######## design 1 ########
Design 1, cell classes on the final placement:
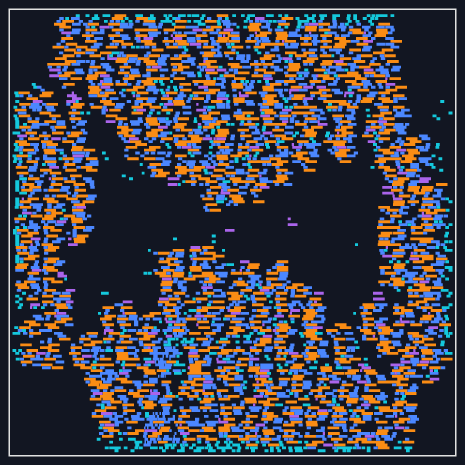

`src/rtl/decode_dispatch_queue.sv`:
```
// Decode-to-rename instruction buffer: up to two decoded instructions in and
// two in-order instructions out per cycle, with serialization of privileged/eret ops.
package decode_dispatch_queue_pkg;
  typedef struct packed {
    logic [31:0] raw;
    logic [6:0]  opcode;
    logic [4:0]  rd;
    logic [4:0]  rs1;
    logic [4:0]  rs2;
    logic [3:0]  fu_type;
  } decoded_inst_t;

  typedef struct packed {
    logic        ex;
    logic [4:0]  exccode;
    logic [31:0] tval;
  } exception_t;

  localparam logic [4:0] EXCCODE_RI = 5'd10;
endpackage

module decode_dispatch_queue
  import decode_dispatch_queue_pkg::*;
#(
  parameter int DEPTH = 8
) (
  input  logic                  clk,
  input  logic                  resetn,
  input  logic                  flush,
  input  logic [1:0]            in_valid,
  input  decoded_inst_t [1:0]   in_inst,
  input  logic [1:0][31:0]      in_pc,
  input  exception_t [1:0]      in_exc,
  input  logic [1:0]            in_serialize,
  output logic                  in_ready,
  input  logic                  backend_empty,
  output logic [1:0]            out_valid,
  output decoded_inst_t [1:0]   out_inst,
  output logic [1:0][31:0]      out_pc,
  output exception_t [1:0]      out_exc,
  input  logic [1:0]            out_accept
);
  localparam int PTR_W = $clog2(DEPTH);
  localparam int CNT_W = PTR_W + 1;

  typedef enum logic [1:0] {
    S_NORMAL,
    S_DRAIN,
    S_SER_ISSUE,
    S_SER_WAIT
  } state_t;

  decoded_inst_t inst_mem [DEPTH];
  logic [31:0]   pc_mem   [DEPTH];
  exception_t    exc_mem  [DEPTH];
  logic          ser_mem  [DEPTH];

  logic [PTR_W-1:0] head_q, head_d;
  logic [PTR_W-1:0] tail_q, tail_d;
  logic [CNT_W-1:0] count_q, count_d;
  state_t           state_q;
  logic             in_ready_q, in_ready_d;

  logic [1:0][PTR_W-1:0] rd_idx;
  logic [1:0][PTR_W-1:0] wr_idx;
  logic [1:0]            rd_special;
  logic [1:0]            acc;
  logic                  enq_fire;
  logic [CNT_W-1:0]      enq_n;
  logic [CNT_W-1:0]      deq_n;

  // Slot gi reads head+gi and writes tail+gi; the carry out of the pointer is dropped.
  genvar gi;
  generate
    for (gi = 0; gi < 2; gi++) begin : g_slot
      assign rd_idx[gi]     = head_q + PTR_W'(gi);
      assign wr_idx[gi]     = tail_q + PTR_W'(gi);
      assign rd_special[gi] = ser_mem[rd_idx[gi]] | exc_mem[rd_idx[gi]].ex;
      assign out_inst[gi]   = inst_mem[rd_idx[gi]];
      assign out_pc[gi]     = pc_mem[rd_idx[gi]];
      assign out_exc[gi]    = exc_mem[rd_idx[gi]];
    end
  endgenerate

  always_comb begin
    out_valid = 2'b00;
    case (state_q)
      S_NORMAL: begin
        if (count_q != '0 && !ser_mem[head_q]) begin
          out_valid[0] = 1'b1;
          out_valid[1] = (count_q >= CNT_W'(2)) && !rd_special[0] && !rd_special[1];
        end
      end
      S_SER_ISSUE: out_valid[0] = (count_q != '0);
      default: out_valid = 2'b00;
    endcase
  end

  assign in_ready = in_ready_q;
  assign acc      = out_accept & out_valid;
  assign enq_fire = in_ready_q && !flush && in_valid[0];
  assign enq_n    = enq_fire ? (in_valid[1] ? CNT_W'(2) : CNT_W'(1)) : '0;
  assign deq_n    = flush ? '0 : (CNT_W'(acc[0]) + CNT_W'(acc[1]));

  always_comb begin
    head_d  = head_q;
    tail_d  = tail_q;
    count_d = count_q;
    if (flush) begin
      head_d  = '0;
      tail_d  = '0;
      count_d = '0;
    end else begin
      head_d  = head_q + PTR_W'(deq_n);
      tail_d  = tail_q + PTR_W'(enq_n);
      count_d = count_q + enq_n - deq_n;
    end
    in_ready_d = (count_d <= CNT_W'(DEPTH - 2));
  end

  // Pointers, occupancy and the serialization FSM; flush overrides everything.
  always_ff @(posedge clk or negedge resetn) begin
    if (!resetn) begin
      head_q     <= '0;
      tail_q     <= '0;
      count_q    <= '0;
      in_ready_q <= 1'b1;
      state_q    <= S_NORMAL;
    end else begin
      head_q     <= head_d;
      tail_q     <= tail_d;
      count_q    <= count_d;
      in_ready_q <= in_ready_d;
      if (flush) begin
        state_q <= S_NORMAL;
      end else begin
        case (state_q)
          S_NORMAL:    if (count_q != '0 && ser_mem[head_q]) state_q <= S_DRAIN;
          S_DRAIN:     if (backend_empty) state_q <= S_SER_ISSUE;
          S_SER_ISSUE: if (acc[0]) state_q <= S_SER_WAIT;
          S_SER_WAIT:  if (backend_empty) state_q <= S_NORMAL;
          default:     state_q <= S_NORMAL;
        endcase
      end
    end
  end

  // Entry storage carries no reset; contents are only meaningful between head and tail.
  always_ff @(posedge clk) begin
    if (enq_fire) begin
      for (int i = 0; i < 2; i++) begin
        if (in_valid[i]) begin
          inst_mem[wr_idx[i]] <= in_inst[i];
          pc_mem[wr_idx[i]]   <= in_pc[i];
          exc_mem[wr_idx[i]]  <= in_exc[i];
          ser_mem[wr_idx[i]]  <= in_serialize[i];
        end
      end
    end
  end

`ifndef SYNTHESIS
  a_enq_needs_ready: assert property (@(posedge clk) disable iff (!resetn)
    (!flush && in_valid != 2'b00) |-> in_ready_q);

  a_in_valid_thermo: assert property (@(posedge clk) disable iff (!resetn)
    in_valid != 2'b10);

  a_accept_thermo: assert property (@(posedge clk) disable iff (!resetn)
    out_accept != 2'b10);

  a_accept_subset: assert property (@(posedge clk) disable iff (!resetn)
    !flush |-> ((out_accept & ~out_valid) == 2'b00));

  a_count_range: assert property (@(posedge clk) disable iff (!resetn)
    count_q <= CNT_W'(DEPTH));
`endif

endmodule

```
`config.mk`:
```
export PLATFORM = sky130hd
export DESIGN_NAME = decode_dispatch_queue
export DESIGN_NICKNAME = d
export VERILOG_FILES = /design/src/rtl/decode_dispatch_queue.sv
export SDC_FILE = /design/constraint.sdc
export NUM_CORES = 2
export LEC_CHECK = 0
export ABC_AREA = 0
export CAP_MARGIN = 20
export CORE_MARGIN = 2
export CORE_UTILIZATION = 34
export DETAILED_ROUTE_END_ITERATION = 8
export SLEW_MARGIN = 20
export SYNTH_ARGS = -nofsm -noshare
export SYNTH_HDL_FRONTEND = slang
export SYNTH_SLANG_ARGS = --single-unit
```
`constraint.sdc`:
```
create_clock -name clk -period 11.9 [get_ports clk]
set_input_delay 1.19 -clock clk [delete_from_list [all_inputs] [get_ports clk]]
set_output_delay 1.19 -clock clk [all_outputs]
set_load 0.05 [all_outputs]
```
######## design 2 ########
==> src/rtl/alu_issue_ctrl.sv <==
// Issue/writeback controller for the shared ALU: accepts one packed instruction,
// drives registered operands to the ALU, then writes the result back to a 16-entry register file.
`ifndef DATA_WIDTH
`define DATA_WIDTH 32
`endif
`ifndef OP_ADD
`define OP_ADD 4'h0
`endif
`ifndef OP_SUB
`define OP_SUB 4'h1
`endif
`ifndef OP_MUL
`define OP_MUL 4'h2
`endif
`ifndef OP_CMP
`define OP_CMP 4'h3
`endif

module alu_issue_ctrl #(
  parameter int DATA_WIDTH = `DATA_WIDTH,
  parameter int MUL_EXTRA  = 2
) (
  input  logic                  clk,
  input  logic                  reset,
  input  logic                  instr_valid,
  output logic                  instr_ready,
  input  logic [23:0]           instr,
  output logic [3:0]            alu_opcode,
  output logic [DATA_WIDTH-1:0] alu_operand_a,
  output logic [DATA_WIDTH-1:0] alu_operand_b,
  output logic [7:0]            alu_immediate,
  input  logic [DATA_WIDTH-1:0] alu_result,
  input  logic                  alu_cmp_flag,
  input  logic                  host_we,
  input  logic [3:0]            host_addr,
  input  logic [DATA_WIDTH-1:0] host_wdata,
  input  logic [3:0]            dbg_addr,
  output logic [DATA_WIDTH-1:0] dbg_rdata,
  output logic                  cmp_flag,
  output logic                  done,
  output logic                  illegal,
  output logic [1:0]            dbg_state
);

  // Handshake: an instruction transfers on a rising edge where instr_valid && instr_ready;
  // the initiator must hold instr stable while instr_valid is high and instr_ready is low.

  typedef enum logic [1:0] {S_IDLE = 2'd0, S_READ = 2'd1, S_EXEC = 2'd2, S_WB = 2'd3} state_t;

  state_t                r_state;
  state_t                w_next;
  logic [23:0]           r_instr;
  logic [2:0]            r_cnt;
  logic [DATA_WIDTH-1:0] r_res;
  logic                  r_flag;
  logic [DATA_WIDTH-1:0] r_regs [16];

  logic [3:0] w_op;
  logic [3:0] w_rd;
  logic [3:0] w_rs;
  logic [3:0] w_rt;
  logic       w_is_arith;
  logic       w_is_cmp;
  logic       w_accept;

  assign w_op       = r_instr[23:20];
  assign w_rd       = r_instr[19:16];
  assign w_rs       = r_instr[15:12];
  assign w_rt       = r_instr[11:8];
  assign w_is_arith = (w_op == `OP_ADD) || (w_op == `OP_SUB) || (w_op == `OP_MUL);
  assign w_is_cmp   = (w_op == `OP_CMP);
  assign w_accept   = instr_valid && instr_ready;

  always_ff @(posedge clk or posedge reset) begin
    if (reset) r_state <= S_IDLE;
    else       r_state <= w_next;
  end

  always_comb begin
    w_next = r_state;
    case (r_state)
      S_IDLE: if (w_accept) w_next = S_READ;
      S_READ: w_next = S_EXEC;
      S_EXEC: if (r_cnt == 3'd0) w_next = S_WB;
      S_WB:   w_next = S_IDLE;
      default: w_next = S_IDLE;
    endcase
  end

  always_comb begin
    instr_ready = (r_state == S_IDLE);
    done        = (r_state == S_WB);
    illegal     = (r_state == S_WB) && !w_is_arith && !w_is_cmp;
    dbg_state   = r_state;
  end

  // Datapath: instruction latch, ALU drive registers, EXEC counter and result capture.
  always_ff @(posedge clk or posedge reset) begin
    if (reset) begin
      r_instr       <= '0;
      r_cnt         <= '0;
      r_res         <= '0;
      r_flag        <= 1'b0;
      alu_opcode    <= '0;
      alu_operand_a <= '0;
      alu_operand_b <= '0;
      alu_immediate <= '0;
      cmp_flag      <= 1'b0;
    end else begin
      if (r_state == S_IDLE && w_accept) r_instr <= instr;
      if (r_state == S_READ) begin
        alu_opcode    <= w_op;
        alu_operand_a <= r_regs[w_rs];
        alu_operand_b <= r_regs[w_rt];
        alu_immediate <= r_instr[7:0];
        r_cnt         <= (w_op == `OP_MUL) ? 3'(MUL_EXTRA) : 3'd0;
      end
      if (r_state == S_EXEC) begin
        if (r_cnt == 3'd0) begin
          r_res  <= alu_result;
          r_flag <= alu_cmp_flag;
        end else begin
          r_cnt <= r_cnt - 3'd1;
        end
      end
      if (r_state == S_WB && w_is_cmp) cmp_flag <= r_flag;
    end
  end

  // Writeback is assigned after the host write so it takes priority on the same register.
  always_ff @(posedge clk or posedge reset) begin
    if (reset) begin
      for (int i = 0; i < 16; i++) r_regs[i] <= '0;
    end else begin
      if (host_we) r_regs[host_addr] <= host_wdata;
      if (r_state == S_WB && w_is_arith) r_regs[w_rd] <= r_res;
    end
  end

  assign dbg_rdata = r_regs[dbg_addr];

endmodule
==> config.mk <==
export PLATFORM = sky130hd
export DESIGN_NAME = alu_issue_ctrl
export DESIGN_NICKNAME = d
export VERILOG_FILES = /design/src/rtl/alu_issue_ctrl.sv
export SDC_FILE = /design/constraint.sdc
export NUM_CORES = 2
export LEC_CHECK = 0
export ABC_CLOCK_PERIOD_IN_PS = 29400
export CAP_MARGIN = 25
export CORE_UTILIZATION = 50
export CTS_BUF_LIST = sky130_fd_sc_hd__clkbuf_4 sky130_fd_sc_hd__clkbuf_8 sky130_fd_sc_hd__clkbuf_16
export DETAILED_ROUTE_END_ITERATION = 12
export PLACE_DENSITY = 0.79
export SYNTH_ARGS = -nofsm -noshare
export SYNTH_HDL_FRONTEND = slang
export SYNTH_SLANG_ARGS = --single-unit
==> constraint.sdc <==
create_clock -name clk -period 29.4 [get_ports clk]
set_input_delay 5.88 -clock clk [delete_from_list [all_inputs] [get_ports clk]]
set_output_delay 5.88 -clock clk [all_outputs]
set_load 0.03 [all_outputs]
######## design 3 ########
==> src/rtl/vga_timing_gen.sv <==
// VGA raster timing: pixel-rate divider, hcount/vcount counters, sync/active decode,
// a LAT-deep delay line to align with the colour source, and the registered pin stage.
module vga_timing_gen #(
    parameter int unsigned CLK_DIV  = 2,
    parameter int unsigned H_ACTIVE = 640,
    parameter int unsigned H_FP     = 16,
    parameter int unsigned H_SYNC   = 96,
    parameter int unsigned H_BP     = 48,
    parameter int unsigned V_ACTIVE = 480,
    parameter int unsigned V_FP     = 10,
    parameter int unsigned V_SYNC   = 2,
    parameter int unsigned V_BP     = 33,
    parameter bit          HS_POL   = 1'b0,
    parameter bit          VS_POL   = 1'b0,
    parameter int unsigned LAT      = 1
) (
    input  logic        clk,
    input  logic        rst,
    output logic [10:0] hcount,
    output logic [9:0]  vcount,
    output logic        pix_ce,
    output logic        active,
    output logic        line_start,
    output logic        frame_start,
    input  logic [5:0]  rgb_in,
    output logic        vga_hs,
    output logic        vga_vs,
    output logic [1:0]  vga_r,
    output logic [1:0]  vga_g,
    output logic [1:0]  vga_b
);

    localparam int unsigned H_TOTAL = H_ACTIVE + H_FP + H_SYNC + H_BP;
    localparam int unsigned V_TOTAL = V_ACTIVE + V_FP + V_SYNC + V_BP;
    localparam int          DIV_W   = (CLK_DIV > 1) ? $clog2(CLK_DIV) : 1;

    localparam logic [DIV_W-1:0] DIV_LAST = DIV_W'(CLK_DIV - 1);
    localparam logic [10:0] H_LAST   = 11'(H_TOTAL - 1);
    localparam logic [10:0] H_ACT    = 11'(H_ACTIVE);
    localparam logic [10:0] HS_START = 11'(H_ACTIVE + H_FP);
    localparam logic [10:0] HS_END   = 11'(H_ACTIVE + H_FP + H_SYNC);
    localparam logic [9:0]  V_LAST   = 10'(V_TOTAL - 1);
    localparam logic [9:0]  V_ACT    = 10'(V_ACTIVE);
    localparam logic [9:0]  VS_START = 10'(V_ACTIVE + V_FP);
    localparam logic [9:0]  VS_END   = 10'(V_ACTIVE + V_FP + V_SYNC);

    logic [DIV_W-1:0] div_q, div_d;
    logic [10:0]      hcount_q, hcount_d;
    logic [9:0]       vcount_q, vcount_d;
    logic             pix_ce_q, pix_ce_d;
    logic             active_q, active_d;
    logic             line_start_q, line_start_d;
    logic             frame_start_q, frame_start_d;
    logic             hs_raw, vs_raw;
    logic [LAT-1:0]   hs_dly_q, vs_dly_q, de_dly_q;
    logic             vga_hs_q, vga_hs_d;
    logic             vga_vs_q, vga_vs_d;
    logic [5:0]       rgb_q, rgb_d;

    // NOTE: every variable gets a default at the top of always_comb so no path leaves it unassigned (no latch).
    always_comb begin
        div_d         = (div_q == DIV_LAST) ? '0 : div_q + DIV_W'(1);
        pix_ce_d      = (div_d == DIV_LAST);
        hcount_d      = hcount_q;
        vcount_d      = vcount_q;
        line_start_d  = 1'b0;
        frame_start_d = 1'b0;
        if (pix_ce_q) begin
            if (hcount_q == H_LAST) begin
                hcount_d     = '0;
                line_start_d = 1'b1;
                if (vcount_q == V_LAST) begin
                    vcount_d      = '0;
                    frame_start_d = 1'b1;
                end else begin
                    vcount_d = vcount_q + 10'd1;
                end
            end else begin
                hcount_d = hcount_q + 11'd1;
            end
        end
        // Decoded from the next counts so the flag lines up with the counts it describes.
        active_d = (hcount_d < H_ACT) && (vcount_d < V_ACT);

        // Sync is carried as "asserted" through the delay line; polarity applies at the pin.
        hs_raw   = (hcount_q >= HS_START) && (hcount_q < HS_END);
        vs_raw   = (vcount_q >= VS_START) && (vcount_q < VS_END);
        vga_hs_d = hs_dly_q[LAT-1] ? HS_POL : ~HS_POL;
        vga_vs_d = vs_dly_q[LAT-1] ? VS_POL : ~VS_POL;
        rgb_d    = de_dly_q[LAT-1] ? rgb_in : 6'd0;
    end

    // NOTE: sequential state uses non-blocking assignments so all registers update from pre-edge values.
    always_ff @(posedge clk) begin
        if (rst) begin
            div_q         <= '0;
            hcount_q      <= '0;
            vcount_q      <= '0;
            pix_ce_q      <= 1'b0;
            active_q      <= 1'b1;
            line_start_q  <= 1'b0;
            frame_start_q <= 1'b0;
            // NOTE: the delay line is reset too, otherwise stale sync/de would reach the pins after reset.
            hs_dly_q      <= '0;
            vs_dly_q      <= '0;
            de_dly_q      <= '0;
            vga_hs_q      <= ~HS_POL;
            vga_vs_q      <= ~VS_POL;
            rgb_q         <= '0;
        end else begin
            div_q         <= div_d;
            hcount_q      <= hcount_d;
            vcount_q      <= vcount_d;
            pix_ce_q      <= pix_ce_d;
            active_q      <= active_d;
            line_start_q  <= line_start_d;
            frame_start_q <= frame_start_d;
            hs_dly_q[0]   <= hs_raw;
            vs_dly_q[0]   <= vs_raw;
            de_dly_q[0]   <= active_q;
            for (int i = 1; i < LAT; i++) begin
                hs_dly_q[i] <= hs_dly_q[i-1];
                vs_dly_q[i] <= vs_dly_q[i-1];
                de_dly_q[i] <= de_dly_q[i-1];
            end
            vga_hs_q      <= vga_hs_d;
            vga_vs_q      <= vga_vs_d;
            rgb_q         <= rgb_d;
        end
    end

    assign hcount                  = hcount_q;
    assign vcount                  = vcount_q;
    assign pix_ce                  = pix_ce_q;
    assign active                  = active_q;
    assign line_start              = line_start_q;
    assign frame_start             = frame_start_q;
    assign vga_hs                  = vga_hs_q;
    assign vga_vs                  = vga_vs_q;
    assign {vga_r, vga_g, vga_b}   = rgb_q;

endmodule
==> config.mk <==
export PLATFORM = sky130hd
export DESIGN_NAME = vga_timing_gen
export DESIGN_NICKNAME = d
export VERILOG_FILES = /design/src/rtl/vga_timing_gen.sv
export SDC_FILE = /design/constraint.sdc
export NUM_CORES = 1
export LEC_CHECK = 0
export ABC_CLOCK_PERIOD_IN_PS = 2100
export CAP_MARGIN = 10
export CORE_AREA = 5 5 79 81
export CTS_BUF_LIST = sky130_fd_sc_hd__clkbuf_16
export DETAILED_ROUTE_END_ITERATION = 10
export DIE_AREA = 0 0 84 86
export SLEW_MARGIN = 20
export SYNTH_ARGS = -nofsm -noshare
export SYNTH_HDL_FRONTEND = slang
export SYNTH_SLANG_ARGS = --single-unit
==> constraint.sdc <==
create_clock -name clk -period 2.1 [get_ports clk]
set_input_delay 0.315 -clock clk [delete_from_list [all_inputs] [get_ports clk]]
set_output_delay 0.315 -clock clk [all_outputs]
set_load 0.05 [all_outputs]

==> layout pictures side by side <==
Clock distribution.
image #1
The bar under the picture is 100 um long.
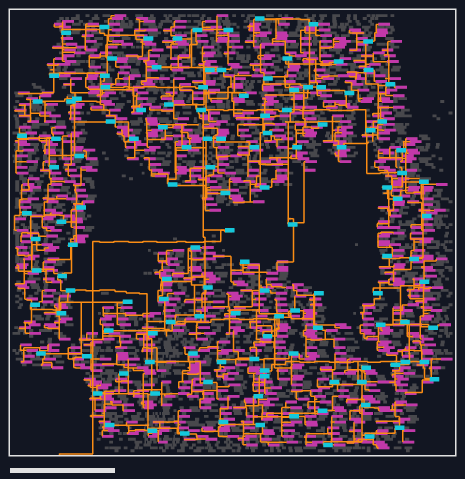
image #2
The bar under the picture is 100 um long.
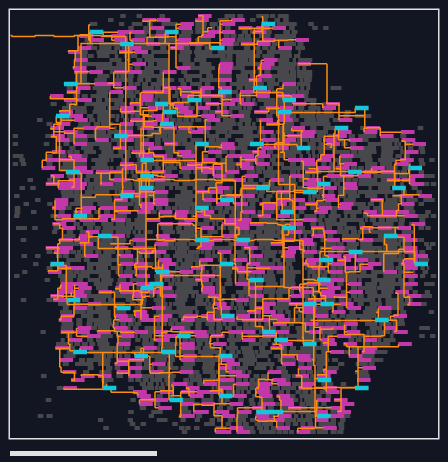
image #3
The bar under the picture is 20 um long.
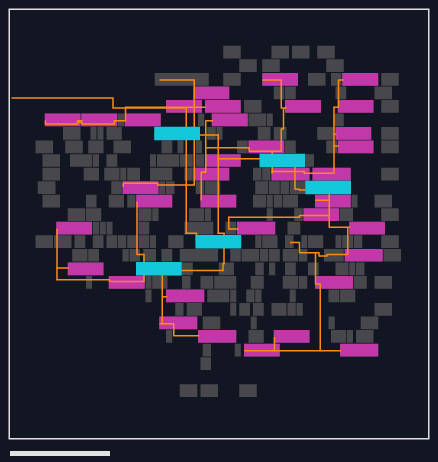
The one with the most sequential cells is image #1.
The one with the smallest die is image #3.
image #3 -> design 3
image #2 -> design 2
image #1 -> design 1

Design 3, routed metal per tile:
The die is cut into 17 by 17 equal tiles; dark blue is low, red is high, scaled to the fullest tile. Values are wire area over tile area, all layers added.
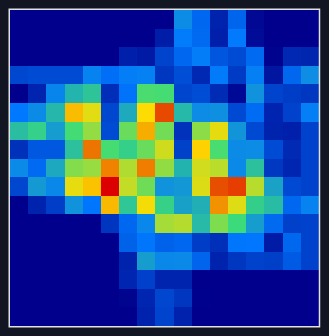
mean over tiles: 0.082
nearly empty tiles: 32%
tiles over half the peak: 15%
emptiest ninth of the die: bottom left
densest ninth of the die: middle
fullest tile: 0.38

Design 3, where the registers sit:
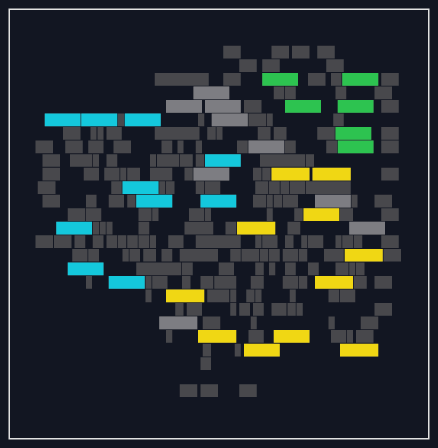
[vcount] cyan | sequential cells: 10
[rgb_q] green | sequential cells: 6 | where: top right
[hcount] yellow | sequential cells: 11
not colored: 9

==> out/qor.txt, design 3 <==
Num CTS Buffers = 5
# diodes = 0
Post-synth EDFFs = 0
Max stage delay on crit path = 0.54 ns
Most common logic cells in the final layout = 40 x clkdlybuf4s50_1, 27 x dfxtp_1, 20 x nor2_1
Fin nets = 239
HPWL reported at the end of detailed placement = 2713 um
Most numerous logic cell after layout = clkdlybuf4s50_1
Post-synth top flop = dfxtp_1
Max-slew violations = 0
Fillers = 541
Tool warnings = 30
Cell variety after synth = 35
DR vias = 1374
Logic area = 809.5 um2
CP top delay family = simple AND/OR/NAND/NOR gates
DRT antenna net count = 0
Die height = 86 um
DR WL met3 = 223 um
MI comb cells = 126
Yosys stat chip area = 1592 um2
CP Launch Type = flop
Hold Path Class = flop to flop
Data buffer area share = 20.37%
Comb area share = 35.24%
Critical Path Fanout Max = 6
Setup TNS after final layout = 0 ns
GR Util met3 = 4.515%
Core area = 5405 um2
Dpl ws = 0.1180 ns
Global-route layer with the greatest usage = met2
Yosys Instances = 178
Initial antenna violation count = 0
Die W = 84 um
Final core occ = 42.50%
Unrepaired setup endpoints after global routing = false
Status = completed
FA/HA/MAJ Cells, Area Fraction = 3.931%
Die area = 7224 um2
TritonCTS clock tree = done
Fin Hold WS = 0.3628 ns
Largest net degree at the start of global routing = 15
Cells resized by post-CTS repair = 0
Area grow syn2layout = 44.34%
[design 3: worst max path at each step]
| stage | cells after the start | start | end |
|---|---|---|---|
| 2_1_floorplan | 7 | hcount[8] | active |
| 3_3_place_gp | 6 | hcount[6] | active |
| 3_5_place_dp | 6 | hcount[6] | active |
| 4_1_cts | 6 | hcount[6] | active |
| 5_1_grt | 6 | hcount[6] | active |
| 6_report | 6 | hcount[6] | active |
[design 3: power breakdown]
part	switching (mW)	internal (mW)
Clock	0.281	0.557
Combinational	0.0554	0.0408
Sequential	0.00947	0.695
Total	0.346	1.29
[design 3: Yosys cell counts, types with 2 or more instances]
cell type,number
xor2_1,9
nand3_1,5
nor4_1,2
dfxtp_1,36
and3_1,5
and2_1,6
nand4b_1,3
nor2_1,20
clkbuf_1,6
inv_1,8
a21oi_1,6
ha_1,5
nand2b_1,3
nand2_1,12
nor3_1,12
nand4_1,10
xnor2_1,9
a31oi_1,3
nor2b_1,2
[design 3: sequential cells by signal, indices dropped and copies added, names as in the netlist]
name	count
hcount	11
vcount	10
rgb_q	6
active	1
de_dly_q	1
frame_start	1
hs_dly_q	1
line_start	1
pix_ce	1
vga_hs	1
vga_vs	1
vs_dly_q	1
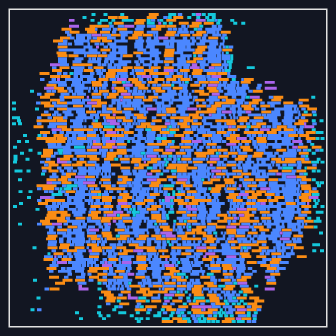
Design 2: cell classes on the final placement
[clock drivers and dummy loads] purple | cells: 129
[sequential cells] orange | cells: 651
[remaining logic cells] blue | cells: 1949
[remaining buffers and delay cells] cyan | cells: 297

==> out/qor.txt, design 2 <==
# diodes = 5
Synthesized area per cell = 14.19 um2
Clk_buf instances = 109
FA/HA/MAJ Cells, Area Fraction = 0.1797%
Total GRT Usage = 33.83%
N_taps = 1070
Cell leakage power = 18.54 nW
Status = completed
Synth top cell by count = mux2_2
Tcrit/Tclk final = 50.88%
Buf/Inv on CP = 4
Syn Inst Count = 2945
Fin area = 47310 um2
MI comb cells = 1940
Global-route wire length before repair = 212400 um
Clk Tree Root Cell = clkbuf_16
Die area = 84720 um2
Vias/cell = 7.602
CP startpoint = dbg_addr[1]
Critical Path Slowest Stage Cell = buf_4
==> design 2: power breakdown <==
group	switching, mW	leakage (nW)	internal [mW]	total (mW)
combinational	1.17	9.59	1.62	2.78
sequential	0.713	7.71	1.35	2.07
clock	0.389	1.24	0.553	0.942
total	2.27	18.5	3.52	5.79
==> design 2: registers in the layout (all words and copies together), names as in the netlist <==
register,cells
r_res,32
dbg_state,2
alu_opcode,4
r_regs,512
r_cnt,3
r_instr,24
cmp_flag,1
alu_immediate,8
r_flag,1
alu_operand_a,32
alu_operand_b,32
==> design 2: cell usage in the layout (no fill, tap or decap), types with 10 or more instances in the layout <==
master and count:
dfrtp_1 643, mux2_1 10, mux4_2 416, mux2_2 944, buf_4 72, a21oi_1 160
nor4_1 96, nor2_4 12, o22ai_1 128, mux2_4 13, clkbuf_8 19, mux2i_1 98
clkdlybuf4s50_1 210, clkbuf_4 17, clkbuf_16 74
==> design 2: per-layer routing <==
layer / up-vias / track usage [%] / wire, um
li1: 11752 / - / -
met1: 15887 / 42.21 / 48960
met2: 2802 / 50.94 / 65230
met3: 722 / 10.80 / 19510
met4: 12 / 21.65 / 10150
met5: - / 0 / 79
Design 1, the clock network:
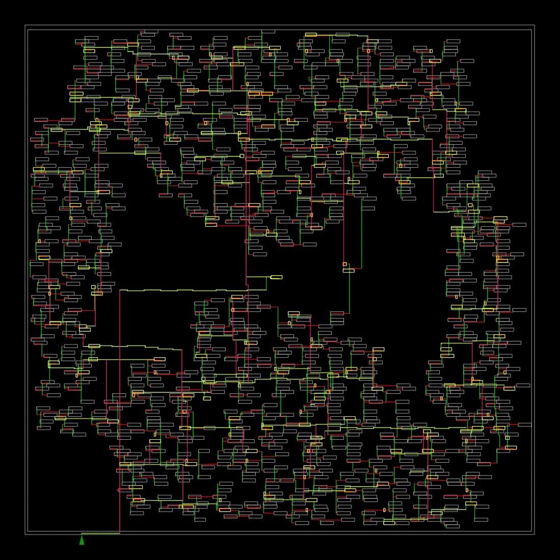
insertion delay at the late pin of the worst-skew pair: 0.79 ns
Fin Clk Skew: 0.03428 ns
Num CTS Buffers: 130
CTS sink count: 1045
sequential cell count: 1045

Design 1, the metal 4 layer:
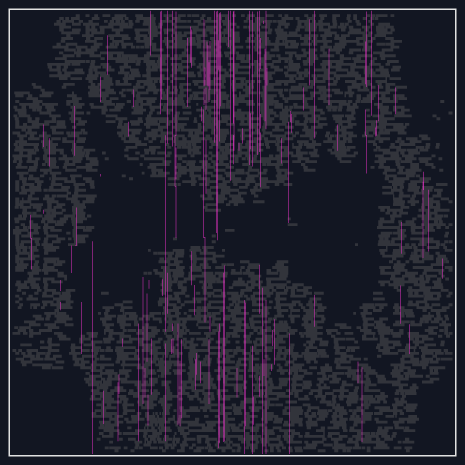
wire length on this layer: 8180 um
share of all routed wire: 4.4%

## Picture notes: 'cell classes on the final placement' of design 1
[remaining logic cells] blue | cells: 1921
[sequential cells] orange | cells: 1045
[clock drivers and dummy loads] purple | cells: 226
[remaining buffers and delay cells] cyan | cells: 593

==> out/qor.txt, design 1 <==
Most common logic cells in the final layout = 1262 x mux2_2, 1032 x edfxtp_1, 524 x clkdlybuf4s50_1
N_taps = 2325
FA/HA/MAJ Cells, Area Fraction = 0.4488%
Total GRT Usage = 20.70%
# diodes = 29
Kind of critical path = flop to output port
Placed instance count = 5884
Yosys Instances = 3227
Worst hold path endpoint = state_q[0]
GR Util met2 = 36.14%
Comb area share = 37.98%
Hold Path Class = flop to flop
Clock-cell share = 5.658%
Arrival time at the worst endpoint = 6.16 ns
Setup Buffers After CTS = 0
Slew @ Worst Pin = 1.154 ns
Synth Seq Share = 52.49%
Inverters = 13
Setup crit end = out_valid[1]
Top layer in use = met5
DRT Wirelength = 187700 um
M1 WL = 74540 um
Yosys xor share = 0.1028%
Pwr dens = 155.1 nW/um2
CP top delay family = buffers and inverters
Yosys warns = 0
Top non-seq family = multiplexers
Bufs w/o clock = 593
Cells resized by post-CTS repair = 0
Vias in the first global route = 37255
Hold Startpoint = state_q[0]
Status = completed
Cell variety after synth = 39
Fin Hold WS = 0.6632 ns
DRT antenna net count = 0
Max-area cell share = 51.94%
Layout cells sized above 1 = 54.06%
Buf/Inv on CP = 3
Area fraction in compound gates = 0.2517%
Worst vdd ir = 142.5 uV
Data buffer area share = 8.262%
Clk buf depth = 3
Hold Path Depth = 2
R2R cell count = 15
Mapped Area = 59660 um2
Cells along the critical path = ha_4 > buf_4 > buf_4 > a21oi_1 > mux4_2 > nor3_1 > clkdlybuf4s50_1
Buffers added on ports = 524
Sequential Area = 31330 um2
GR Util met3 = 2.920%
Critical Path Slowest Stage Cell = dfrtp_4
Core area = 174000 um2
Simple-gate portion of the synthesized area = 0.5369%
==> design 1: cell families (layout without fill, tap and decap cells) <==
kind of cell	Yosys count	count (layout)
multiplexers	1807	1807
flip-flops	1045	1045
buffers and inverters	274	832
AND/OR/NAND/NOR	53	53
AND-OR/OR-AND	22	22
adder cells (fa/ha/maj)	19	19
XOR/XNOR	7	7
other	0	29
==> design 1: Yosys cell counts, drive strengths merged <==
cell / instances
buf: 228
mux4: 514
fa: 4
o21ai: 2
a211oi: 1
a21o: 2
o22a: 1
xor2: 2
nand2b: 6
ha: 15
and3: 2
nand3: 4
or2: 1
mux2i: 5
nor2: 16
a2111oi: 1
clkbuf: 33
nand3b: 1
nor3b: 1
nand4b: 2
o21bai: 5
edfxtp: 1032
dfrtp: 12
o311ai: 2
mux2: 1288
nor3: 5
a21oi: 6
dfstp: 1
xnor2: 5
nor4: 3
nor2b: 8
o31ai: 2
nand2: 4
inv: 13
==> design 1: where the power goes <==
part	leakage [nW]	switching, mW	internal, mW
clock	1.97	1.62	2.22
sequential	9.50	0.0664	4.19
combinational	10.5	1.71	1.26
total	21.9	3.40	7.68

######## design 4 ########
Design 4, the metal 4 layer:
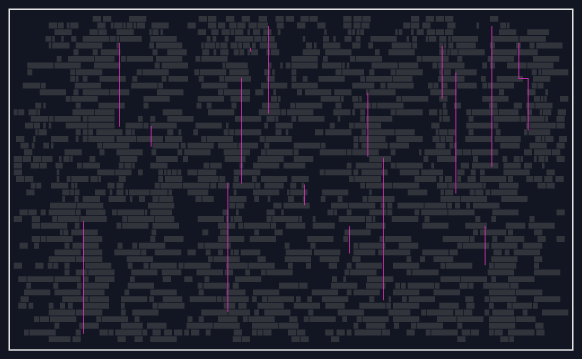

$ cat config.mk
export PLATFORM = sky130hd
export DESIGN_NAME = fetch_queue_flat
export DESIGN_NICKNAME = d
export VERILOG_FILES = /design/src/rtl/fetch_queue_pkg.sv /design/src/rtl/fetch_queue_if.sv /design/src/rtl/fetch_queue_sync_fifo.sv /design/src/rtl/fetch_queue.sv /design/src/flat_wrapper.sv
export SDC_FILE = /design/constraint.sdc
export NUM_CORES = 1
export LEC_CHECK = 0
export ABC_CLOCK_PERIOD_IN_PS = 11000
export CAP_MARGIN = 10
export CORE_ASPECT_RATIO = 0.6
export CORE_UTILIZATION = 43
export DETAILED_ROUTE_END_ITERATION = 10
export PLACE_DENSITY_LB_ADDON = 0.05
export SLEW_MARGIN = 20
export SYNTH_ARGS = -nofsm -noshare
export SYNTH_HDL_FRONTEND = slang
export SYNTH_HIERARCHICAL = 1
export SYNTH_SLANG_ARGS = --single-unit
$ cat constraint.sdc
create_clock -name clk -period 11 [get_ports clk]
set_clock_uncertainty 0.2 [all_clocks]
set_input_delay 2.2 -clock clk [delete_from_list [all_inputs] [get_ports clk]]
set_output_delay 2.2 -clock clk [all_outputs]
set_load 0.01 [all_outputs]
$ cat src/rtl/fetch_queue_pkg.sv
// Shared fetch-path types and constants, also used by the PC register.
// No logic; constants and the pc/instr entry layout only.
package fetch_queue_pkg;

    localparam int FETCH_ADDR_WIDTH = 32;
    localparam int FETCH_DATA_WIDTH = 32;
    localparam int FETCH_OFFSET     = 4;
    localparam logic [FETCH_ADDR_WIDTH-1:0] RESET_VECTOR = 32'hBFC0_0000;

    typedef struct packed {
        logic [FETCH_ADDR_WIDTH-1:0] pc;
        logic [FETCH_DATA_WIDTH-1:0] instr;
    } fetch_entry_t;

endpackage

$ cat src/rtl/fetch_queue_if.sv
// Fetch-side request/response and decode-side valid/ready bundle of fetch_queue.
// master drives requests, memory data, flush and outReady; slave is the queue.
interface fetch_queue_if #(
    parameter int ADDR_WIDTH = 32,
    parameter int DATA_WIDTH = 32,
    parameter int DEPTH      = 4
);
    localparam int CW = $clog2(DEPTH + 1);

    logic [ADDR_WIDTH-1:0] pc;
    logic                  pcValid;
    logic [DATA_WIDTH-1:0] instr;
    logic                  flush;
    logic                  fetchStall;
    logic                  outValid;
    logic                  outReady;
    logic [ADDR_WIDTH-1:0] outPc;
    logic [ADDR_WIDTH-1:0] outIncPc;
    logic [DATA_WIDTH-1:0] outInstr;
    logic [CW-1:0]         count;

    modport master (
        output pc, pcValid, instr, flush, outReady,
        input  fetchStall, outValid, outPc, outIncPc, outInstr, count
    );

    modport slave (
        input  pc, pcValid, instr, flush, outReady,
        output fetchStall, outValid, outPc, outIncPc, outInstr, count
    );

endinterface

$ cat src/rtl/fetch_queue_sync_fifo.sv
// Generic DEPTH x WIDTH FIFO with synchronous clear; read data is combinational from rdPtr.
// Write visible next cycle; pushes when full and pops when empty are dropped.
module sync_fifo #(
    parameter int DEPTH = 4,
    parameter int WIDTH = 64,
    localparam int PW   = $clog2(DEPTH),
    localparam int CW   = $clog2(DEPTH + 1)
) (
    input  logic             clk,
    input  logic             rstN,
    input  logic             push,
    input  logic             pop,
    input  logic             clear,
    input  logic [WIDTH-1:0] wdata,
    output logic [WIDTH-1:0] rdata,
    output logic [CW-1:0]    count
);

    logic [WIDTH-1:0] mem [DEPTH];
    logic [PW-1:0]    rdPtr;
    logic [PW-1:0]    wrPtr;
    logic             doPush;
    logic             doPop;

    assign doPush = push && (count != CW'(DEPTH));
    assign doPop  = pop && (count != '0);
    assign rdata  = mem[rdPtr];

    always_ff @(posedge clk) begin
        if (!rstN) begin
            rdPtr <= '0;
            wrPtr <= '0;
            count <= '0;
            for (int i = 0; i < DEPTH; i++) begin
                mem[i] <= '0;
            end
        end else if (clear) begin
            // storage is left as-is: count=0 hides every stale entry
            rdPtr <= '0;
            wrPtr <= '0;
            count <= '0;
        end else begin
            if (doPush) begin
                mem[wrPtr] <= wdata;
                wrPtr      <= wrPtr + 1'b1;
            end
            if (doPop) begin
                rdPtr <= rdPtr + 1'b1;
            end
            case ({doPush, doPop})
                2'b10:   count <= count + 1'b1;
                2'b01:   count <= count - 1'b1;
                default: count <= count;
            endcase
        end
    end

endmodule

$ cat src/rtl/fetch_queue.sv
// Pairs each memory response with its PC and queues the pairs for decode; flush kills all.
// Accept in N, write at end of N+1, outValid in N+2; stalls the PC register on count+pending >= DEPTH.
module fetch_queue
    import fetch_queue_pkg::*;
#(
    parameter int DEPTH      = 4,
    parameter int ADDR_WIDTH = FETCH_ADDR_WIDTH,
    parameter int DATA_WIDTH = FETCH_DATA_WIDTH,
    parameter int OFFSET     = FETCH_OFFSET
) (
    input  logic           clk,
    input  logic           rstN,
    fetch_queue_if.slave   bus
);

    localparam int CW = $clog2(DEPTH + 1);
    localparam int OW = CW + 1;

    typedef struct packed {
        logic [ADDR_WIDTH-1:0] pc;
        logic [DATA_WIDTH-1:0] instr;
    } entry_t;

    logic                  reqPending;
    logic [ADDR_WIDTH-1:0] reqPc;
    logic                  accept;
    logic                  push;
    logic                  pop;
    logic [OW-1:0]         occupancy;
    logic [CW-1:0]         count;
    entry_t                wrEntry;
    entry_t                rdEntry;

    // The in-flight request already owns a slot, so it counts toward occupancy;
    // a same-cycle pop is deliberately ignored to keep this path short.
    assign occupancy      = {1'b0, count} + OW'(reqPending);
    assign bus.fetchStall = (occupancy >= OW'(DEPTH));

    assign accept  = bus.pcValid && !bus.fetchStall && !bus.flush;
    assign push    = reqPending && !bus.flush;
    assign pop     = bus.outValid && bus.outReady;
    assign wrEntry = '{pc: reqPc, instr: bus.instr};

    always_ff @(posedge clk) begin
        if (!rstN) begin
            reqPending <= 1'b0;
            reqPc      <= '0;
        end else begin
            reqPending <= accept;
            if (accept) begin
                reqPc <= bus.pc;
            end
        end
    end

    sync_fifo #(
        .DEPTH (DEPTH),
        .WIDTH ($bits(entry_t))
    ) u_fifo (
        .clk   (clk),
        .rstN  (rstN),
        .push  (push),
        .pop   (pop),
        .clear (bus.flush),
        .wdata (wrEntry),
        .rdata (rdEntry),
        .count (count)
    );

    assign bus.count    = count;
    assign bus.outValid = (count != '0);
    assign bus.outPc    = rdEntry.pc;
    assign bus.outInstr = rdEntry.instr;
    assign bus.outIncPc = rdEntry.pc + ADDR_WIDTH'(OFFSET);

endmodule

$ cat src/flat_wrapper.sv
// flat-port wrapper written by rule: the top's interface ports become plain ports
module fetch_queue_flat import fetch_queue_pkg::*;
#(
    parameter int DEPTH      = 4,
    parameter int ADDR_WIDTH = FETCH_ADDR_WIDTH,
    parameter int DATA_WIDTH = FETCH_DATA_WIDTH,
    parameter int OFFSET     = FETCH_OFFSET
)
  (clk, rstN, bus_pc, bus_pcValid, bus_instr, bus_flush, bus_outReady, bus_fetchStall, bus_outValid, bus_outPc, bus_outIncPc, bus_outInstr, bus_count);
  fetch_queue_if #(.ADDR_WIDTH(ADDR_WIDTH), .DATA_WIDTH(DATA_WIDTH), .DEPTH(DEPTH)) bus_i ();
  input  logic clk;
  input  logic rstN;
  input wire logic [$bits(bus_i.pc)-1:0] bus_pc;
  input wire logic [$bits(bus_i.pcValid)-1:0] bus_pcValid;
  input wire logic [$bits(bus_i.instr)-1:0] bus_instr;
  input wire logic [$bits(bus_i.flush)-1:0] bus_flush;
  input wire logic [$bits(bus_i.outReady)-1:0] bus_outReady;
  output wire logic [$bits(bus_i.fetchStall)-1:0] bus_fetchStall;
  output wire logic [$bits(bus_i.outValid)-1:0] bus_outValid;
  output wire logic [$bits(bus_i.outPc)-1:0] bus_outPc;
  output wire logic [$bits(bus_i.outIncPc)-1:0] bus_outIncPc;
  output wire logic [$bits(bus_i.outInstr)-1:0] bus_outInstr;
  output wire logic [$bits(bus_i.count)-1:0] bus_count;
  assign bus_i.pc = bus_pc;
  assign bus_i.pcValid = bus_pcValid;
  assign bus_i.instr = bus_instr;
  assign bus_i.flush = bus_flush;
  assign bus_i.outReady = bus_outReady;
  assign bus_fetchStall = bus_i.fetchStall;
  assign bus_outValid = bus_i.outValid;
  assign bus_outPc = bus_i.outPc;
  assign bus_outIncPc = bus_i.outIncPc;
  assign bus_outInstr = bus_i.outInstr;
  assign bus_count = bus_i.count;
  fetch_queue #(.DEPTH(DEPTH), .ADDR_WIDTH(ADDR_WIDTH), .DATA_WIDTH(DATA_WIDTH), .OFFSET(OFFSET)) u_core (.clk(clk), .rstN(rstN), .bus(bus_i));
endmodule
######## design 5 ########
$ cat src/rtl/uart_tx_fifo_param_pkg.sv
// Shared UART definitions: parity encodings, transmitter FSM states and the
// baud divisor rounding used by both the transmitter and the future receiver.
package uart_tx_fifo_param_pkg;

  localparam int PARITY_NONE = 0;
  localparam int PARITY_ODD  = 1;
  localparam int PARITY_EVEN = 2;

  typedef enum logic [2:0] {
    ST_IDLE,
    ST_START,
    ST_DATA,
    ST_PARITY,
    ST_STOP
  } tx_state_e;

  // Clock cycles per bit, rounded to nearest.
  function automatic int calc_div(input int clk_freq, input int baud);
    return (clk_freq + baud / 2) / baud;
  endfunction

endpackage

$ cat src/rtl/uart_tx_fifo_param_fifo.sv
// Synchronous FIFO with the head word presented combinationally on rdata, so a
// consumer can pop and use the data in the same cycle. Pointers wrap modulo DEPTH.
module uart_tx_fifo #(
  parameter int WIDTH = 8,
  parameter int DEPTH = 4
) (
  input  logic                   clk,
  input  logic                   rst,
  input  logic                   push,
  input  logic [WIDTH-1:0]       wdata,
  input  logic                   pop,
  output logic [WIDTH-1:0]       rdata,
  output logic                   full,
  output logic                   empty,
  output logic [$clog2(DEPTH):0] count
);

  localparam int AW = $clog2(DEPTH);
  localparam logic [AW:0] DEPTH_C = (AW + 1)'(DEPTH);

  logic [WIDTH-1:0] mem_q [DEPTH];
  logic [AW-1:0]    wptr_q, wptr_d;
  logic [AW-1:0]    rptr_q, rptr_d;
  logic [AW:0]      count_q, count_d;
  logic             do_push;
  logic             do_pop;

  assign full    = (count_q == DEPTH_C);
  assign empty   = (count_q == '0);
  assign count   = count_q;
  assign rdata   = mem_q[rptr_q];
  // A full FIFO refuses a push even when the head is popped in the same cycle.
  assign do_push = push && !full;
  assign do_pop  = pop && !empty;

  always_comb begin
    wptr_d  = wptr_q;
    rptr_d  = rptr_q;
    count_d = count_q;
    if (do_push) wptr_d = wptr_q + AW'(1);
    if (do_pop)  rptr_d = rptr_q + AW'(1);
    case ({do_push, do_pop})
      2'b10:   count_d = count_q + (AW + 1)'(1);
      2'b01:   count_d = count_q - (AW + 1)'(1);
      default: count_d = count_q;
    endcase
  end

  always_ff @(posedge clk) begin
    if (rst) begin
      wptr_q  <= '0;
      rptr_q  <= '0;
      count_q <= '0;
    end else begin
      wptr_q  <= wptr_d;
      rptr_q  <= rptr_d;
      count_q <= count_d;
    end
  end

  always_ff @(posedge clk) begin
    if (do_push) mem_q[wptr_q] <= wdata;
  end

endmodule

$ cat src/rtl/uart_tx_fifo_param.sv
// UART transmitter on the system clock with an internal per-bit divider and a
// small input FIFO; frames are sent back-to-back while the FIFO holds data.
module uart_tx_fifo_param
  import uart_tx_fifo_param_pkg::*;
#(
  parameter int CLK_FREQ   = 12000000,
  parameter int BAUD       = 9600,
  parameter int DATA_BITS  = 8,
  parameter int PARITY     = 0,
  parameter int STOP_BITS  = 1,
  parameter int FIFO_DEPTH = 4
) (
  input  logic                 clk,
  input  logic                 rst,
  input  logic [DATA_BITS-1:0] tx_data,
  input  logic                 tx_valid,
  output logic                 tx_ready,
  output logic                 tx,
  output logic                 busy,
  output logic                 tx_done
);

  localparam int DIV = calc_div(CLK_FREQ, BAUD);
  localparam int CW  = $clog2(DIV);
  localparam int BW  = $clog2(DATA_BITS + 1);
  localparam int FCW = $clog2(FIFO_DEPTH) + 1;

  localparam logic [CW-1:0] BAUD_LAST = CW'(DIV - 1);
  localparam logic [CW-1:0] BAUD_PRE  = CW'(DIV - 2);
  localparam logic [BW-1:0] DATA_LAST = BW'(DATA_BITS - 1);
  localparam logic [BW-1:0] STOP_LAST = BW'(STOP_BITS - 1);

  tx_state_e            state_q, state_d;
  logic [CW-1:0]        baud_q, baud_d;
  logic [BW-1:0]        bit_q, bit_d;
  logic [DATA_BITS-1:0] shift_q, shift_d;
  logic                 par_q, par_d;
  logic                 tx_q, tx_d;
  logic                 done_q, done_d;

  logic                 load;
  logic                 baud_last;
  logic [DATA_BITS-1:0] fifo_rdata;
  logic                 fifo_full;
  logic                 fifo_empty;
  logic [FCW-1:0]       fifo_count;

  uart_tx_fifo #(
    .WIDTH (DATA_BITS),
    .DEPTH (FIFO_DEPTH)
  ) u_fifo (
    .clk   (clk),
    .rst   (rst),
    .push  (tx_valid),
    .wdata (tx_data),
    .pop   (load),
    .rdata (fifo_rdata),
    .full  (fifo_full),
    .empty (fifo_empty),
    .count (fifo_count)
  );

  assign baud_last = (baud_q == BAUD_LAST);

  always_comb begin
    state_d = state_q;
    baud_d  = baud_q + CW'(1);
    bit_d   = bit_q;
    shift_d = shift_q;
    par_d   = par_q;
    tx_d    = tx_q;
    done_d  = 1'b0;
    load    = 1'b0;

    case (state_q)
      ST_IDLE: begin
        baud_d = '0;
        tx_d   = 1'b1;
        load   = !fifo_empty;
      end
      ST_START: begin
        if (baud_last) begin
          state_d = ST_DATA;
          baud_d  = '0;
          bit_d   = '0;
          tx_d    = shift_q[0];
        end
      end
      ST_DATA: begin
        if (baud_last) begin
          baud_d = '0;
          if (bit_q == DATA_LAST) begin
            bit_d = '0;
            if (PARITY != PARITY_NONE) begin
              state_d = ST_PARITY;
              tx_d    = par_q;
            end else begin
              state_d = ST_STOP;
              tx_d    = 1'b1;
            end
          end else begin
            bit_d   = bit_q + BW'(1);
            shift_d = shift_q >> 1;
            tx_d    = shift_q[1];
          end
        end
      end
      ST_PARITY: begin
        if (baud_last) begin
          state_d = ST_STOP;
          baud_d  = '0;
          bit_d   = '0;
          tx_d    = 1'b1;
        end
      end
      ST_STOP: begin
        // Registered pulse lands on the final cycle of the last stop bit.
        done_d = (bit_q == STOP_LAST) && (baud_q == BAUD_PRE);
        if (baud_last) begin
          baud_d = '0;
          if (bit_q == STOP_LAST) begin
            state_d = ST_IDLE;
            load    = !fifo_empty;
          end else begin
            bit_d = bit_q + BW'(1);
          end
        end
      end
      default: begin
        state_d = ST_IDLE;
        baud_d  = '0;
        tx_d    = 1'b1;
      end
    endcase

    if (load) begin
      state_d = ST_START;
      baud_d  = '0;
      tx_d    = 1'b0;
      shift_d = fifo_rdata;
      par_d   = (PARITY == PARITY_ODD) ? ~^fifo_rdata : ^fifo_rdata;
    end
  end

  always_ff @(posedge clk) begin
    if (rst) begin
      state_q <= ST_IDLE;
      baud_q  <= '0;
      bit_q   <= '0;
      shift_q <= '0;
      par_q   <= 1'b0;
      tx_q    <= 1'b1;
      done_q  <= 1'b0;
    end else begin
      state_q <= state_d;
      baud_q  <= baud_d;
      bit_q   <= bit_d;
      shift_q <= shift_d;
      par_q   <= par_d;
      tx_q    <= tx_d;
      done_q  <= done_d;
    end
  end

  assign tx       = tx_q;
  assign tx_done  = done_q;
  assign tx_ready = !fifo_full;
  assign busy     = (state_q != ST_IDLE) || (fifo_count != '0);

endmodule

$ cat config.mk
export PLATFORM = sky130hd
export DESIGN_NAME = uart_tx_fifo_param
export DESIGN_NICKNAME = d
export VERILOG_FILES = /design/src/rtl/uart_tx_fifo_param_pkg.sv /design/src/rtl/uart_tx_fifo_param_fifo.sv /design/src/rtl/uart_tx_fifo_param.sv
export SDC_FILE = /design/constraint.sdc
export NUM_CORES = 1
export LEC_CHECK = 0
export ABC_CLOCK_PERIOD_IN_PS = 6800
export CAP_MARGIN = 10
export CORE_MARGIN = 5
export CORE_UTILIZATION = 45
export CTS_CLUSTER_SIZE = 20
export DETAILED_ROUTE_END_ITERATION = 12
export PLACE_DENSITY_LB_ADDON = 0.2
export SLEW_MARGIN = 20
export SYNTH_ARGS = -nofsm -noshare
export SYNTH_HDL_FRONTEND = slang
export SYNTH_SLANG_ARGS = --single-unit
$ cat constraint.sdc
create_clock -name clk -period 6.8 [get_ports clk]
set_clock_uncertainty 0.1 [all_clocks]
set_input_delay 0.68 -clock clk [delete_from_list [all_inputs] [get_ports clk]]
set_output_delay 0.68 -clock clk [all_outputs]
set_load 0.1 [all_outputs]
######## design 6 ########
--- src/rtl/serial_adder.sv ---
// Bit-serial ripple adder: computes a + b + cin one bit per clock, LSB first,
// using a single full-adder cell and a registered carry.
module serial_adder #(
  parameter int unsigned WIDTH = 8
) (
  input  logic             clk,
  input  logic             rst_n,
  input  logic             start,
  input  logic [WIDTH-1:0] a,
  input  logic [WIDTH-1:0] b,
  input  logic             cin,
  output logic             busy,
  output logic             done,
  output logic [WIDTH-1:0] sum,
  output logic             cout
);

  localparam int unsigned CW = (WIDTH > 1) ? $clog2(WIDTH) : 1;

  typedef enum logic [1:0] {IDLE, SHIFT, DONE} state_t;

  state_t           state, state_d;
  logic [WIDTH-1:0] op_a, op_a_d;
  logic [WIDTH-1:0] op_b, op_b_d;
  logic [WIDTH-1:0] res, res_d;
  logic [CW-1:0]    cnt, cnt_d;
  logic             carry, carry_d;
  logic [WIDTH-1:0] sum_d;
  logic             cout_d, done_d, busy_d;

  logic             s_bit, maj, last;
  logic [WIDTH-1:0] res_nx;

  // Full-adder cell on the current LSBs; the new sum bit enters the result MSB
  assign s_bit  = op_a[0] ^ op_b[0] ^ carry;
  assign maj    = (op_a[0] & op_b[0]) | (op_a[0] & carry) | (op_b[0] & carry);
  assign res_nx = (res >> 1) | (WIDTH'(s_bit) << (WIDTH - 1));
  assign last   = (cnt == CW'(WIDTH - 1));

  always_ff @(posedge clk or negedge rst_n) begin
    if (!rst_n) begin
      state <= IDLE;
      op_a  <= '0;
      op_b  <= '0;
      res   <= '0;
      cnt   <= '0;
      carry <= 1'b0;
      sum   <= '0;
      cout  <= 1'b0;
      done  <= 1'b0;
      busy  <= 1'b0;
    end else begin
      state <= state_d;
      op_a  <= op_a_d;
      op_b  <= op_b_d;
      res   <= res_d;
      cnt   <= cnt_d;
      carry <= carry_d;
      sum   <= sum_d;
      cout  <= cout_d;
      done  <= done_d;
      busy  <= busy_d;
    end
  end

  // Next-state and datapath; DONE accepts start exactly like IDLE for back-to-back use
  always_comb begin
    state_d = state;
    op_a_d  = op_a;
    op_b_d  = op_b;
    res_d   = res;
    cnt_d   = cnt;
    carry_d = carry;
    sum_d   = sum;
    cout_d  = cout;
    done_d  = 1'b0;
    case (state)
      IDLE, DONE: begin
        state_d = IDLE;
        if (start) begin
          op_a_d  = a;
          op_b_d  = b;
          carry_d = cin;
          res_d   = '0;
          cnt_d   = '0;
          state_d = SHIFT;
        end
      end
      SHIFT: begin
        op_a_d  = op_a >> 1;
        op_b_d  = op_b >> 1;
        carry_d = maj;
        res_d   = res_nx;
        cnt_d   = cnt + CW'(1);
        if (last) begin
          sum_d   = res_nx;
          cout_d  = maj;
          done_d  = 1'b1;
          state_d = DONE;
        end
      end
      default: state_d = IDLE;
    endcase
    busy_d = (state_d == SHIFT);
  end

endmodule

--- config.mk ---
export PLATFORM = sky130hd
export DESIGN_NAME = serial_adder
export DESIGN_NICKNAME = d
export VERILOG_FILES = /design/src/rtl/serial_adder.sv
export SDC_FILE = /design/constraint.sdc
export NUM_CORES = 1
export LEC_CHECK = 0
export ABC_AREA = 0
export CAP_MARGIN = 0
export CORE_MARGIN = 2
export CORE_UTILIZATION = 49
export DETAILED_ROUTE_END_ITERATION = 10
export GPL_ROUTABILITY_DRIVEN = 0
export PLACE_DENSITY = 0.74
export SETUP_SLACK_MARGIN = 0.4
export SYNTH_ARGS = -nofsm -noshare
export SYNTH_HDL_FRONTEND = slang
export SYNTH_SLANG_ARGS = --single-unit
--- constraint.sdc ---
create_clock -name clk -period 2.3 [get_ports clk]
set_clock_uncertainty 0.2 [all_clocks]
set_input_delay 0.345 -clock clk [delete_from_list [all_inputs] [get_ports clk]]
set_output_delay 0.345 -clock clk [all_outputs]
set_load 0.05 [all_outputs]
Design 5, clock distribution:
The bar under the picture is 20 um long.
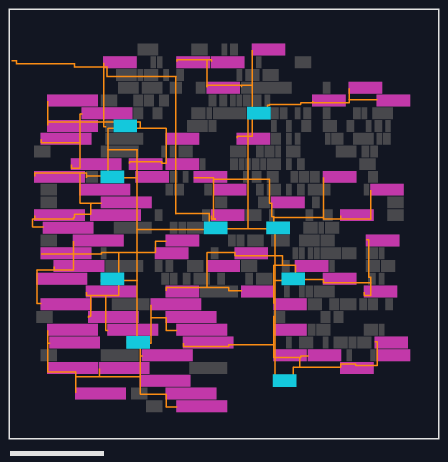
[clock wires] orange | length: 851 um
[clock-net drivers] cyan | count: 9
[flip-flops] magenta | count: 69
flops lie: spread over the die

Design 5, routed metal per tile:
The die is cut into 18 by 18 equal tiles; dark blue is low, red is high, scaled to the fullest tile. Values are wire area over tile area, all layers added.
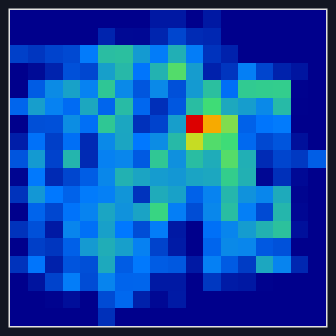
mean over tiles: 0.093
fullest tile: 0.53
densest ninth of the die: middle
nearly empty tiles: 30%

==> out/qor.txt, design 5 <==
Critical Path Fanout Max = 19
CTS sink count = 69
RR Endpoint = u_fifo.count[2]
Pwr dens = 366.9 nW/um2
Critical Path Slowest Stage Cell = dfxtp_1
Kind of critical path = flop to flop
Clk buf depth = 2
Cell type with the largest total area = edfxtp_1
Bufs w/o clock = 14
Cells resized by post-CTS repair = 0
Unrepaired setup endpoints after global routing = false
Die W = 91.40 um
Sequential cell count = 69
Fillers = 559
Post-synth EDFFs = 32
Vias/cell = 5.321
Total GRT Usage = 12.92%
Cell leakage power = 1.167 nW
Global route total overflow = 0
Vias in the first global route = 1812
Clock Pin Slew Worst Setup and Hold Paths = 0.07 ns
Starting DRT DRC Count = 86
Area fraction in compound gates = 6.882%
Top layer in use = met4
Die area = 8354 um2
Hold_buf cts = 0
Ys async rst share = 0%
Global-route wire length before repair = 8549 um
Status = completed
Largest register FFs = 32
Largest net degree at the start of global routing = 20
Area grow syn2layout = 12.63%
Setup TNS after final layout = 0 ns
M1 WL = 2288 um
Max stage delay on crit path = 0.51 ns
Fin Hold WS = 0.3862 ns
CP endpoint kind = flop
Yosys stat chip area = 2982 um2
Yosys warns = 0
Minimum clock period = 3.188 ns
Max frequency = 313.7 MHz
Syn nets = 276
==> design 5: power by group <==
group          internal, mW  switching (mW)  total (mW)
combinational         0.138           0.223       0.360
sequential            0.501          0.0524       0.553
clock                 0.167           0.152       0.319
==> design 5: synthesized netlist by cell type, types with 5 or more instances <==
cell and n:
edfxtp_1 32, nor2_1 24, xnor2_1 6, xor2_1 8, nor3_1 5, clkbuf_1 5
dfxtp_1 37, ha_1 10, inv_1 16, a21oi_1 19, mux2i_1 8, nand2_1 10
nand3_1 13, o21ai_0 11, and3_1 9, mux4_2 8
==> design 5: metrics by stage <==
stage	instance area, um2	setup WS (ns)
after global routing	3358	3.373
after CTS	3358	3.597
after global placement	3168	3.725
final	3358	3.612
after detailed placement	3168	3.650
after floorplan	2982	3.673
==> design 5: worst max-delay path by stage <==
stage                 endpoint  slack (ns)  cells after the start
2_1_floorplan  u_fifo.count[2]        3.67                     10
3_3_place_gp   u_fifo.count[2]        3.73                     10
3_5_place_dp   u_fifo.count[2]        3.65                     10
4_1_cts        u_fifo.count[2]        3.60                     10
5_1_grt        u_fifo.count[2]        3.37                     10
6_report       u_fifo.count[2]        3.61                     10
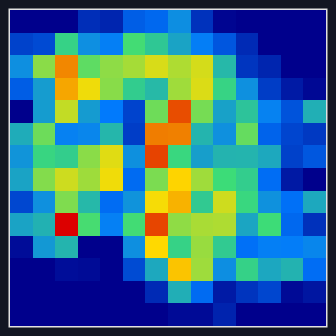
Design 6: routed metal per tile
The die is cut into 14 by 14 equal tiles; dark blue is low, red is high, scaled to the fullest tile. Values are wire area over tile area, all layers added.
mean over tiles: 0.12
nearly empty tiles: 19%
fullest tile: 0.37
densest ninth of the die: middle
tiles over half the peak: 25%

==> out/qor.txt, design 6 <==
Insertion delay at the late pin of the worst-skew pair = 0.29 ns
Die height = 67.90 um
Synth cell count leaders = 40 x dfrtp_1, 16 x a21oi_1, 16 x mux2i_1, 15 x a211oi_1, 10 x nor2b_1
RR Startpoint = cnt[0]
Max cap viols = 0
Worst vdd ir = 415.9 uV
Core area = 3971 um2
Cell type with the largest total area = dfrtp_1
Kind of critical path = flop to output port
Final worst slack = 0.5773 ns
Fraction of area in registers = 41.34%
Simple-gate portion of the synthesized area = 9.381%
Top non-seq family = multiplexers
Hold Startpoint = cout
Clk_buf instances = 5
Syn Inst Count = 169
Syn nets = 192
MI comb cells = 111
Yosys stat chip area = 2001 um2
Clk buf depth = 2
Cell variety after synth = 24
Arrival time at the worst endpoint = 1.18 ns
Cell leakage power = 1.087 nW
Status = completed
Drt pass-1 iters = 4
Final Hold Fails = 0
Max-slew violations = 0
Initial antenna violation count = 0
==> design 6: metal layers <==
metal  vias up  track usage, %  part of all wire, %
met1       662           22.52                   45
met4         0           6.000                  1.2
li1        665               -                    -
met5         -               0                    0
met3         5           4.276                  4.7
met2        34           28.43                   49
==> design 6: sequential cells by signal, summed over array words and instances, names as in the netlist <==
register  count
op_a          8
op_b          8
sum           8
res           7
cnt           3
state         2
busy          1
carry         1
cout          1
done          1
==> design 6: path summary, 6_finish.rpt <==
kind / endpoint / slack [ns] / cells after the start
min reg2reg: cout / 0.28 / 2
min in group asynchronous: sum[3] / 0.34 / 3
min: cout / 0.28 / 2
max reg2reg: sum[6] / 0.60 / 4
max in group asynchronous: op_a[7] / 1.37 / 3
max: sum[3] / 0.58 / 1
==> design 6: power by group through the flow <==
stage	Combinational, mW	Sequential [mW]	Clock, mW
after global placement	1.38	1.27	0
after floorplan	0.859	1.49	0
after global routing	1.50	1.34	0.628
after detailed placement	1.42	1.30	0
after CTS	1.37	1.29	0.598
final	1.35	1.28	0.587
==> design 6: repair_timing <==
item	CTS	global route
setup endpoints to repair	11	0
buffers inserted	0	0
hold buffers	1	0
resized	11	0
hold endpoints to repair	40	0
Design 4, routed metal per tile:
The die is cut into 23 by 14 equal tiles; dark blue is low, red is high, scaled to the fullest tile. Values are wire area over tile area, all layers added.
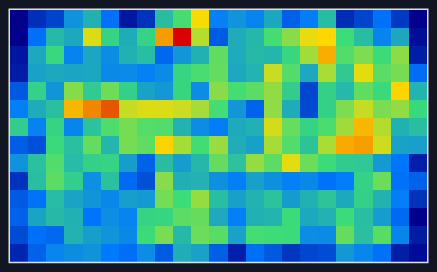
nearly empty tiles: 1.2%
tiles over half the peak: 28%
fullest tile: 0.39
mean over tiles: 0.16

About 'the metal 4 layer' of design 4:
nets with wire on the layer: 7
main direction: vertical
wire length on this layer: 504 um
longest straight run: 57.8 um

==> out/qor.txt, design 4 <==
Clock Pin Slew Worst Setup and Hold Paths = 0.06 ns
Worst slew margin = 25.29%
CP Launch Type = flop
Syn nets = 975
Starting DRT DRC Count = 606
Max stage delay on crit path = 1.04 ns
Yosys warns = 6
Detailed-route DRC error count = 0
GR Util met2 = 31.13%
Fin Hold WS = 0.2991 ns
Placed instance count = 1435
Max-slew violations = 0
DR vias = 7669
Total GRT Usage = 20.64%
Io pins = 170
Final Hold Fails = 0
Largest register by flop count = u_core/u_fifo/mem
HPWL reported at the end of detailed placement = 18340 um
Mux frac, synth = 10.84%
Tcrit/Tclk final = 59.67%
DRT antenna net count = 0
Fin nets = 1131
Clock-cell share = 5.864%
CP top delay family = simple AND/OR/NAND/NOR gates
TritonCTS clock tree = done
Status = completed
Post-synth EDFFs = 256
Global route total overflow = 0
Cell variety after synth = 43
Crit path DRT = 8.60 ns
Ys async rst share = 0%
Clk buf depth = 3
Top flop regs = u_core/u_fifo/mem (256), u_core/reqPc (32), u_core/u_fifo/count (3)
Unrepaired setup endpoints after global routing = false
==> design 4: synthesized netlist by cell type (all sizes together), types with 2 or more instances <==
master | count | share of area (%)
and2 | 259 | 12
edfxtp | 256 | 58
nand2 | 75 | 2.1
mux4 | 64 | 11
dfxtp | 42 | 6.3
a21boi | 32 | 1.8
clkbuf | 31 | 0.92
buf | 24 | 1.3
xnor2 | 16 | 1.1
xor2 | 16 | 1.1
nor2 | 13 | 0.37
nand3 | 11 | 0.41
inv | 9 | 0.25
nor3 | 7 | 0.26
nand4 | 6 | 0.28
nand2b | 5 | 0.24
and4 | 4 | 0.28
nor4 | 4 | 0.44
or3 | 4 | 0.19
a21oi | 3 | 0.11
o21ai | 3 | 0.11
and3 | 2 | 0.10
ha | 2 | 0.19
nor2b | 2 | 0.094
nor3b | 2 | 0.20
nor4b | 2 | 0.29
or3b | 2 | 0.13
==> design 4: power breakdown <==
part / internal [mW] / switching [mW] / total (mW)
Sequential: 1.26 / 0.0151 / 1.28
Clock: 0.579 / 0.428 / 1.01
Combinational: 0.0679 / 0.0716 / 0.140

==> screenshots <==
The clock network.
shot_01.png
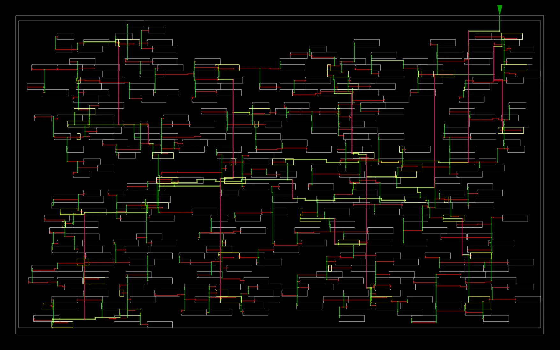
shot_02.png
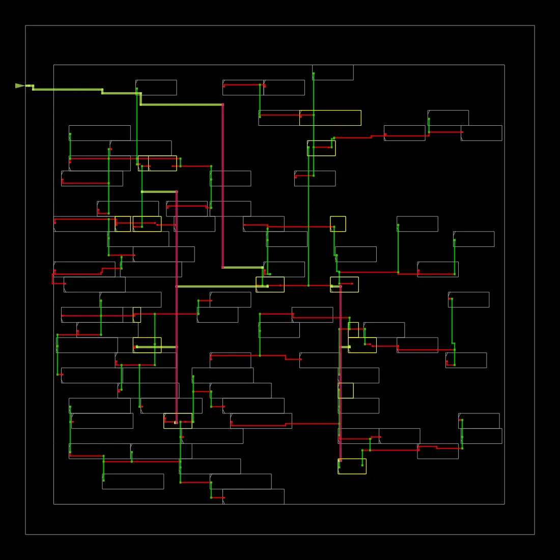
shot_03.png
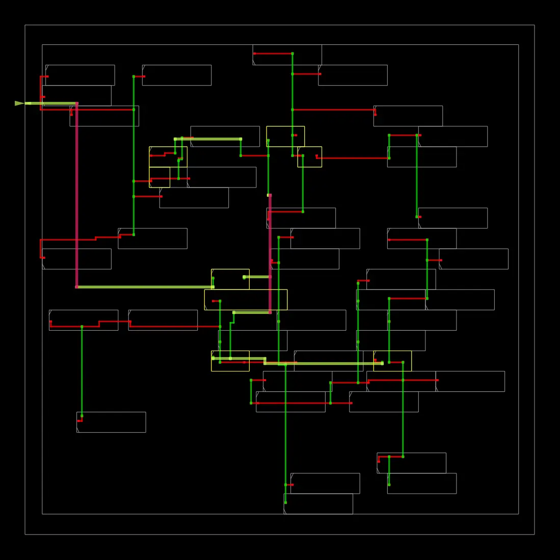
Design 6 is shot_03.png.
Design 5 is shot_02.png.
Design 4 is shot_01.png.
The one with the fewest sequential cells is shot_03.png.
The one with the most clock buffers is shot_01.png.


######## design 7 ########
===== config.mk =====
export PLATFORM = sky130hd
export DESIGN_NAME = mode_blink_indicator
export DESIGN_NICKNAME = d
export VERILOG_FILES = /design/src/rtl/mode_blink_indicator_pkg.sv /design/src/rtl/mode_blink_indicator_timer.sv /design/src/rtl/mode_blink_indicator.sv
export SDC_FILE = /design/constraint.sdc
export NUM_CORES = 1
export LEC_CHECK = 0
export ABC_AREA = 1
export CAP_MARGIN = 20
export CORE_MARGIN = 5
export CORE_UTILIZATION = 38
export CTS_CLUSTER_DIAMETER = 50
export DETAILED_ROUTE_END_ITERATION = 7
export MAX_ROUTING_LAYER = met4
export PLACE_DENSITY = 0.66
export SYNTH_ARGS = -nofsm -noshare
export SYNTH_HDL_FRONTEND = slang
export SYNTH_SLANG_ARGS = --single-unit

===== constraint.sdc =====
create_clock -name clk -period 2.1 [get_ports clk]
set_clock_uncertainty 0.05 [all_clocks]
set_input_delay 0.315 -clock clk [delete_from_list [all_inputs] [get_ports clk]]
set_output_delay 0.315 -clock clk [all_outputs]
set_load 0.02 [all_outputs]

===== src/rtl/mode_blink_indicator_pkg.sv =====
// Shared types and defaults for the mode blink indicator and the mode selector
// that feeds it.
package mode_blink_indicator_pkg;

    localparam int unsigned MODE_W_DEFAULT     = 4;
    localparam int unsigned ON_CYCLES_DEFAULT  = 20000;
    localparam int unsigned OFF_CYCLES_DEFAULT = 20000;
    localparam int unsigned GAP_CYCLES_DEFAULT = 80000;

    typedef enum logic [1:0] {
        StIdle,
        StOn,
        StOff,
        StGap
    } blink_state_e;

    function automatic int unsigned max3(input int unsigned a, input int unsigned b,
                                         input int unsigned c);
        int unsigned m;
        m = (a > b) ? a : b;
        return (m > c) ? m : c;
    endfunction

endpackage


===== src/rtl/mode_blink_indicator_timer.sv =====
// Phase timer: up-counter restarted at zero on demand, flags when it reaches the
// terminal value supplied for the current phase.
module phase_timer #(
    parameter int unsigned Width = 8
) (
    input  logic             clk_i,
    input  logic             rst_i,
    input  logic             restart_i,
    input  logic [Width-1:0] term_i,
    output logic             tc_o
);

    logic [Width-1:0] count_q, count_d;

    always_comb begin
        count_d = restart_i ? '0 : count_q + Width'(1);
    end

    always_ff @(posedge clk_i) begin
        if (rst_i) begin
            count_q <= '0;
        end else begin
            count_q <= count_d;
        end
    end

    assign tc_o = (count_q == term_i);

endmodule


===== src/rtl/mode_blink_indicator.sv =====
// Shows the current mode on one LED as a repeating code of mode+1 blinks
// followed by a dark gap.
module mode_blink_indicator
    import mode_blink_indicator_pkg::*;
#(
    parameter int unsigned MODE_W     = MODE_W_DEFAULT,
    parameter int unsigned ON_CYCLES  = ON_CYCLES_DEFAULT,
    parameter int unsigned OFF_CYCLES = OFF_CYCLES_DEFAULT,
    parameter int unsigned GAP_CYCLES = GAP_CYCLES_DEFAULT
) (
    input  logic              clk,
    input  logic              rst,
    input  logic [MODE_W-1:0] mode,
    output logic              led,
    output logic              frame_done,
    output logic [MODE_W-1:0] active_mode
);

    localparam int unsigned MaxCycles = max3(ON_CYCLES, OFF_CYCLES, GAP_CYCLES);
    localparam int unsigned TimerW    = (MaxCycles > 1) ? $clog2(MaxCycles) : 1;
    localparam int unsigned BlinkW    = MODE_W + 1;

    blink_state_e      state_q, state_d;
    logic              led_q, led_d;
    logic              frame_done_q, frame_done_d;
    logic [MODE_W-1:0] active_mode_q, active_mode_d;
    logic [BlinkW-1:0] blinks_left_q, blinks_left_d;

    logic              restart;
    logic              tc;
    logic [TimerW-1:0] term;
    logic              mode_changed;

    always_comb begin
        term = TimerW'(GAP_CYCLES - 1);
        if (state_q == StOn) begin
            term = TimerW'(ON_CYCLES - 1);
        end else if (state_q == StOff) begin
            term = TimerW'(OFF_CYCLES - 1);
        end
    end

    phase_timer #(
        .Width (TimerW)
    ) u_phase_timer (
        .clk_i     (clk),
        .rst_i     (rst),
        .restart_i (restart),
        .term_i    (term),
        .tc_o      (tc)
    );

    assign mode_changed = (mode != active_mode_q);

    always_comb begin
        state_d       = state_q;
        led_d         = led_q;
        frame_done_d  = 1'b0;
        active_mode_d = active_mode_q;
        blinks_left_d = blinks_left_q;
        restart       = 1'b0;
        unique case (state_q)
            StIdle: begin
                active_mode_d = mode;
                blinks_left_d = BlinkW'(mode) + BlinkW'(1);
                led_d         = 1'b1;
                state_d       = StOn;
                restart       = 1'b1;
            end
            StOn: begin
                // A new request cuts the code short; the full gap still follows.
                if (mode_changed) begin
                    led_d   = 1'b0;
                    state_d = StGap;
                    restart = 1'b1;
                end else if (tc) begin
                    led_d         = 1'b0;
                    blinks_left_d = blinks_left_q - BlinkW'(1);
                    state_d       = StOff;
                    restart       = 1'b1;
                end
            end
            StOff: begin
                if (mode_changed) begin
                    led_d   = 1'b0;
                    state_d = StGap;
                    restart = 1'b1;
                end else if (tc) begin
                    restart = 1'b1;
                    if (blinks_left_q == '0) begin
                        state_d = StGap;
                    end else begin
                        led_d   = 1'b1;
                        state_d = StOn;
                    end
                end
            end
            StGap: begin
                if (tc) begin
                    frame_done_d  = 1'b1;
                    active_mode_d = mode;
                    blinks_left_d = BlinkW'(mode) + BlinkW'(1);
                    led_d         = 1'b1;
                    state_d       = StOn;
                    restart       = 1'b1;
                end
            end
            default: begin
                state_d = StIdle;
                restart = 1'b1;
            end
        endcase
    end

    always_ff @(posedge clk) begin
        if (rst) begin
            state_q       <= StIdle;
            led_q         <= 1'b0;
            frame_done_q  <= 1'b0;
            active_mode_q <= '0;
            blinks_left_q <= '0;
        end else begin
            state_q       <= state_d;
            led_q         <= led_d;
            frame_done_q  <= frame_done_d;
            active_mode_q <= active_mode_d;
            blinks_left_q <= blinks_left_d;
        end
    end

    assign led         = led_q;
    assign frame_done  = frame_done_q;
    assign active_mode = active_mode_q;

endmodule

######## design 8 ########
==> src/rtl/uart_regbridge.sv <==
// Byte-command parser between uart_rx and uart_tx. It turns 'W' addr data and 'R' addr into single register-bus accesses.
// Define UART_REGBRIDGE_ACK_EN to answer every completed write with 'K'.
module uart_regbridge #(
  parameter int TIMEOUT_CYCLES = 120000,
  parameter int TIMER_W        = 17
) (
  input  logic       clock,
  input  logic       reset_n,
  input  logic [7:0] rx_data_i,
  input  logic       rx_valid_i,
  output logic [7:0] tx_data_o,
  output logic       tx_write_o,
  input  logic       tx_busy_i,
  output logic [7:0] reg_addr_o,
  output logic [7:0] reg_wdata_o,
  output logic       reg_we_o,
  output logic       reg_re_o,
  input  logic [7:0] reg_rdata_i,
  output logic       timeout_o,
  output logic       overrun_o,
  output logic       busy_o
);

  typedef enum logic [2:0] {
    IDLE,
    ADDR,
    DATA,
    EXEC,
    READ,
    RESP
  } state_t;

  localparam logic [7:0]         OP_WRITE   = 8'h57;
  localparam logic [7:0]         OP_READ    = 8'h52;
  localparam logic [7:0]         RESP_UNK   = 8'h3F;
  localparam logic [TIMER_W-1:0] TIMER_LAST = TIMER_W'(TIMEOUT_CYCLES - 1);

  state_t             state;
  logic               op_write;
  logic               read_wait;
  logic [7:0]         resp;
  logic [TIMER_W-1:0] timer;

  assign busy_o = (state != IDLE);

  // Strobes default low every cycle, so each one set below lasts exactly one clock.
  always_ff @(posedge clock) begin
    if (!reset_n) begin
      state       <= IDLE;
      op_write    <= 1'b0;
      read_wait   <= 1'b0;
      resp        <= 8'h00;
      timer       <= '0;
      tx_data_o   <= 8'h00;
      tx_write_o  <= 1'b0;
      reg_addr_o  <= 8'h00;
      reg_wdata_o <= 8'h00;
      reg_we_o    <= 1'b0;
      reg_re_o    <= 1'b0;
      timeout_o   <= 1'b0;
      overrun_o   <= 1'b0;
    end else begin
      tx_write_o <= 1'b0;
      reg_we_o   <= 1'b0;
      reg_re_o   <= 1'b0;
      timeout_o  <= 1'b0;
      overrun_o  <= 1'b0;
      case (state)
        IDLE: begin
          if (rx_valid_i) begin
            if (rx_data_i == OP_WRITE || rx_data_i == OP_READ) begin
              op_write <= (rx_data_i == OP_WRITE);
              timer    <= '0;
              state    <= ADDR;
            end else begin
              resp  <= RESP_UNK;
              state <= RESP;
            end
          end
        end
        ADDR: begin
          if (rx_valid_i) begin
            reg_addr_o <= rx_data_i;
            timer      <= '0;
            if (op_write) begin
              state <= DATA;
            end else begin
              reg_re_o  <= 1'b1;
              read_wait <= 1'b1;
              state     <= READ;
            end
          end else if (timer == TIMER_LAST) begin
            timeout_o <= 1'b1;
            state     <= IDLE;
          end else begin
            timer <= timer + 1'b1;
          end
        end
        DATA: begin
          if (rx_valid_i) begin
            reg_wdata_o <= rx_data_i;
            reg_we_o    <= 1'b1;
            timer       <= '0;
            state       <= EXEC;
          end else if (timer == TIMER_LAST) begin
            timeout_o <= 1'b1;
            state     <= IDLE;
          end else begin
            timer <= timer + 1'b1;
          end
        end
        EXEC: begin
          overrun_o <= rx_valid_i;
`ifdef UART_REGBRIDGE_ACK_EN
          resp  <= 8'h4B;
          state <= RESP;
`else
          state <= IDLE;
`endif
        end
        READ: begin
          overrun_o <= rx_valid_i;
          // Read data arrives one clock after the strobe; send it straight out if the transmitter is free.
          if (read_wait) begin
            read_wait <= 1'b0;
          end else begin
            resp <= reg_rdata_i;
            if (!tx_busy_i) begin
              tx_data_o  <= reg_rdata_i;
              tx_write_o <= 1'b1;
              state      <= IDLE;
            end else begin
              state <= RESP;
            end
          end
        end
        RESP: begin
          overrun_o <= rx_valid_i;
          if (!tx_busy_i) begin
            tx_data_o  <= resp;
            tx_write_o <= 1'b1;
            state      <= IDLE;
          end
        end
        default: state <= IDLE;
      endcase
    end
  end

endmodule
==> config.mk <==
export PLATFORM = sky130hd
export DESIGN_NAME = uart_regbridge
export DESIGN_NICKNAME = d
export VERILOG_FILES = /design/src/rtl/uart_regbridge.sv
export SDC_FILE = /design/constraint.sdc
export NUM_CORES = 1
export LEC_CHECK = 0
export CORE_ASPECT_RATIO = 1.5
export CORE_MARGIN = 4
export CORE_UTILIZATION = 35
export CTS_BUF_LIST = sky130_fd_sc_hd__clkbuf_2 sky130_fd_sc_hd__clkbuf_4 sky130_fd_sc_hd__clkbuf_8
export DETAILED_ROUTE_END_ITERATION = 7
export GPL_ROUTABILITY_DRIVEN = 0
export SLEW_MARGIN = 20
export SYNTH_ARGS = -nofsm -noshare
export SYNTH_HDL_FRONTEND = slang
export SYNTH_SLANG_ARGS = --single-unit
==> constraint.sdc <==
create_clock -name clock -period 1.76 [get_ports clock]
set_input_delay 0.352 -clock clock [delete_from_list [all_inputs] [get_ports clock]]
set_output_delay 0.352 -clock clock [all_outputs]
set_load 0.1 [all_outputs]
######## design 9 ########
[src/rtl/fht_input_loader_pkg.sv]
// rtl/fht_input_loader_pkg.sv - shared FHT loader parameters and state type
package fht_input_loader_pkg;

    localparam int A_BIT_DEF = 8;
    localparam int D_BIT_DEF = 16;

    typedef enum logic [1:0] {
        LOAD      = 2'd0,
        KICK      = 2'd1,
        WAIT_ACK  = 2'd2,
        WAIT_DONE = 2'd3
    } loader_state_t;

endpackage

[src/rtl/fht_input_loader_if.sv]
// rtl/fht_input_loader_if.sv - sample stream, control handshake and RAM write bus
interface fht_input_loader_if #(
    parameter int A_BIT = 8,
    parameter int D_BIT = 16
);
    logic [D_BIT-1:0] iDATA;
    logic             iVALID;
    logic             oREADY;
    logic             iFHT_RDY;
    logic             oSTART;
    logic [A_BIT-1:0] oADDR_WR;
    logic [D_BIT-1:0] oDATA;
    logic             oWE;
    logic [A_BIT:0]   oFILL;
    logic             oBUSY;

    modport slave (
        input  iDATA, iVALID, iFHT_RDY,
        output oREADY, oSTART, oADDR_WR, oDATA, oWE, oFILL, oBUSY
    );

    modport master (
        output iDATA, iVALID, iFHT_RDY,
        input  oREADY, oSTART, oADDR_WR, oDATA, oWE, oFILL, oBUSY
    );
endinterface

[src/rtl/fht_bit_reverse.sv]
// rtl/fht_bit_reverse.sv - combinational index bit reversal
module fht_bit_reverse #(
    parameter int A_BIT = 8
) (
    input  logic [A_BIT-1:0] idx,
    output logic [A_BIT-1:0] rev
);
    for (genvar i = 0; i < A_BIT; i++) begin : g_rev
        assign rev[i] = idx[A_BIT-1-i];
    end
endmodule

[src/rtl/fht_input_loader.sv]
// rtl/fht_input_loader.sv - fills FHT RAM with one frame, kicks the transform, waits for done
module fht_input_loader
    import fht_input_loader_pkg::*;
#(
    parameter int A_BIT   = A_BIT_DEF,
    parameter int D_BIT   = D_BIT_DEF,
    parameter int BIT_REV = 1
) (
    input  logic             iCLK,
    input  logic             iRESET,
    fht_input_loader_if.slave bus
);
    loader_state_t    state, state_n;
    logic [A_BIT-1:0] cnt;
    logic [A_BIT-1:0] rev_cnt;
    logic [A_BIT-1:0] wr_addr;
    logic [A_BIT-1:0] addr_q;
    logic [D_BIT-1:0] data_q;
    logic [A_BIT:0]   fill_q;
    logic             ready_q;
    logic             start_q;
    logic             we_q;
    logic             busy_q;
    logic             accept;
    logic             frame_done;

    fht_bit_reverse #(.A_BIT(A_BIT)) u_rev (
        .idx (cnt),
        .rev (rev_cnt)
    );

    assign wr_addr    = (BIT_REV != 0) ? rev_cnt : cnt;
    assign accept     = bus.iVALID & ready_q;
    assign frame_done = (state == WAIT_DONE) & bus.iFHT_RDY;

    always_ff @(posedge iCLK or negedge iRESET) begin
        if (!iRESET) begin
            state <= LOAD;
        end else begin
            state <= state_n;
        end
    end

    always_comb begin
        state_n = state;
        case (state)
            LOAD:      if (accept && (&cnt)) state_n = KICK;
            KICK:      state_n = WAIT_ACK;
            WAIT_ACK:  if (!bus.iFHT_RDY) state_n = WAIT_DONE;
            WAIT_DONE: if (bus.iFHT_RDY) state_n = LOAD;
            default:   state_n = LOAD;
        endcase
    end

    // Ready and start are registered from the next state so that ready stays low
    // through the reset cycle and start lines up with the final RAM write.
    always_ff @(posedge iCLK or negedge iRESET) begin
        if (!iRESET) begin
            ready_q <= 1'b0;
            start_q <= 1'b0;
            we_q    <= 1'b0;
            cnt     <= '0;
            addr_q  <= '0;
            data_q  <= '0;
            fill_q  <= '0;
            busy_q  <= 1'b0;
        end else begin
            ready_q <= (state_n == LOAD);
            start_q <= (state_n == KICK);
            we_q    <= accept;
            if (accept) begin
                cnt    <= cnt + 1'b1;
                addr_q <= wr_addr;
                data_q <= bus.iDATA;
                fill_q <= fill_q + 1'b1;
                busy_q <= 1'b1;
            end
            if (frame_done) begin
                cnt    <= '0;
                fill_q <= '0;
                busy_q <= 1'b0;
            end
        end
    end

    assign bus.oREADY   = ready_q;
    assign bus.oSTART   = start_q;
    assign bus.oWE      = we_q;
    assign bus.oADDR_WR = addr_q;
    assign bus.oDATA    = data_q;
    assign bus.oFILL    = fill_q;
    assign bus.oBUSY    = busy_q;
endmodule
[src/flat_wrapper.sv]
// flat-port wrapper written by rule: the top's interface ports become plain ports
module fht_input_loader_flat import fht_input_loader_pkg::*;
#(
    parameter int A_BIT   = A_BIT_DEF,
    parameter int D_BIT   = D_BIT_DEF,
    parameter int BIT_REV = 1
)
  (iCLK, iRESET, bus_iDATA, bus_iVALID, bus_iFHT_RDY, bus_oREADY, bus_oSTART, bus_oADDR_WR, bus_oDATA, bus_oWE, bus_oFILL, bus_oBUSY);
  fht_input_loader_if #(.A_BIT(A_BIT), .D_BIT(D_BIT)) bus_i ();
  input  logic iCLK;
  input  logic iRESET;
  input wire logic [$bits(bus_i.iDATA)-1:0] bus_iDATA;
  input wire logic [$bits(bus_i.iVALID)-1:0] bus_iVALID;
  input wire logic [$bits(bus_i.iFHT_RDY)-1:0] bus_iFHT_RDY;
  output wire logic [$bits(bus_i.oREADY)-1:0] bus_oREADY;
  output wire logic [$bits(bus_i.oSTART)-1:0] bus_oSTART;
  output wire logic [$bits(bus_i.oADDR_WR)-1:0] bus_oADDR_WR;
  output wire logic [$bits(bus_i.oDATA)-1:0] bus_oDATA;
  output wire logic [$bits(bus_i.oWE)-1:0] bus_oWE;
  output wire logic [$bits(bus_i.oFILL)-1:0] bus_oFILL;
  output wire logic [$bits(bus_i.oBUSY)-1:0] bus_oBUSY;
  assign bus_i.iDATA = bus_iDATA;
  assign bus_i.iVALID = bus_iVALID;
  assign bus_i.iFHT_RDY = bus_iFHT_RDY;
  assign bus_oREADY = bus_i.oREADY;
  assign bus_oSTART = bus_i.oSTART;
  assign bus_oADDR_WR = bus_i.oADDR_WR;
  assign bus_oDATA = bus_i.oDATA;
  assign bus_oWE = bus_i.oWE;
  assign bus_oFILL = bus_i.oFILL;
  assign bus_oBUSY = bus_i.oBUSY;
  fht_input_loader #(.A_BIT(A_BIT), .D_BIT(D_BIT), .BIT_REV(BIT_REV)) u_core (.iCLK(iCLK), .iRESET(iRESET), .bus(bus_i));
endmodule
[config.mk]
export PLATFORM = sky130hd
export DESIGN_NAME = fht_input_loader_flat
export DESIGN_NICKNAME = d
export VERILOG_FILES = /design/src/rtl/fht_input_loader_pkg.sv /design/src/rtl/fht_input_loader_if.sv /design/src/rtl/fht_bit_reverse.sv /design/src/rtl/fht_input_loader.sv /design/src/flat_wrapper.sv
export SDC_FILE = /design/constraint.sdc
export NUM_CORES = 1
export LEC_CHECK = 0
export CORE_MARGIN = 3
export CORE_UTILIZATION = 49
export CTS_BUF_LIST = sky130_fd_sc_hd__clkbuf_4
export CTS_CLUSTER_SIZE = 25
export DETAILED_ROUTE_END_ITERATION = 10
export GPL_TIMING_DRIVEN = 0
export HOLD_SLACK_MARGIN = 0.02
export PLACE_DENSITY = 0.91
export SKIP_LAST_GASP = 1
export SLEW_MARGIN = 20
export SYNTH_ARGS = -nofsm -noshare
export SYNTH_HDL_FRONTEND = slang
export SYNTH_SLANG_ARGS = --single-unit
[constraint.sdc]
create_clock -name iCLK -period 2.01 [get_ports iCLK]
set_clock_uncertainty 0.1 [all_clocks]
set_input_delay 0.201 -clock iCLK [delete_from_list [all_inputs] [get_ports iCLK]]
set_output_delay 0.201 -clock iCLK [all_outputs]
set_load 0.02 [all_outputs]
######## design 10 ########
## config.mk

```make
export PLATFORM = sky130hd
export DESIGN_NAME = exe_unit_seq_flat
export DESIGN_NICKNAME = d
export VERILOG_FILES = /design/src/rtl/exe_unit_pkg.sv /design/src/rtl/exe_unit_seq_if.sv /design/src/rtl/exe_mul_iter.sv /design/src/rtl/exe_unit_seq.sv /design/src/flat_wrapper.sv
export SDC_FILE = /design/constraint.sdc
export NUM_CORES = 1
export LEC_CHECK = 0
export ABC_AREA = 1
export ABC_CLOCK_PERIOD_IN_PS = 6700
export CAP_MARGIN = 25
export CORE_ASPECT_RATIO = 1.75
export CORE_MARGIN = 3
export CORE_UTILIZATION = 25
export CTS_BUF_LIST = sky130_fd_sc_hd__clkbuf_16
export CTS_CLUSTER_SIZE = 20
export DETAILED_ROUTE_END_ITERATION = 7
export HOLD_SLACK_MARGIN = 0.12
export REMOVE_ABC_BUFFERS = 1
export SETUP_SLACK_MARGIN = 0.2
export SYNTH_ARGS = -nofsm -noshare
export SYNTH_HDL_FRONTEND = slang
export SYNTH_SLANG_ARGS = --single-unit
```

## constraint.sdc

```tcl
create_clock -name i_clk -period 6.7 [get_ports i_clk]
set_input_delay 1.34 -clock i_clk [delete_from_list [all_inputs] [get_ports i_clk]]
set_output_delay 1.34 -clock i_clk [all_outputs]
set_load 0.02 [all_outputs]
```

## src/rtl/exe_unit_pkg.sv

```systemverilog
// Shared types for the sequential execute unit.
// Opcode and controller state encodings.
package exe_unit_pkg;

  typedef enum logic [3:0] {
    OP_ADD  = 4'd0,
    OP_CMP  = 4'd1,
    OP_SET  = 4'd2,
    OP_CONV = 4'd3,
    OP_MUL  = 4'd4
  } op_e;

  typedef enum logic {
    ST_IDLE = 1'b0,
    ST_MUL  = 1'b1
  } state_e;

endpackage

```

## src/rtl/exe_unit_seq_if.sv

```systemverilog
// Request/result bundle of the execute unit.
// master drives requests, slave is the unit.
interface exe_unit_seq_if #(
  parameter int WIDTH = 32
);
  logic             i_valid;
  logic [3:0]       i_oper;
  logic [WIDTH-1:0] i_argA;
  logic [WIDTH-1:0] i_argB;
  logic             i_clr;
  logic             o_ready;
  logic             o_valid;
  logic [WIDTH-1:0] o_result;
  logic             o_carry;
  logic             o_error;
  logic             o_err_sticky;

  modport master (
    output i_valid, i_oper, i_argA, i_argB, i_clr,
    input  o_ready, o_valid, o_result, o_carry,
    input  o_error, o_err_sticky
  );

  modport slave (
    input  i_valid, i_oper, i_argA, i_argB, i_clr,
    output o_ready, o_valid, o_result, o_carry,
    output o_error, o_err_sticky
  );
endinterface

```

## src/rtl/exe_mul_iter.sv

```systemverilog
// Iterative unsigned shift-add multiplier, one bit per clock.
// done marks the edge that folds in the last multiplier bit.
module exe_mul_iter #(
  parameter int WIDTH = 32
) (
  input  logic               clk,
  input  logic               rst,
  input  logic               start,
  input  logic [WIDTH-1:0]   a,
  input  logic [WIDTH-1:0]   b,
  output logic               done,
  output logic [2*WIDTH-1:0] product
);
  localparam int CW = $clog2(WIDTH + 1);

  logic [2*WIDTH-1:0] acc;
  logic [2*WIDTH-1:0] mcand;
  logic [WIDTH-1:0]   mplier;
  logic [CW-1:0]      cnt;
  logic [2*WIDTH-1:0] acc_nxt;

  assign acc_nxt = acc + (mplier[0] ? mcand : '0);
  // product is valid in the cycle done is high
  assign product = acc_nxt;
  assign done    = (cnt == CW'(1));

  always_ff @(posedge clk or posedge rst) begin
    if (rst) begin
      acc    <= '0;
      mcand  <= '0;
      mplier <= '0;
      cnt    <= '0;
    end else if (start) begin
      acc    <= '0;
      mcand  <= {{WIDTH{1'b0}}, a};
      mplier <= b;
      cnt    <= CW'(WIDTH);
    end else if (cnt != '0) begin
      acc    <= acc_nxt;
      mcand  <= mcand << 1;
      mplier <= mplier >> 1;
      cnt    <= cnt - CW'(1);
    end
  end
endmodule

```

## src/rtl/exe_unit_seq.sv

```systemverilog
// Execute unit: single-cycle ADD/CMP/SET/CONV,
// iterative MUL through exe_mul_iter.
module exe_unit_seq
  import exe_unit_pkg::*;
#(
  parameter int WIDTH = 32
) (
  input logic           i_clk,
  input logic           i_rsn,
  exe_unit_seq_if.slave bus
);
  localparam int IDXW = $clog2(WIDTH);
  localparam int LW   = WIDTH + 32;
  localparam logic [WIDTH-1:0] ONE = WIDTH'(1);

  state_e             state;
  logic               accept;
  logic               mul_start;
  logic               mul_done;
  logic [2*WIDTH-1:0] prod;
  logic [WIDTH-1:0]   r_c;
  logic               c_c;
  logic               e_c;
  logic [WIDTH-1:0]   mag;
  logic               b_oob;

  assign bus.o_ready = (state == ST_IDLE);
  assign accept      = bus.i_valid && (state == ST_IDLE);
  assign mul_start   = accept && (bus.i_oper == OP_MUL);

  assign mag   = {1'b0, bus.i_argA[WIDTH-2:0]};
  assign b_oob = LW'(bus.i_argB) >= LW'(WIDTH);

  always_comb begin
    r_c = '0;
    c_c = 1'b0;
    e_c = 1'b0;
    unique case (bus.i_oper)
      OP_ADD:
        {c_c, r_c} = {1'b0, bus.i_argA}
                   + {1'b0, bus.i_argB};
      OP_CMP:
        r_c = WIDTH'($signed(bus.i_argA)
                   < $signed(bus.i_argB));
      OP_SET:
        if (b_oob) begin
          r_c = bus.i_argA;
          e_c = 1'b1;
        end else begin
          r_c = bus.i_argA
              | (ONE << bus.i_argB[IDXW-1:0]);
        end
      OP_CONV:
        // sign-magnitude: 1000..0 is negative zero
        if (!bus.i_argA[WIDTH-1]) r_c = bus.i_argA;
        else if (mag == '0)       e_c = 1'b1;
        else                      r_c = ~mag + ONE;
      OP_MUL:
        r_c = '0;
      default:
        e_c = 1'b1;
    endcase
  end

  exe_mul_iter #(.WIDTH(WIDTH)) u_mul (
    .clk     (i_clk),
    .rst     (i_rsn),
    .start   (mul_start),
    .a       (bus.i_argA),
    .b       (bus.i_argB),
    .done    (mul_done),
    .product (prod)
  );

  always_ff @(posedge i_clk or posedge i_rsn) begin
    if (i_rsn) begin
      state            <= ST_IDLE;
      bus.o_valid      <= 1'b0;
      bus.o_result     <= '0;
      bus.o_carry      <= 1'b0;
      bus.o_error      <= 1'b0;
      bus.o_err_sticky <= 1'b0;
    end else begin
      bus.o_valid <= 1'b0;
      unique case (state)
        ST_IDLE: begin
          if (mul_start) begin
            state <= ST_MUL;
          end else if (accept) begin
            bus.o_valid  <= 1'b1;
            bus.o_result <= r_c;
            bus.o_carry  <= c_c;
            bus.o_error  <= e_c;
          end
          if (accept && !mul_start && e_c)
            bus.o_err_sticky <= 1'b1;
          else if (bus.i_clr)
            bus.o_err_sticky <= 1'b0;
        end
        ST_MUL: begin
          if (mul_done) begin
            state        <= ST_IDLE;
            bus.o_valid  <= 1'b1;
            bus.o_result <= prod[WIDTH-1:0];
            bus.o_carry  <= |prod[2*WIDTH-1:WIDTH];
            bus.o_error  <= 1'b0;
          end
        end
      endcase
    end
  end
endmodule

```

## src/flat_wrapper.sv

```systemverilog
// flat-port wrapper written by rule: the top's interface ports become plain ports
module exe_unit_seq_flat import exe_unit_pkg::*;
#(
  parameter int WIDTH = 32
)
  (i_clk, i_rsn, bus_i_valid, bus_i_oper, bus_i_argA, bus_i_argB, bus_i_clr, bus_o_ready, bus_o_valid, bus_o_result, bus_o_carry, bus_o_error, bus_o_err_sticky);
  exe_unit_seq_if #(.WIDTH(WIDTH)) bus_i ();
  input logic i_clk;
  input logic i_rsn;
  input wire logic [$bits(bus_i.i_valid)-1:0] bus_i_valid;
  input wire logic [$bits(bus_i.i_oper)-1:0] bus_i_oper;
  input wire logic [$bits(bus_i.i_argA)-1:0] bus_i_argA;
  input wire logic [$bits(bus_i.i_argB)-1:0] bus_i_argB;
  input wire logic [$bits(bus_i.i_clr)-1:0] bus_i_clr;
  output wire logic [$bits(bus_i.o_ready)-1:0] bus_o_ready;
  output wire logic [$bits(bus_i.o_valid)-1:0] bus_o_valid;
  output wire logic [$bits(bus_i.o_result)-1:0] bus_o_result;
  output wire logic [$bits(bus_i.o_carry)-1:0] bus_o_carry;
  output wire logic [$bits(bus_i.o_error)-1:0] bus_o_error;
  output wire logic [$bits(bus_i.o_err_sticky)-1:0] bus_o_err_sticky;
  assign bus_i.i_valid = bus_i_valid;
  assign bus_i.i_oper = bus_i_oper;
  assign bus_i.i_argA = bus_i_argA;
  assign bus_i.i_argB = bus_i_argB;
  assign bus_i.i_clr = bus_i_clr;
  assign bus_o_ready = bus_i.o_ready;
  assign bus_o_valid = bus_i.o_valid;
  assign bus_o_result = bus_i.o_result;
  assign bus_o_carry = bus_i.o_carry;
  assign bus_o_error = bus_i.o_error;
  assign bus_o_err_sticky = bus_i.o_err_sticky;
  exe_unit_seq #(.WIDTH(WIDTH)) u_core (.i_clk(i_clk), .i_rsn(i_rsn), .bus(bus_i));
endmodule
```


==> gallery <==
Clock distribution.
panel A
The bar under the picture is 20 um long.
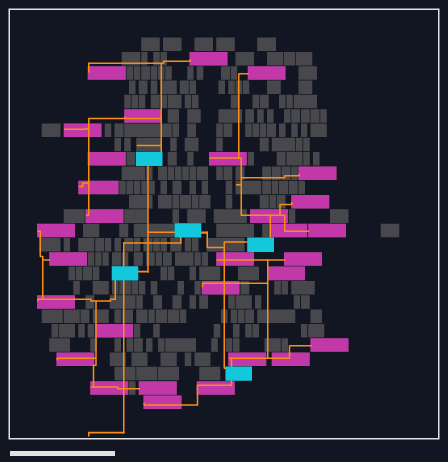
panel B
The bar under the picture is 20 um long.
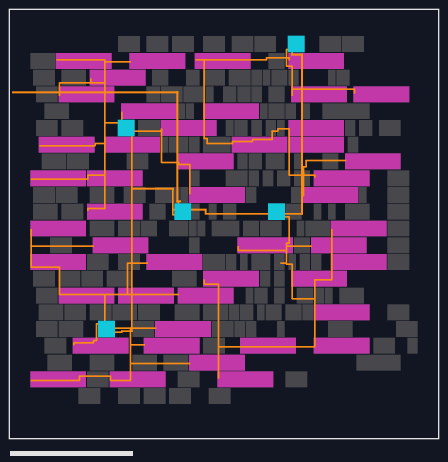
panel C
The bar under the picture is 20 um long.
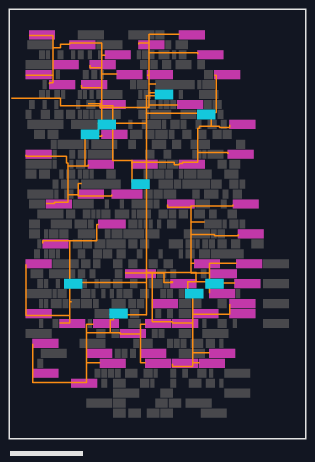
panel D
The bar under the picture is 50 um long.
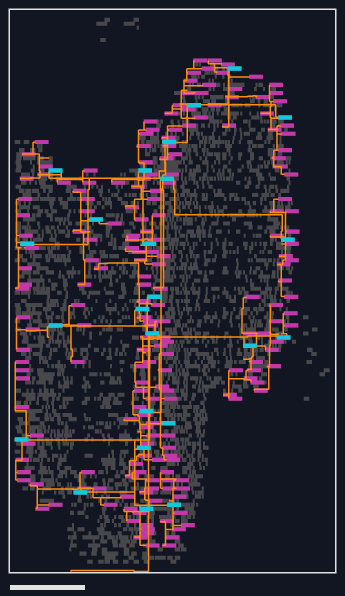
Panel C comes from design 8.
Panel D comes from design 10.
Panel A comes from design 7.
Panel B comes from design 9.
- fewest sequential cells: panel A
- largest die: panel D

Key to panel C:
[flip-flops] magenta | count: 59
[clock-net drivers] cyan | count: 9
[clock wires] orange | length: 831 um
flops lie: spread over the die
routed clock nets: 10

Design 8, cell classes on the final placement:
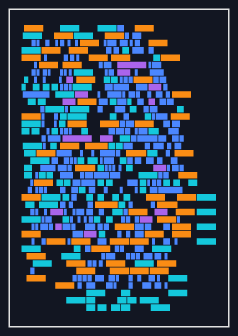
[sequential cells] orange | cells: 59
[remaining logic cells] blue | cells: 245
[clock drivers and dummy loads] purple | cells: 15
[remaining buffers and delay cells] cyan | cells: 103

==> out/qor.txt, design 8 <==
Status = completed
R2R cell count = 7
Global-route wire length before repair = 12450 um
Clock Power = 1.39 mW
Fin nets = 439
Worst slew margin = 74.48%
Core area = 7661 um2
Placed instance count = 504
Post-synth top flop = dfxtp_1
Tcrit/Tclk final = 98.12%
GR Util met3 = 5.819%
Crit path DRT = 1.41 ns
Worst vdd ir = 571.4 uV
Reg power frac = 38.5%
CP endpoint kind = output port
Setup violators final = 0
Cell variety after synth = 53
Max cap viols = 0
Most common logic cells in the final layout = 54 x dfxtp_1, 49 x nand2_1, 45 x buf_4
Seq group = 1.46 mW
#FFs+latches synth = 59
CP startpoint = state[0]
Mux frac, synth = 4.700%
Layout cells sized above 1 = 33.41%
Buf/Inv on CP = 2
RR Endpoint = timer[16]
Unrepaired setup endpoints after global routing = true
Mapped Area = 2769 um2
GR met1 Demand/Resource = 18.76%
Top pwr grp = registers
Non-Filler Instances = 524
Detailed-route DRC error count = 0
Die area = 9428 um2
Critical Path Fanout Max = 4
Simple-gate portion of the synthesized area = 29.10%
Critical Path Slowest Stage Cell = or3_4
DR WL/cell = 14.40 um
Synth Seq Share = 42.66%
CTS H-tree lvls = 3
Cell leakage power = 1.639 nW
Fin Hold WS = 0.2650 ns
CP top delay family = simple AND/OR/NAND/NOR gates
Comb pwr share = 24.9%
Vias/cell = 5.242
Psw = 1.140 mW
Hold_buf cts = 0
Largest net degree at the start of global routing = 19
Synthesized area per cell = 8.546 um2
Tool warnings = 27
RR Startpoint = state[2]
Worst R2R Setup Slack = 0.08 ns
Drt pass-1 iters = 4
FA/HA/MAJ Cells, Area Fraction = 0.4519%
Cells along the critical path = buf_6 > or3_4 > buf_12
-- design 8: cells in the mapped netlist, drive strengths merged (2+ instances only) --
master | instances | area (um2)
o31ai | 8 | 60.06
nor2b | 4 | 25.02
a211oi | 10 | 75.07
o21ai | 20 | 107.6
inv | 6 | 22.52
or4 | 7 | 52.55
or2 | 2 | 12.52
nor4 | 7 | 56.30
dfxtp | 59 | 1181
and4 | 3 | 26.28
a21oi | 29 | 148.9
nor4b | 3 | 32.53
mux2i | 13 | 130.1
clkbuf | 11 | 41.29
nand2b | 7 | 43.79
o311a | 2 | 20.02
or3 | 5 | 31.28
nand4 | 5 | 43.79
and3 | 2 | 12.51
nand2 | 49 | 183.9
o31a | 2 | 17.52
nand3 | 18 | 90.09
nor3 | 7 | 51.30
buf | 9 | 60.06
nor2 | 19 | 73.82
-- design 8: cell type report --
cell class	instances	area share, %
clock buffer	11	3.309
clock inverter	4	1.711
inverter	6	0.5134
multi-input combinational	239	36.22
sequential	59	27.18
tap	102	2.909
timing repair buffer	103	28.15
-- design 8: flip-flops by register name (all words and copies together) (netlist names), 3 cells and up --
register	cells
tx_data_o	8
resp	8
reg_wdata_o	8
state	3
reg_addr_o	8
timer	17
Design 10, cell classes on the final placement:
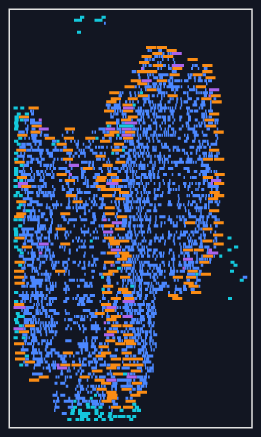
[sequential cells] orange | cells: 203
[remaining buffers and delay cells] cyan | cells: 126
[clock drivers and dummy loads] purple | cells: 44
[remaining logic cells] blue | cells: 2907

==> out/qor.txt, design 10 <==
Setup crit end = u_core.bus.o_result[27]
Syn Inst Count = 3190
Clock Pin Slew Worst Setup and Hold Paths = 0.06 ns
Area grow syn2layout = 15.80%
Tool warnings = 60
Minimum clock period = 4.748 ns
Die height = 375.0 um
Status = completed
Initial antenna violation count = 0
CP endpoint kind = flop
Met2 wire len = 42680 um
Hold_buf cts = 0
Cell leakage power = 11.60 nW
Fillers = 8754
Post-synth top flop = dfrtp_1
DRT Wirelength = 81970 um
Post-DP Area = 21690 um2
Max cap viols = 0
Final worst slack = 1.952 ns
Cells resized by post-CTS repair = 0
Pwr dens = 318.6 nW/um2
Crit path DRT = 7.16 ns
Insertion delay at the late pin of the worst-skew pair = 0.57 ns
CP Launch Type = primary input
CP Depth = 15
Setup TNS after final layout = 0 ns
Placed instance count = 4256
#FFs+latches synth = 203
Fraction of area in registers = 22.56%
Synth Seq Share = 26.11%
GR met1 Demand/Resource = 19.81%
Top layer in use = met4
Logic area = 11810 um2
Sequential cell count = 203
Non-Filler Instances = 4300
Max-area cell share = 26.11%
Fin Clk Skew = 0.01163 ns
CP top delay family = buffers and inverters
Most common logic cells in the final layout = 1028 x nand2_1, 584 x inv_1, 266 x nor2_1
Global route total overflow = 0
RR Endpoint = u_core.bus.o_carry
Clk Tree Root Cell = clkbuf_16
Top cell by count, worst path = nand2_1
CP startpoint = bus_i_argB[3]
Routability Congestion = 1.017
design 10: worst min path at each step:
stage / to / depth (start not counted) / startpoint / slack (ns)
final: u_core.bus.o_carry / 2 / u_core.bus.o_carry / 0.48
after global routing: u_core.u_mul.acc[18] / 2 / u_core.u_mul.acc[18] / 0.51
after CTS: u_core.u_mul.cnt[3] / 1 / u_core.u_mul.cnt[3] / 0.49
after detailed placement: u_core.bus.o_carry / 2 / u_core.bus.o_carry / 0.47
after global placement: u_core.u_mul.cnt[3] / 1 / u_core.u_mul.cnt[3] / 0.47
after floorplan: u_core.u_mul.cnt[3] / 1 / u_core.u_mul.cnt[3] / 0.45
design 10: where the power goes:
group | switching, mW | internal (mW) | total (mW) | leakage [nW]
clock network | 0.594 | 0.833 | 1.43 | 0.402
logic | 2.36 | 1.22 | 3.58 | 8.64
registers | 0.414 | 1.75 | 2.17 | 2.56
total | 3.37 | 3.81 | 7.18 | 11.6
design 10: cell families after synthesis:
family / after synthesis / share of synthesized area (%)
AND-OR/OR-AND: 501 / 15.05
XOR/XNOR: 55 / 2.476
AND/OR/NAND/NOR: 1610 / 34.43
adder cells (fa/ha/maj): 132 / 8.567
buffers and inverters: 689 / 13.37
flip-flops: 203 / 26.11
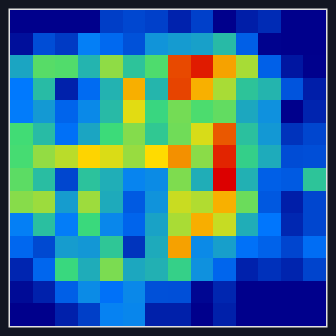
Design 9: routed metal per tile
The die is cut into 14 by 14 equal tiles; dark blue is low, red is high, scaled to the fullest tile. Values are wire area over tile area, all layers added.
nearly empty tiles: 12%
tiles over half the peak: 24%
densest ninth of the die: middle
mean over tiles: 0.13
emptiest ninth of the die: bottom right

==> out/qor.txt, design 9 <==
Ys async rst share = 100.0%
TritonCTS clock tree = done
DR WL/cell = 14.29 um
Core area = 3771 um2
Met2 wire len = 1817 um
Io pins = 57
Sequential cell count = 47
Routability Congestion = 0.7669
Reg power frac = 44.7%
Detailed-route DRC error count = 0
Worst R2R Setup Slack = 0.37 ns
Critical Path Fanout Max = 9
Fraction of area in registers = 44.13%
Syn nets = 182
Cell type with the largest total area = dfrtp_1
Internal = 2.057 mW
Starting DRT DRC Count = 95
GR Util met2 = 27.65%
Post-synth top flop = dfrtp_1
Cells along the critical path = clkdlybuf4s50_1
Cells resized by post-CTS repair = 0
Worst vdd ir = 781.8 uV
Final Hold Fails = 0
Fin nets = 247
N_taps = 48
Crit path DRT = 1.71 ns
Die W = 69.46 um
Tcrit/Tclk final = 91.39%
Clk_buf instances = 5
Status = completed
Area grow syn2layout = 35.07%
Max frequency = 544.4 MHz
Pwr dens = 1196 nW/um2
CP top delay family = buffers and inverters
Final worst slack = 0.1731 ns
Most common logic cells in the final layout = 55 x clkdlybuf4s50_1, 47 x dfrtp_1, 22 x mux2_2
Sw Share = 35.46%
DR WL met3 = 273 um
Global route total overflow = 0
Die area = 4824 um2
Top cells by area = dfrtp_1 60%, mux2_2 13%, a21oi_1 2.8%
Cell variety after synth = 30
Design Power = 3.187 mW
Synth top cell by count = dfrtp_1
Arrival time at the worst endpoint = 1.54 ns
Logic area = 745.7 um2
Yosys warns = 0
Minimum clock period = 1.837 ns
design 9: through the flow:
stage / utilization, % / instance area [um2]
finish: 70.67 / 2665
CTS: 70.67 / 2665
detailed placement: 69.18 / 2609
floorplan: - / 1973
global route: 70.67 / 2665
global placement: 68.78 / 2594
design 9: worst max path at each step:
stage	from	end	slack (ns)	cells past startpoint
2_1_floorplan	u_core.bus.oREADY	u_core.bus.oREADY	0.44	3
3_3_place_gp	iRESET	u_core.bus.oDATA[12]	-0.62	1
3_5_place_dp	bus_iVALID	u_core.bus.oDATA[9]	0.02	5
4_1_cts	u_core.bus.oREADY	bus_oREADY	0.16	1
5_1_grt	u_core.bus.oREADY	bus_oREADY	0.10	1
6_report	u_core.bus.oREADY	bus_oREADY	0.17	1
design 9: power groups by stage:
stage | logic (mW) | clock network, mW | registers (mW)
final | 1.35 | 0.408 | 1.43
after global routing | 1.45 | 0.456 | 1.48
after CTS | 1.37 | 0.423 | 1.43
after detailed placement | 1.37 | 0 | 1.45
after global placement | 1.34 | 0 | 1.43
after floorplan | 0.436 | 0 | 1.72
Design 7, where the registers sit:
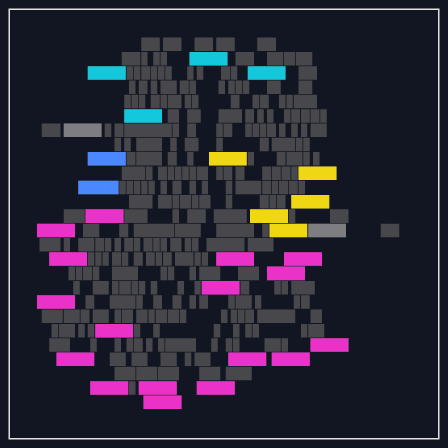
[blinks_left_q] yellow | sequential cells: 5
[u_phase_timer.count_q] magenta | sequential cells: 17
[state_q] blue | sequential cells: 2
[active_mode] cyan | sequential cells: 4

==> out/qor.txt, design 7 <==
Cells along the critical path = inv_1 > ha_4 > inv_1 > nand2_1 > nand3_2 > nor2_2 > nand4_4 > nand3_4 > buf_12 > nor2_1
Synthesized area per cell = 7.055 um2
Yosys xor share = 8.155%
Final Hold Fails = 0
DR WL/cell = 10.22 um
Layout cells sized above 1 = 14.48%
Simple-gate portion of the synthesized area = 40.71%
Row count = 26
Core area = 5010 um2
Max frequency = 536.9 MHz
Vias/cell = 4.485
CP top delay family = simple AND/OR/NAND/NOR gates
Vias in the first global route = 1583
Starting DRT DRC Count = 96
Pwr dens = 1273 nW/um2
Tcrit/Tclk final = 88.69%
Setup TNS after final layout = 0 ns
Global-route layer with the greatest usage = met2
Global-route wire length before repair = 6796 um
Seq group = 0.795 mW
HPWL reported at the end of detailed placement = 2873 um
Max stage delay on crit path = 0.37 ns
DRT Wirelength = 3752 um
Status = completed
Detailed-route DRC error count = 0
Top pwr grp = combinational logic
CP endpoint kind = flop
GR Util met3 = 2.772%
Arrival time at the worst endpoint = 1.99 ns
#FFs+latches synth = 30
RR Startpoint = state_q[1]
Setup violators final = 0
Max-slew violations = 0
P_comb = 1.59 mW
Hold Path Depth = 1
Mapped Area = 1933 um2
CP startpoint = state_q[1]
Synth cell count leaders = 57 x nand2_1, 42 x nor2_1, 38 x inv_1, 30 x dfxtp_1, 24 x nand3_1
Initial antenna violation count = 0
Comb pwr share = 54.2%
Clk buf depth = 2
Die height = 81.33 um
Insertion delay at the late pin of the worst-skew pair = 0.28 ns
Clock Pin Slew Worst Setup and Hold Paths = 0.07 ns
Final worst slack = 0.2375 ns
Psw = 1.274 mW
Global route total overflow = 0
Top layer in use = met4
Internal = 1.663 mW
-- design 7: flip-flops by register name, indices dropped and copies added (netlist names) --
| name | cells |
|---|---|
| led | 1 |
| blinks_left_q | 5 |
| state_q | 2 |
| u_phase_timer.count_q | 17 |
| frame_done | 1 |
| active_mode | 4 |
-- design 7: cell usage in the layout (no fill, tap or decap), types with 7 or more instances in the layout --
| master | count |
|---|---|
| o21ai_0 | 11 |
| clkdlybuf4s50_1 | 11 |
| clkbuf_8 | 8 |
| nand3_1 | 23 |
| nor2_4 | 10 |
| a21oi_1 | 9 |
| ha_1 | 7 |
| inv_1 | 38 |
| dfxtp_1 | 29 |
| nor2_1 | 41 |
| xor2_1 | 15 |
| nand2_1 | 56 |
-- design 7: metrics by stage --
stage,total power [mW],area (um2),utilization (%),instances
2_1_floorplan,1.941,1933,-,274
3_3_place_gp,2.312,2173,43.38,359
3_5_place_dp,2.321,2173,43.38,359
4_1_cts,2.894,2283,45.58,367
5_1_grt,3.238,2307,46.05,367
6_report,2.937,2307,46.05,367
-- design 7: final cells by class --
type	instances	area (um2)
well taps	70	87.58
flip-flops and latches	30	601.8
clock buffers	8	110.1
inverters	40	150.1
fillers	530	2703
repair buffers	17	180.2
multi-input cells	202	1177


==> screenshots <==
The clock network.
(a)
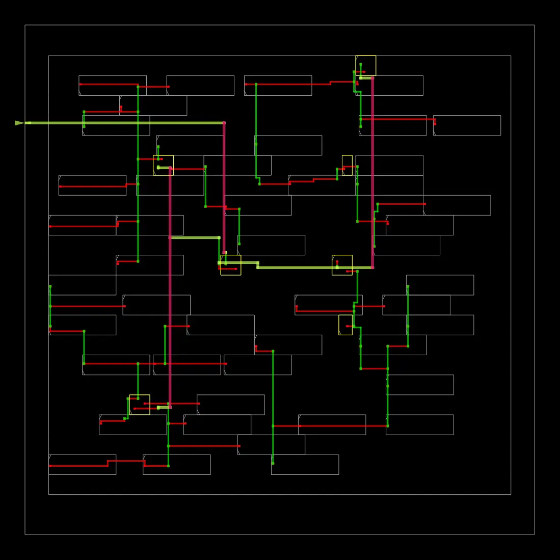
(b)
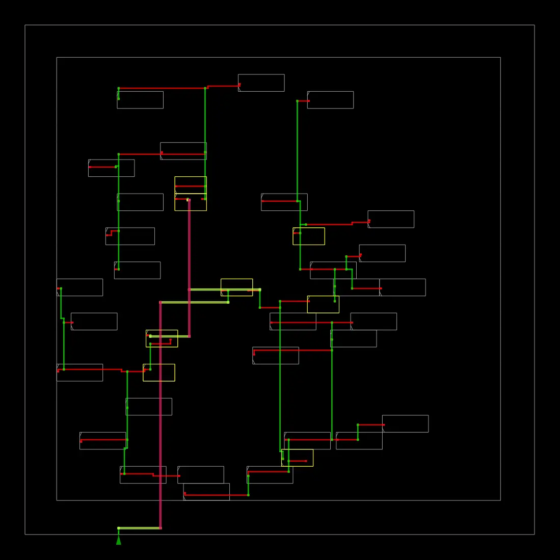
(c)
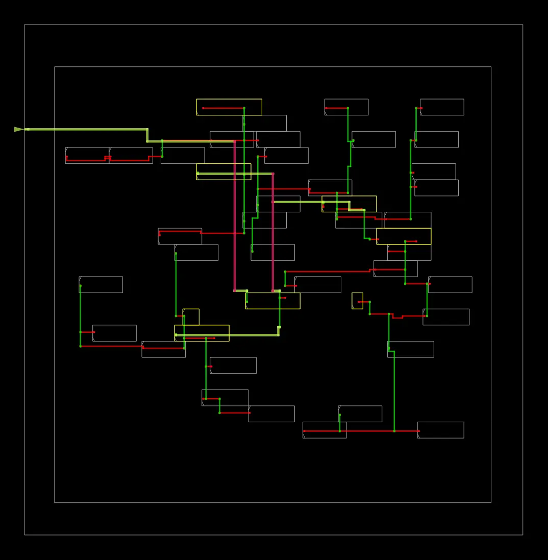
(d)
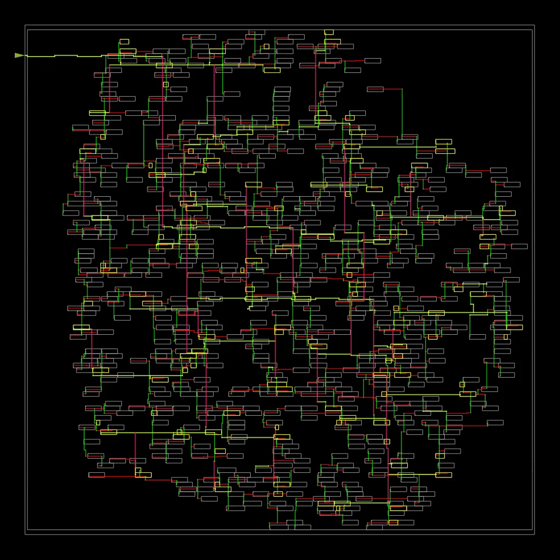
(e)
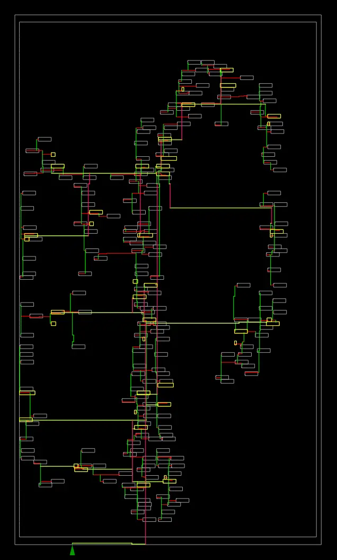
(f)
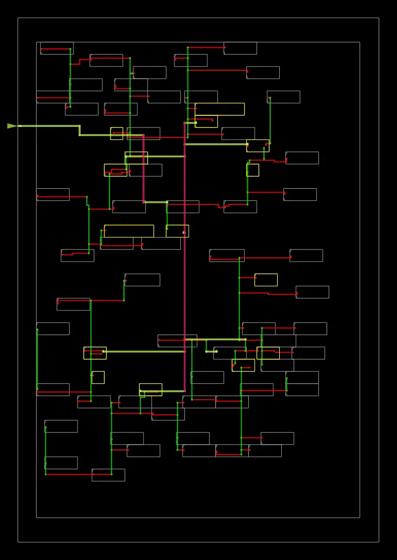
- most sequential cells: (d)
- most clock buffers: (d)
For design 2, see (d).
For design 10, see (e).
For design 7, see (b).
For design 9, see (a).
For design 3, see (c).
For design 8, see (f).


==> gallery <==
Routed metal per tile.
Plate I
The die is cut into 16 by 23 equal tiles; dark blue is low, red is high, scaled to the fullest tile. Values are wire area over tile area, all layers added.
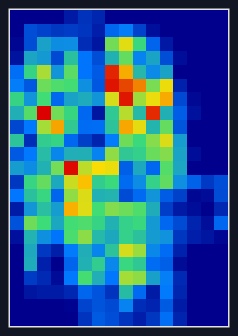
Plate II
The die is cut into 16 by 16 equal tiles; dark blue is low, red is high, scaled to the fullest tile. Values are wire area over tile area, all layers added.
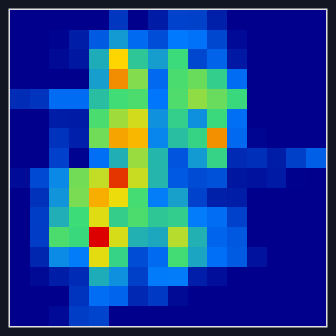
Plate III
The die is cut into 21 by 21 equal tiles; dark blue is low, red is high, scaled to the fullest tile. Values are wire area over tile area, all layers added.
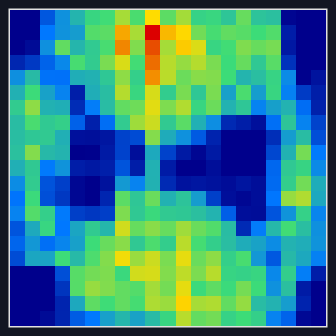
Plate IV
The die is cut into 22 by 38 equal tiles; dark blue is low, red is high, scaled to the fullest tile. Values are wire area over tile area, all layers added.
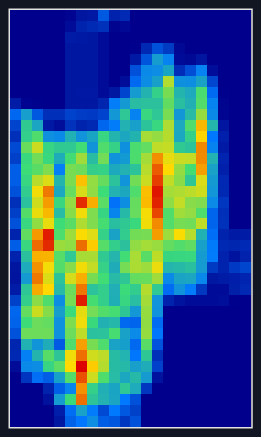
Plate V
The die is cut into 29 by 29 equal tiles; dark blue is low, red is high, scaled to the fullest tile. Values are wire area over tile area, all layers added.
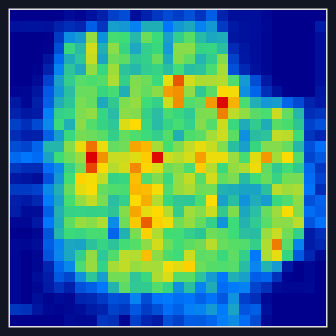
| from | picture |
|---|---|
| design 1 | Plate III |
| design 8 | Plate I |
| design 2 | Plate V |
| design 10 | Plate IV |
| design 7 | Plate II |

Power figures rest on the tool's default switching activity, not on a simulated workload.
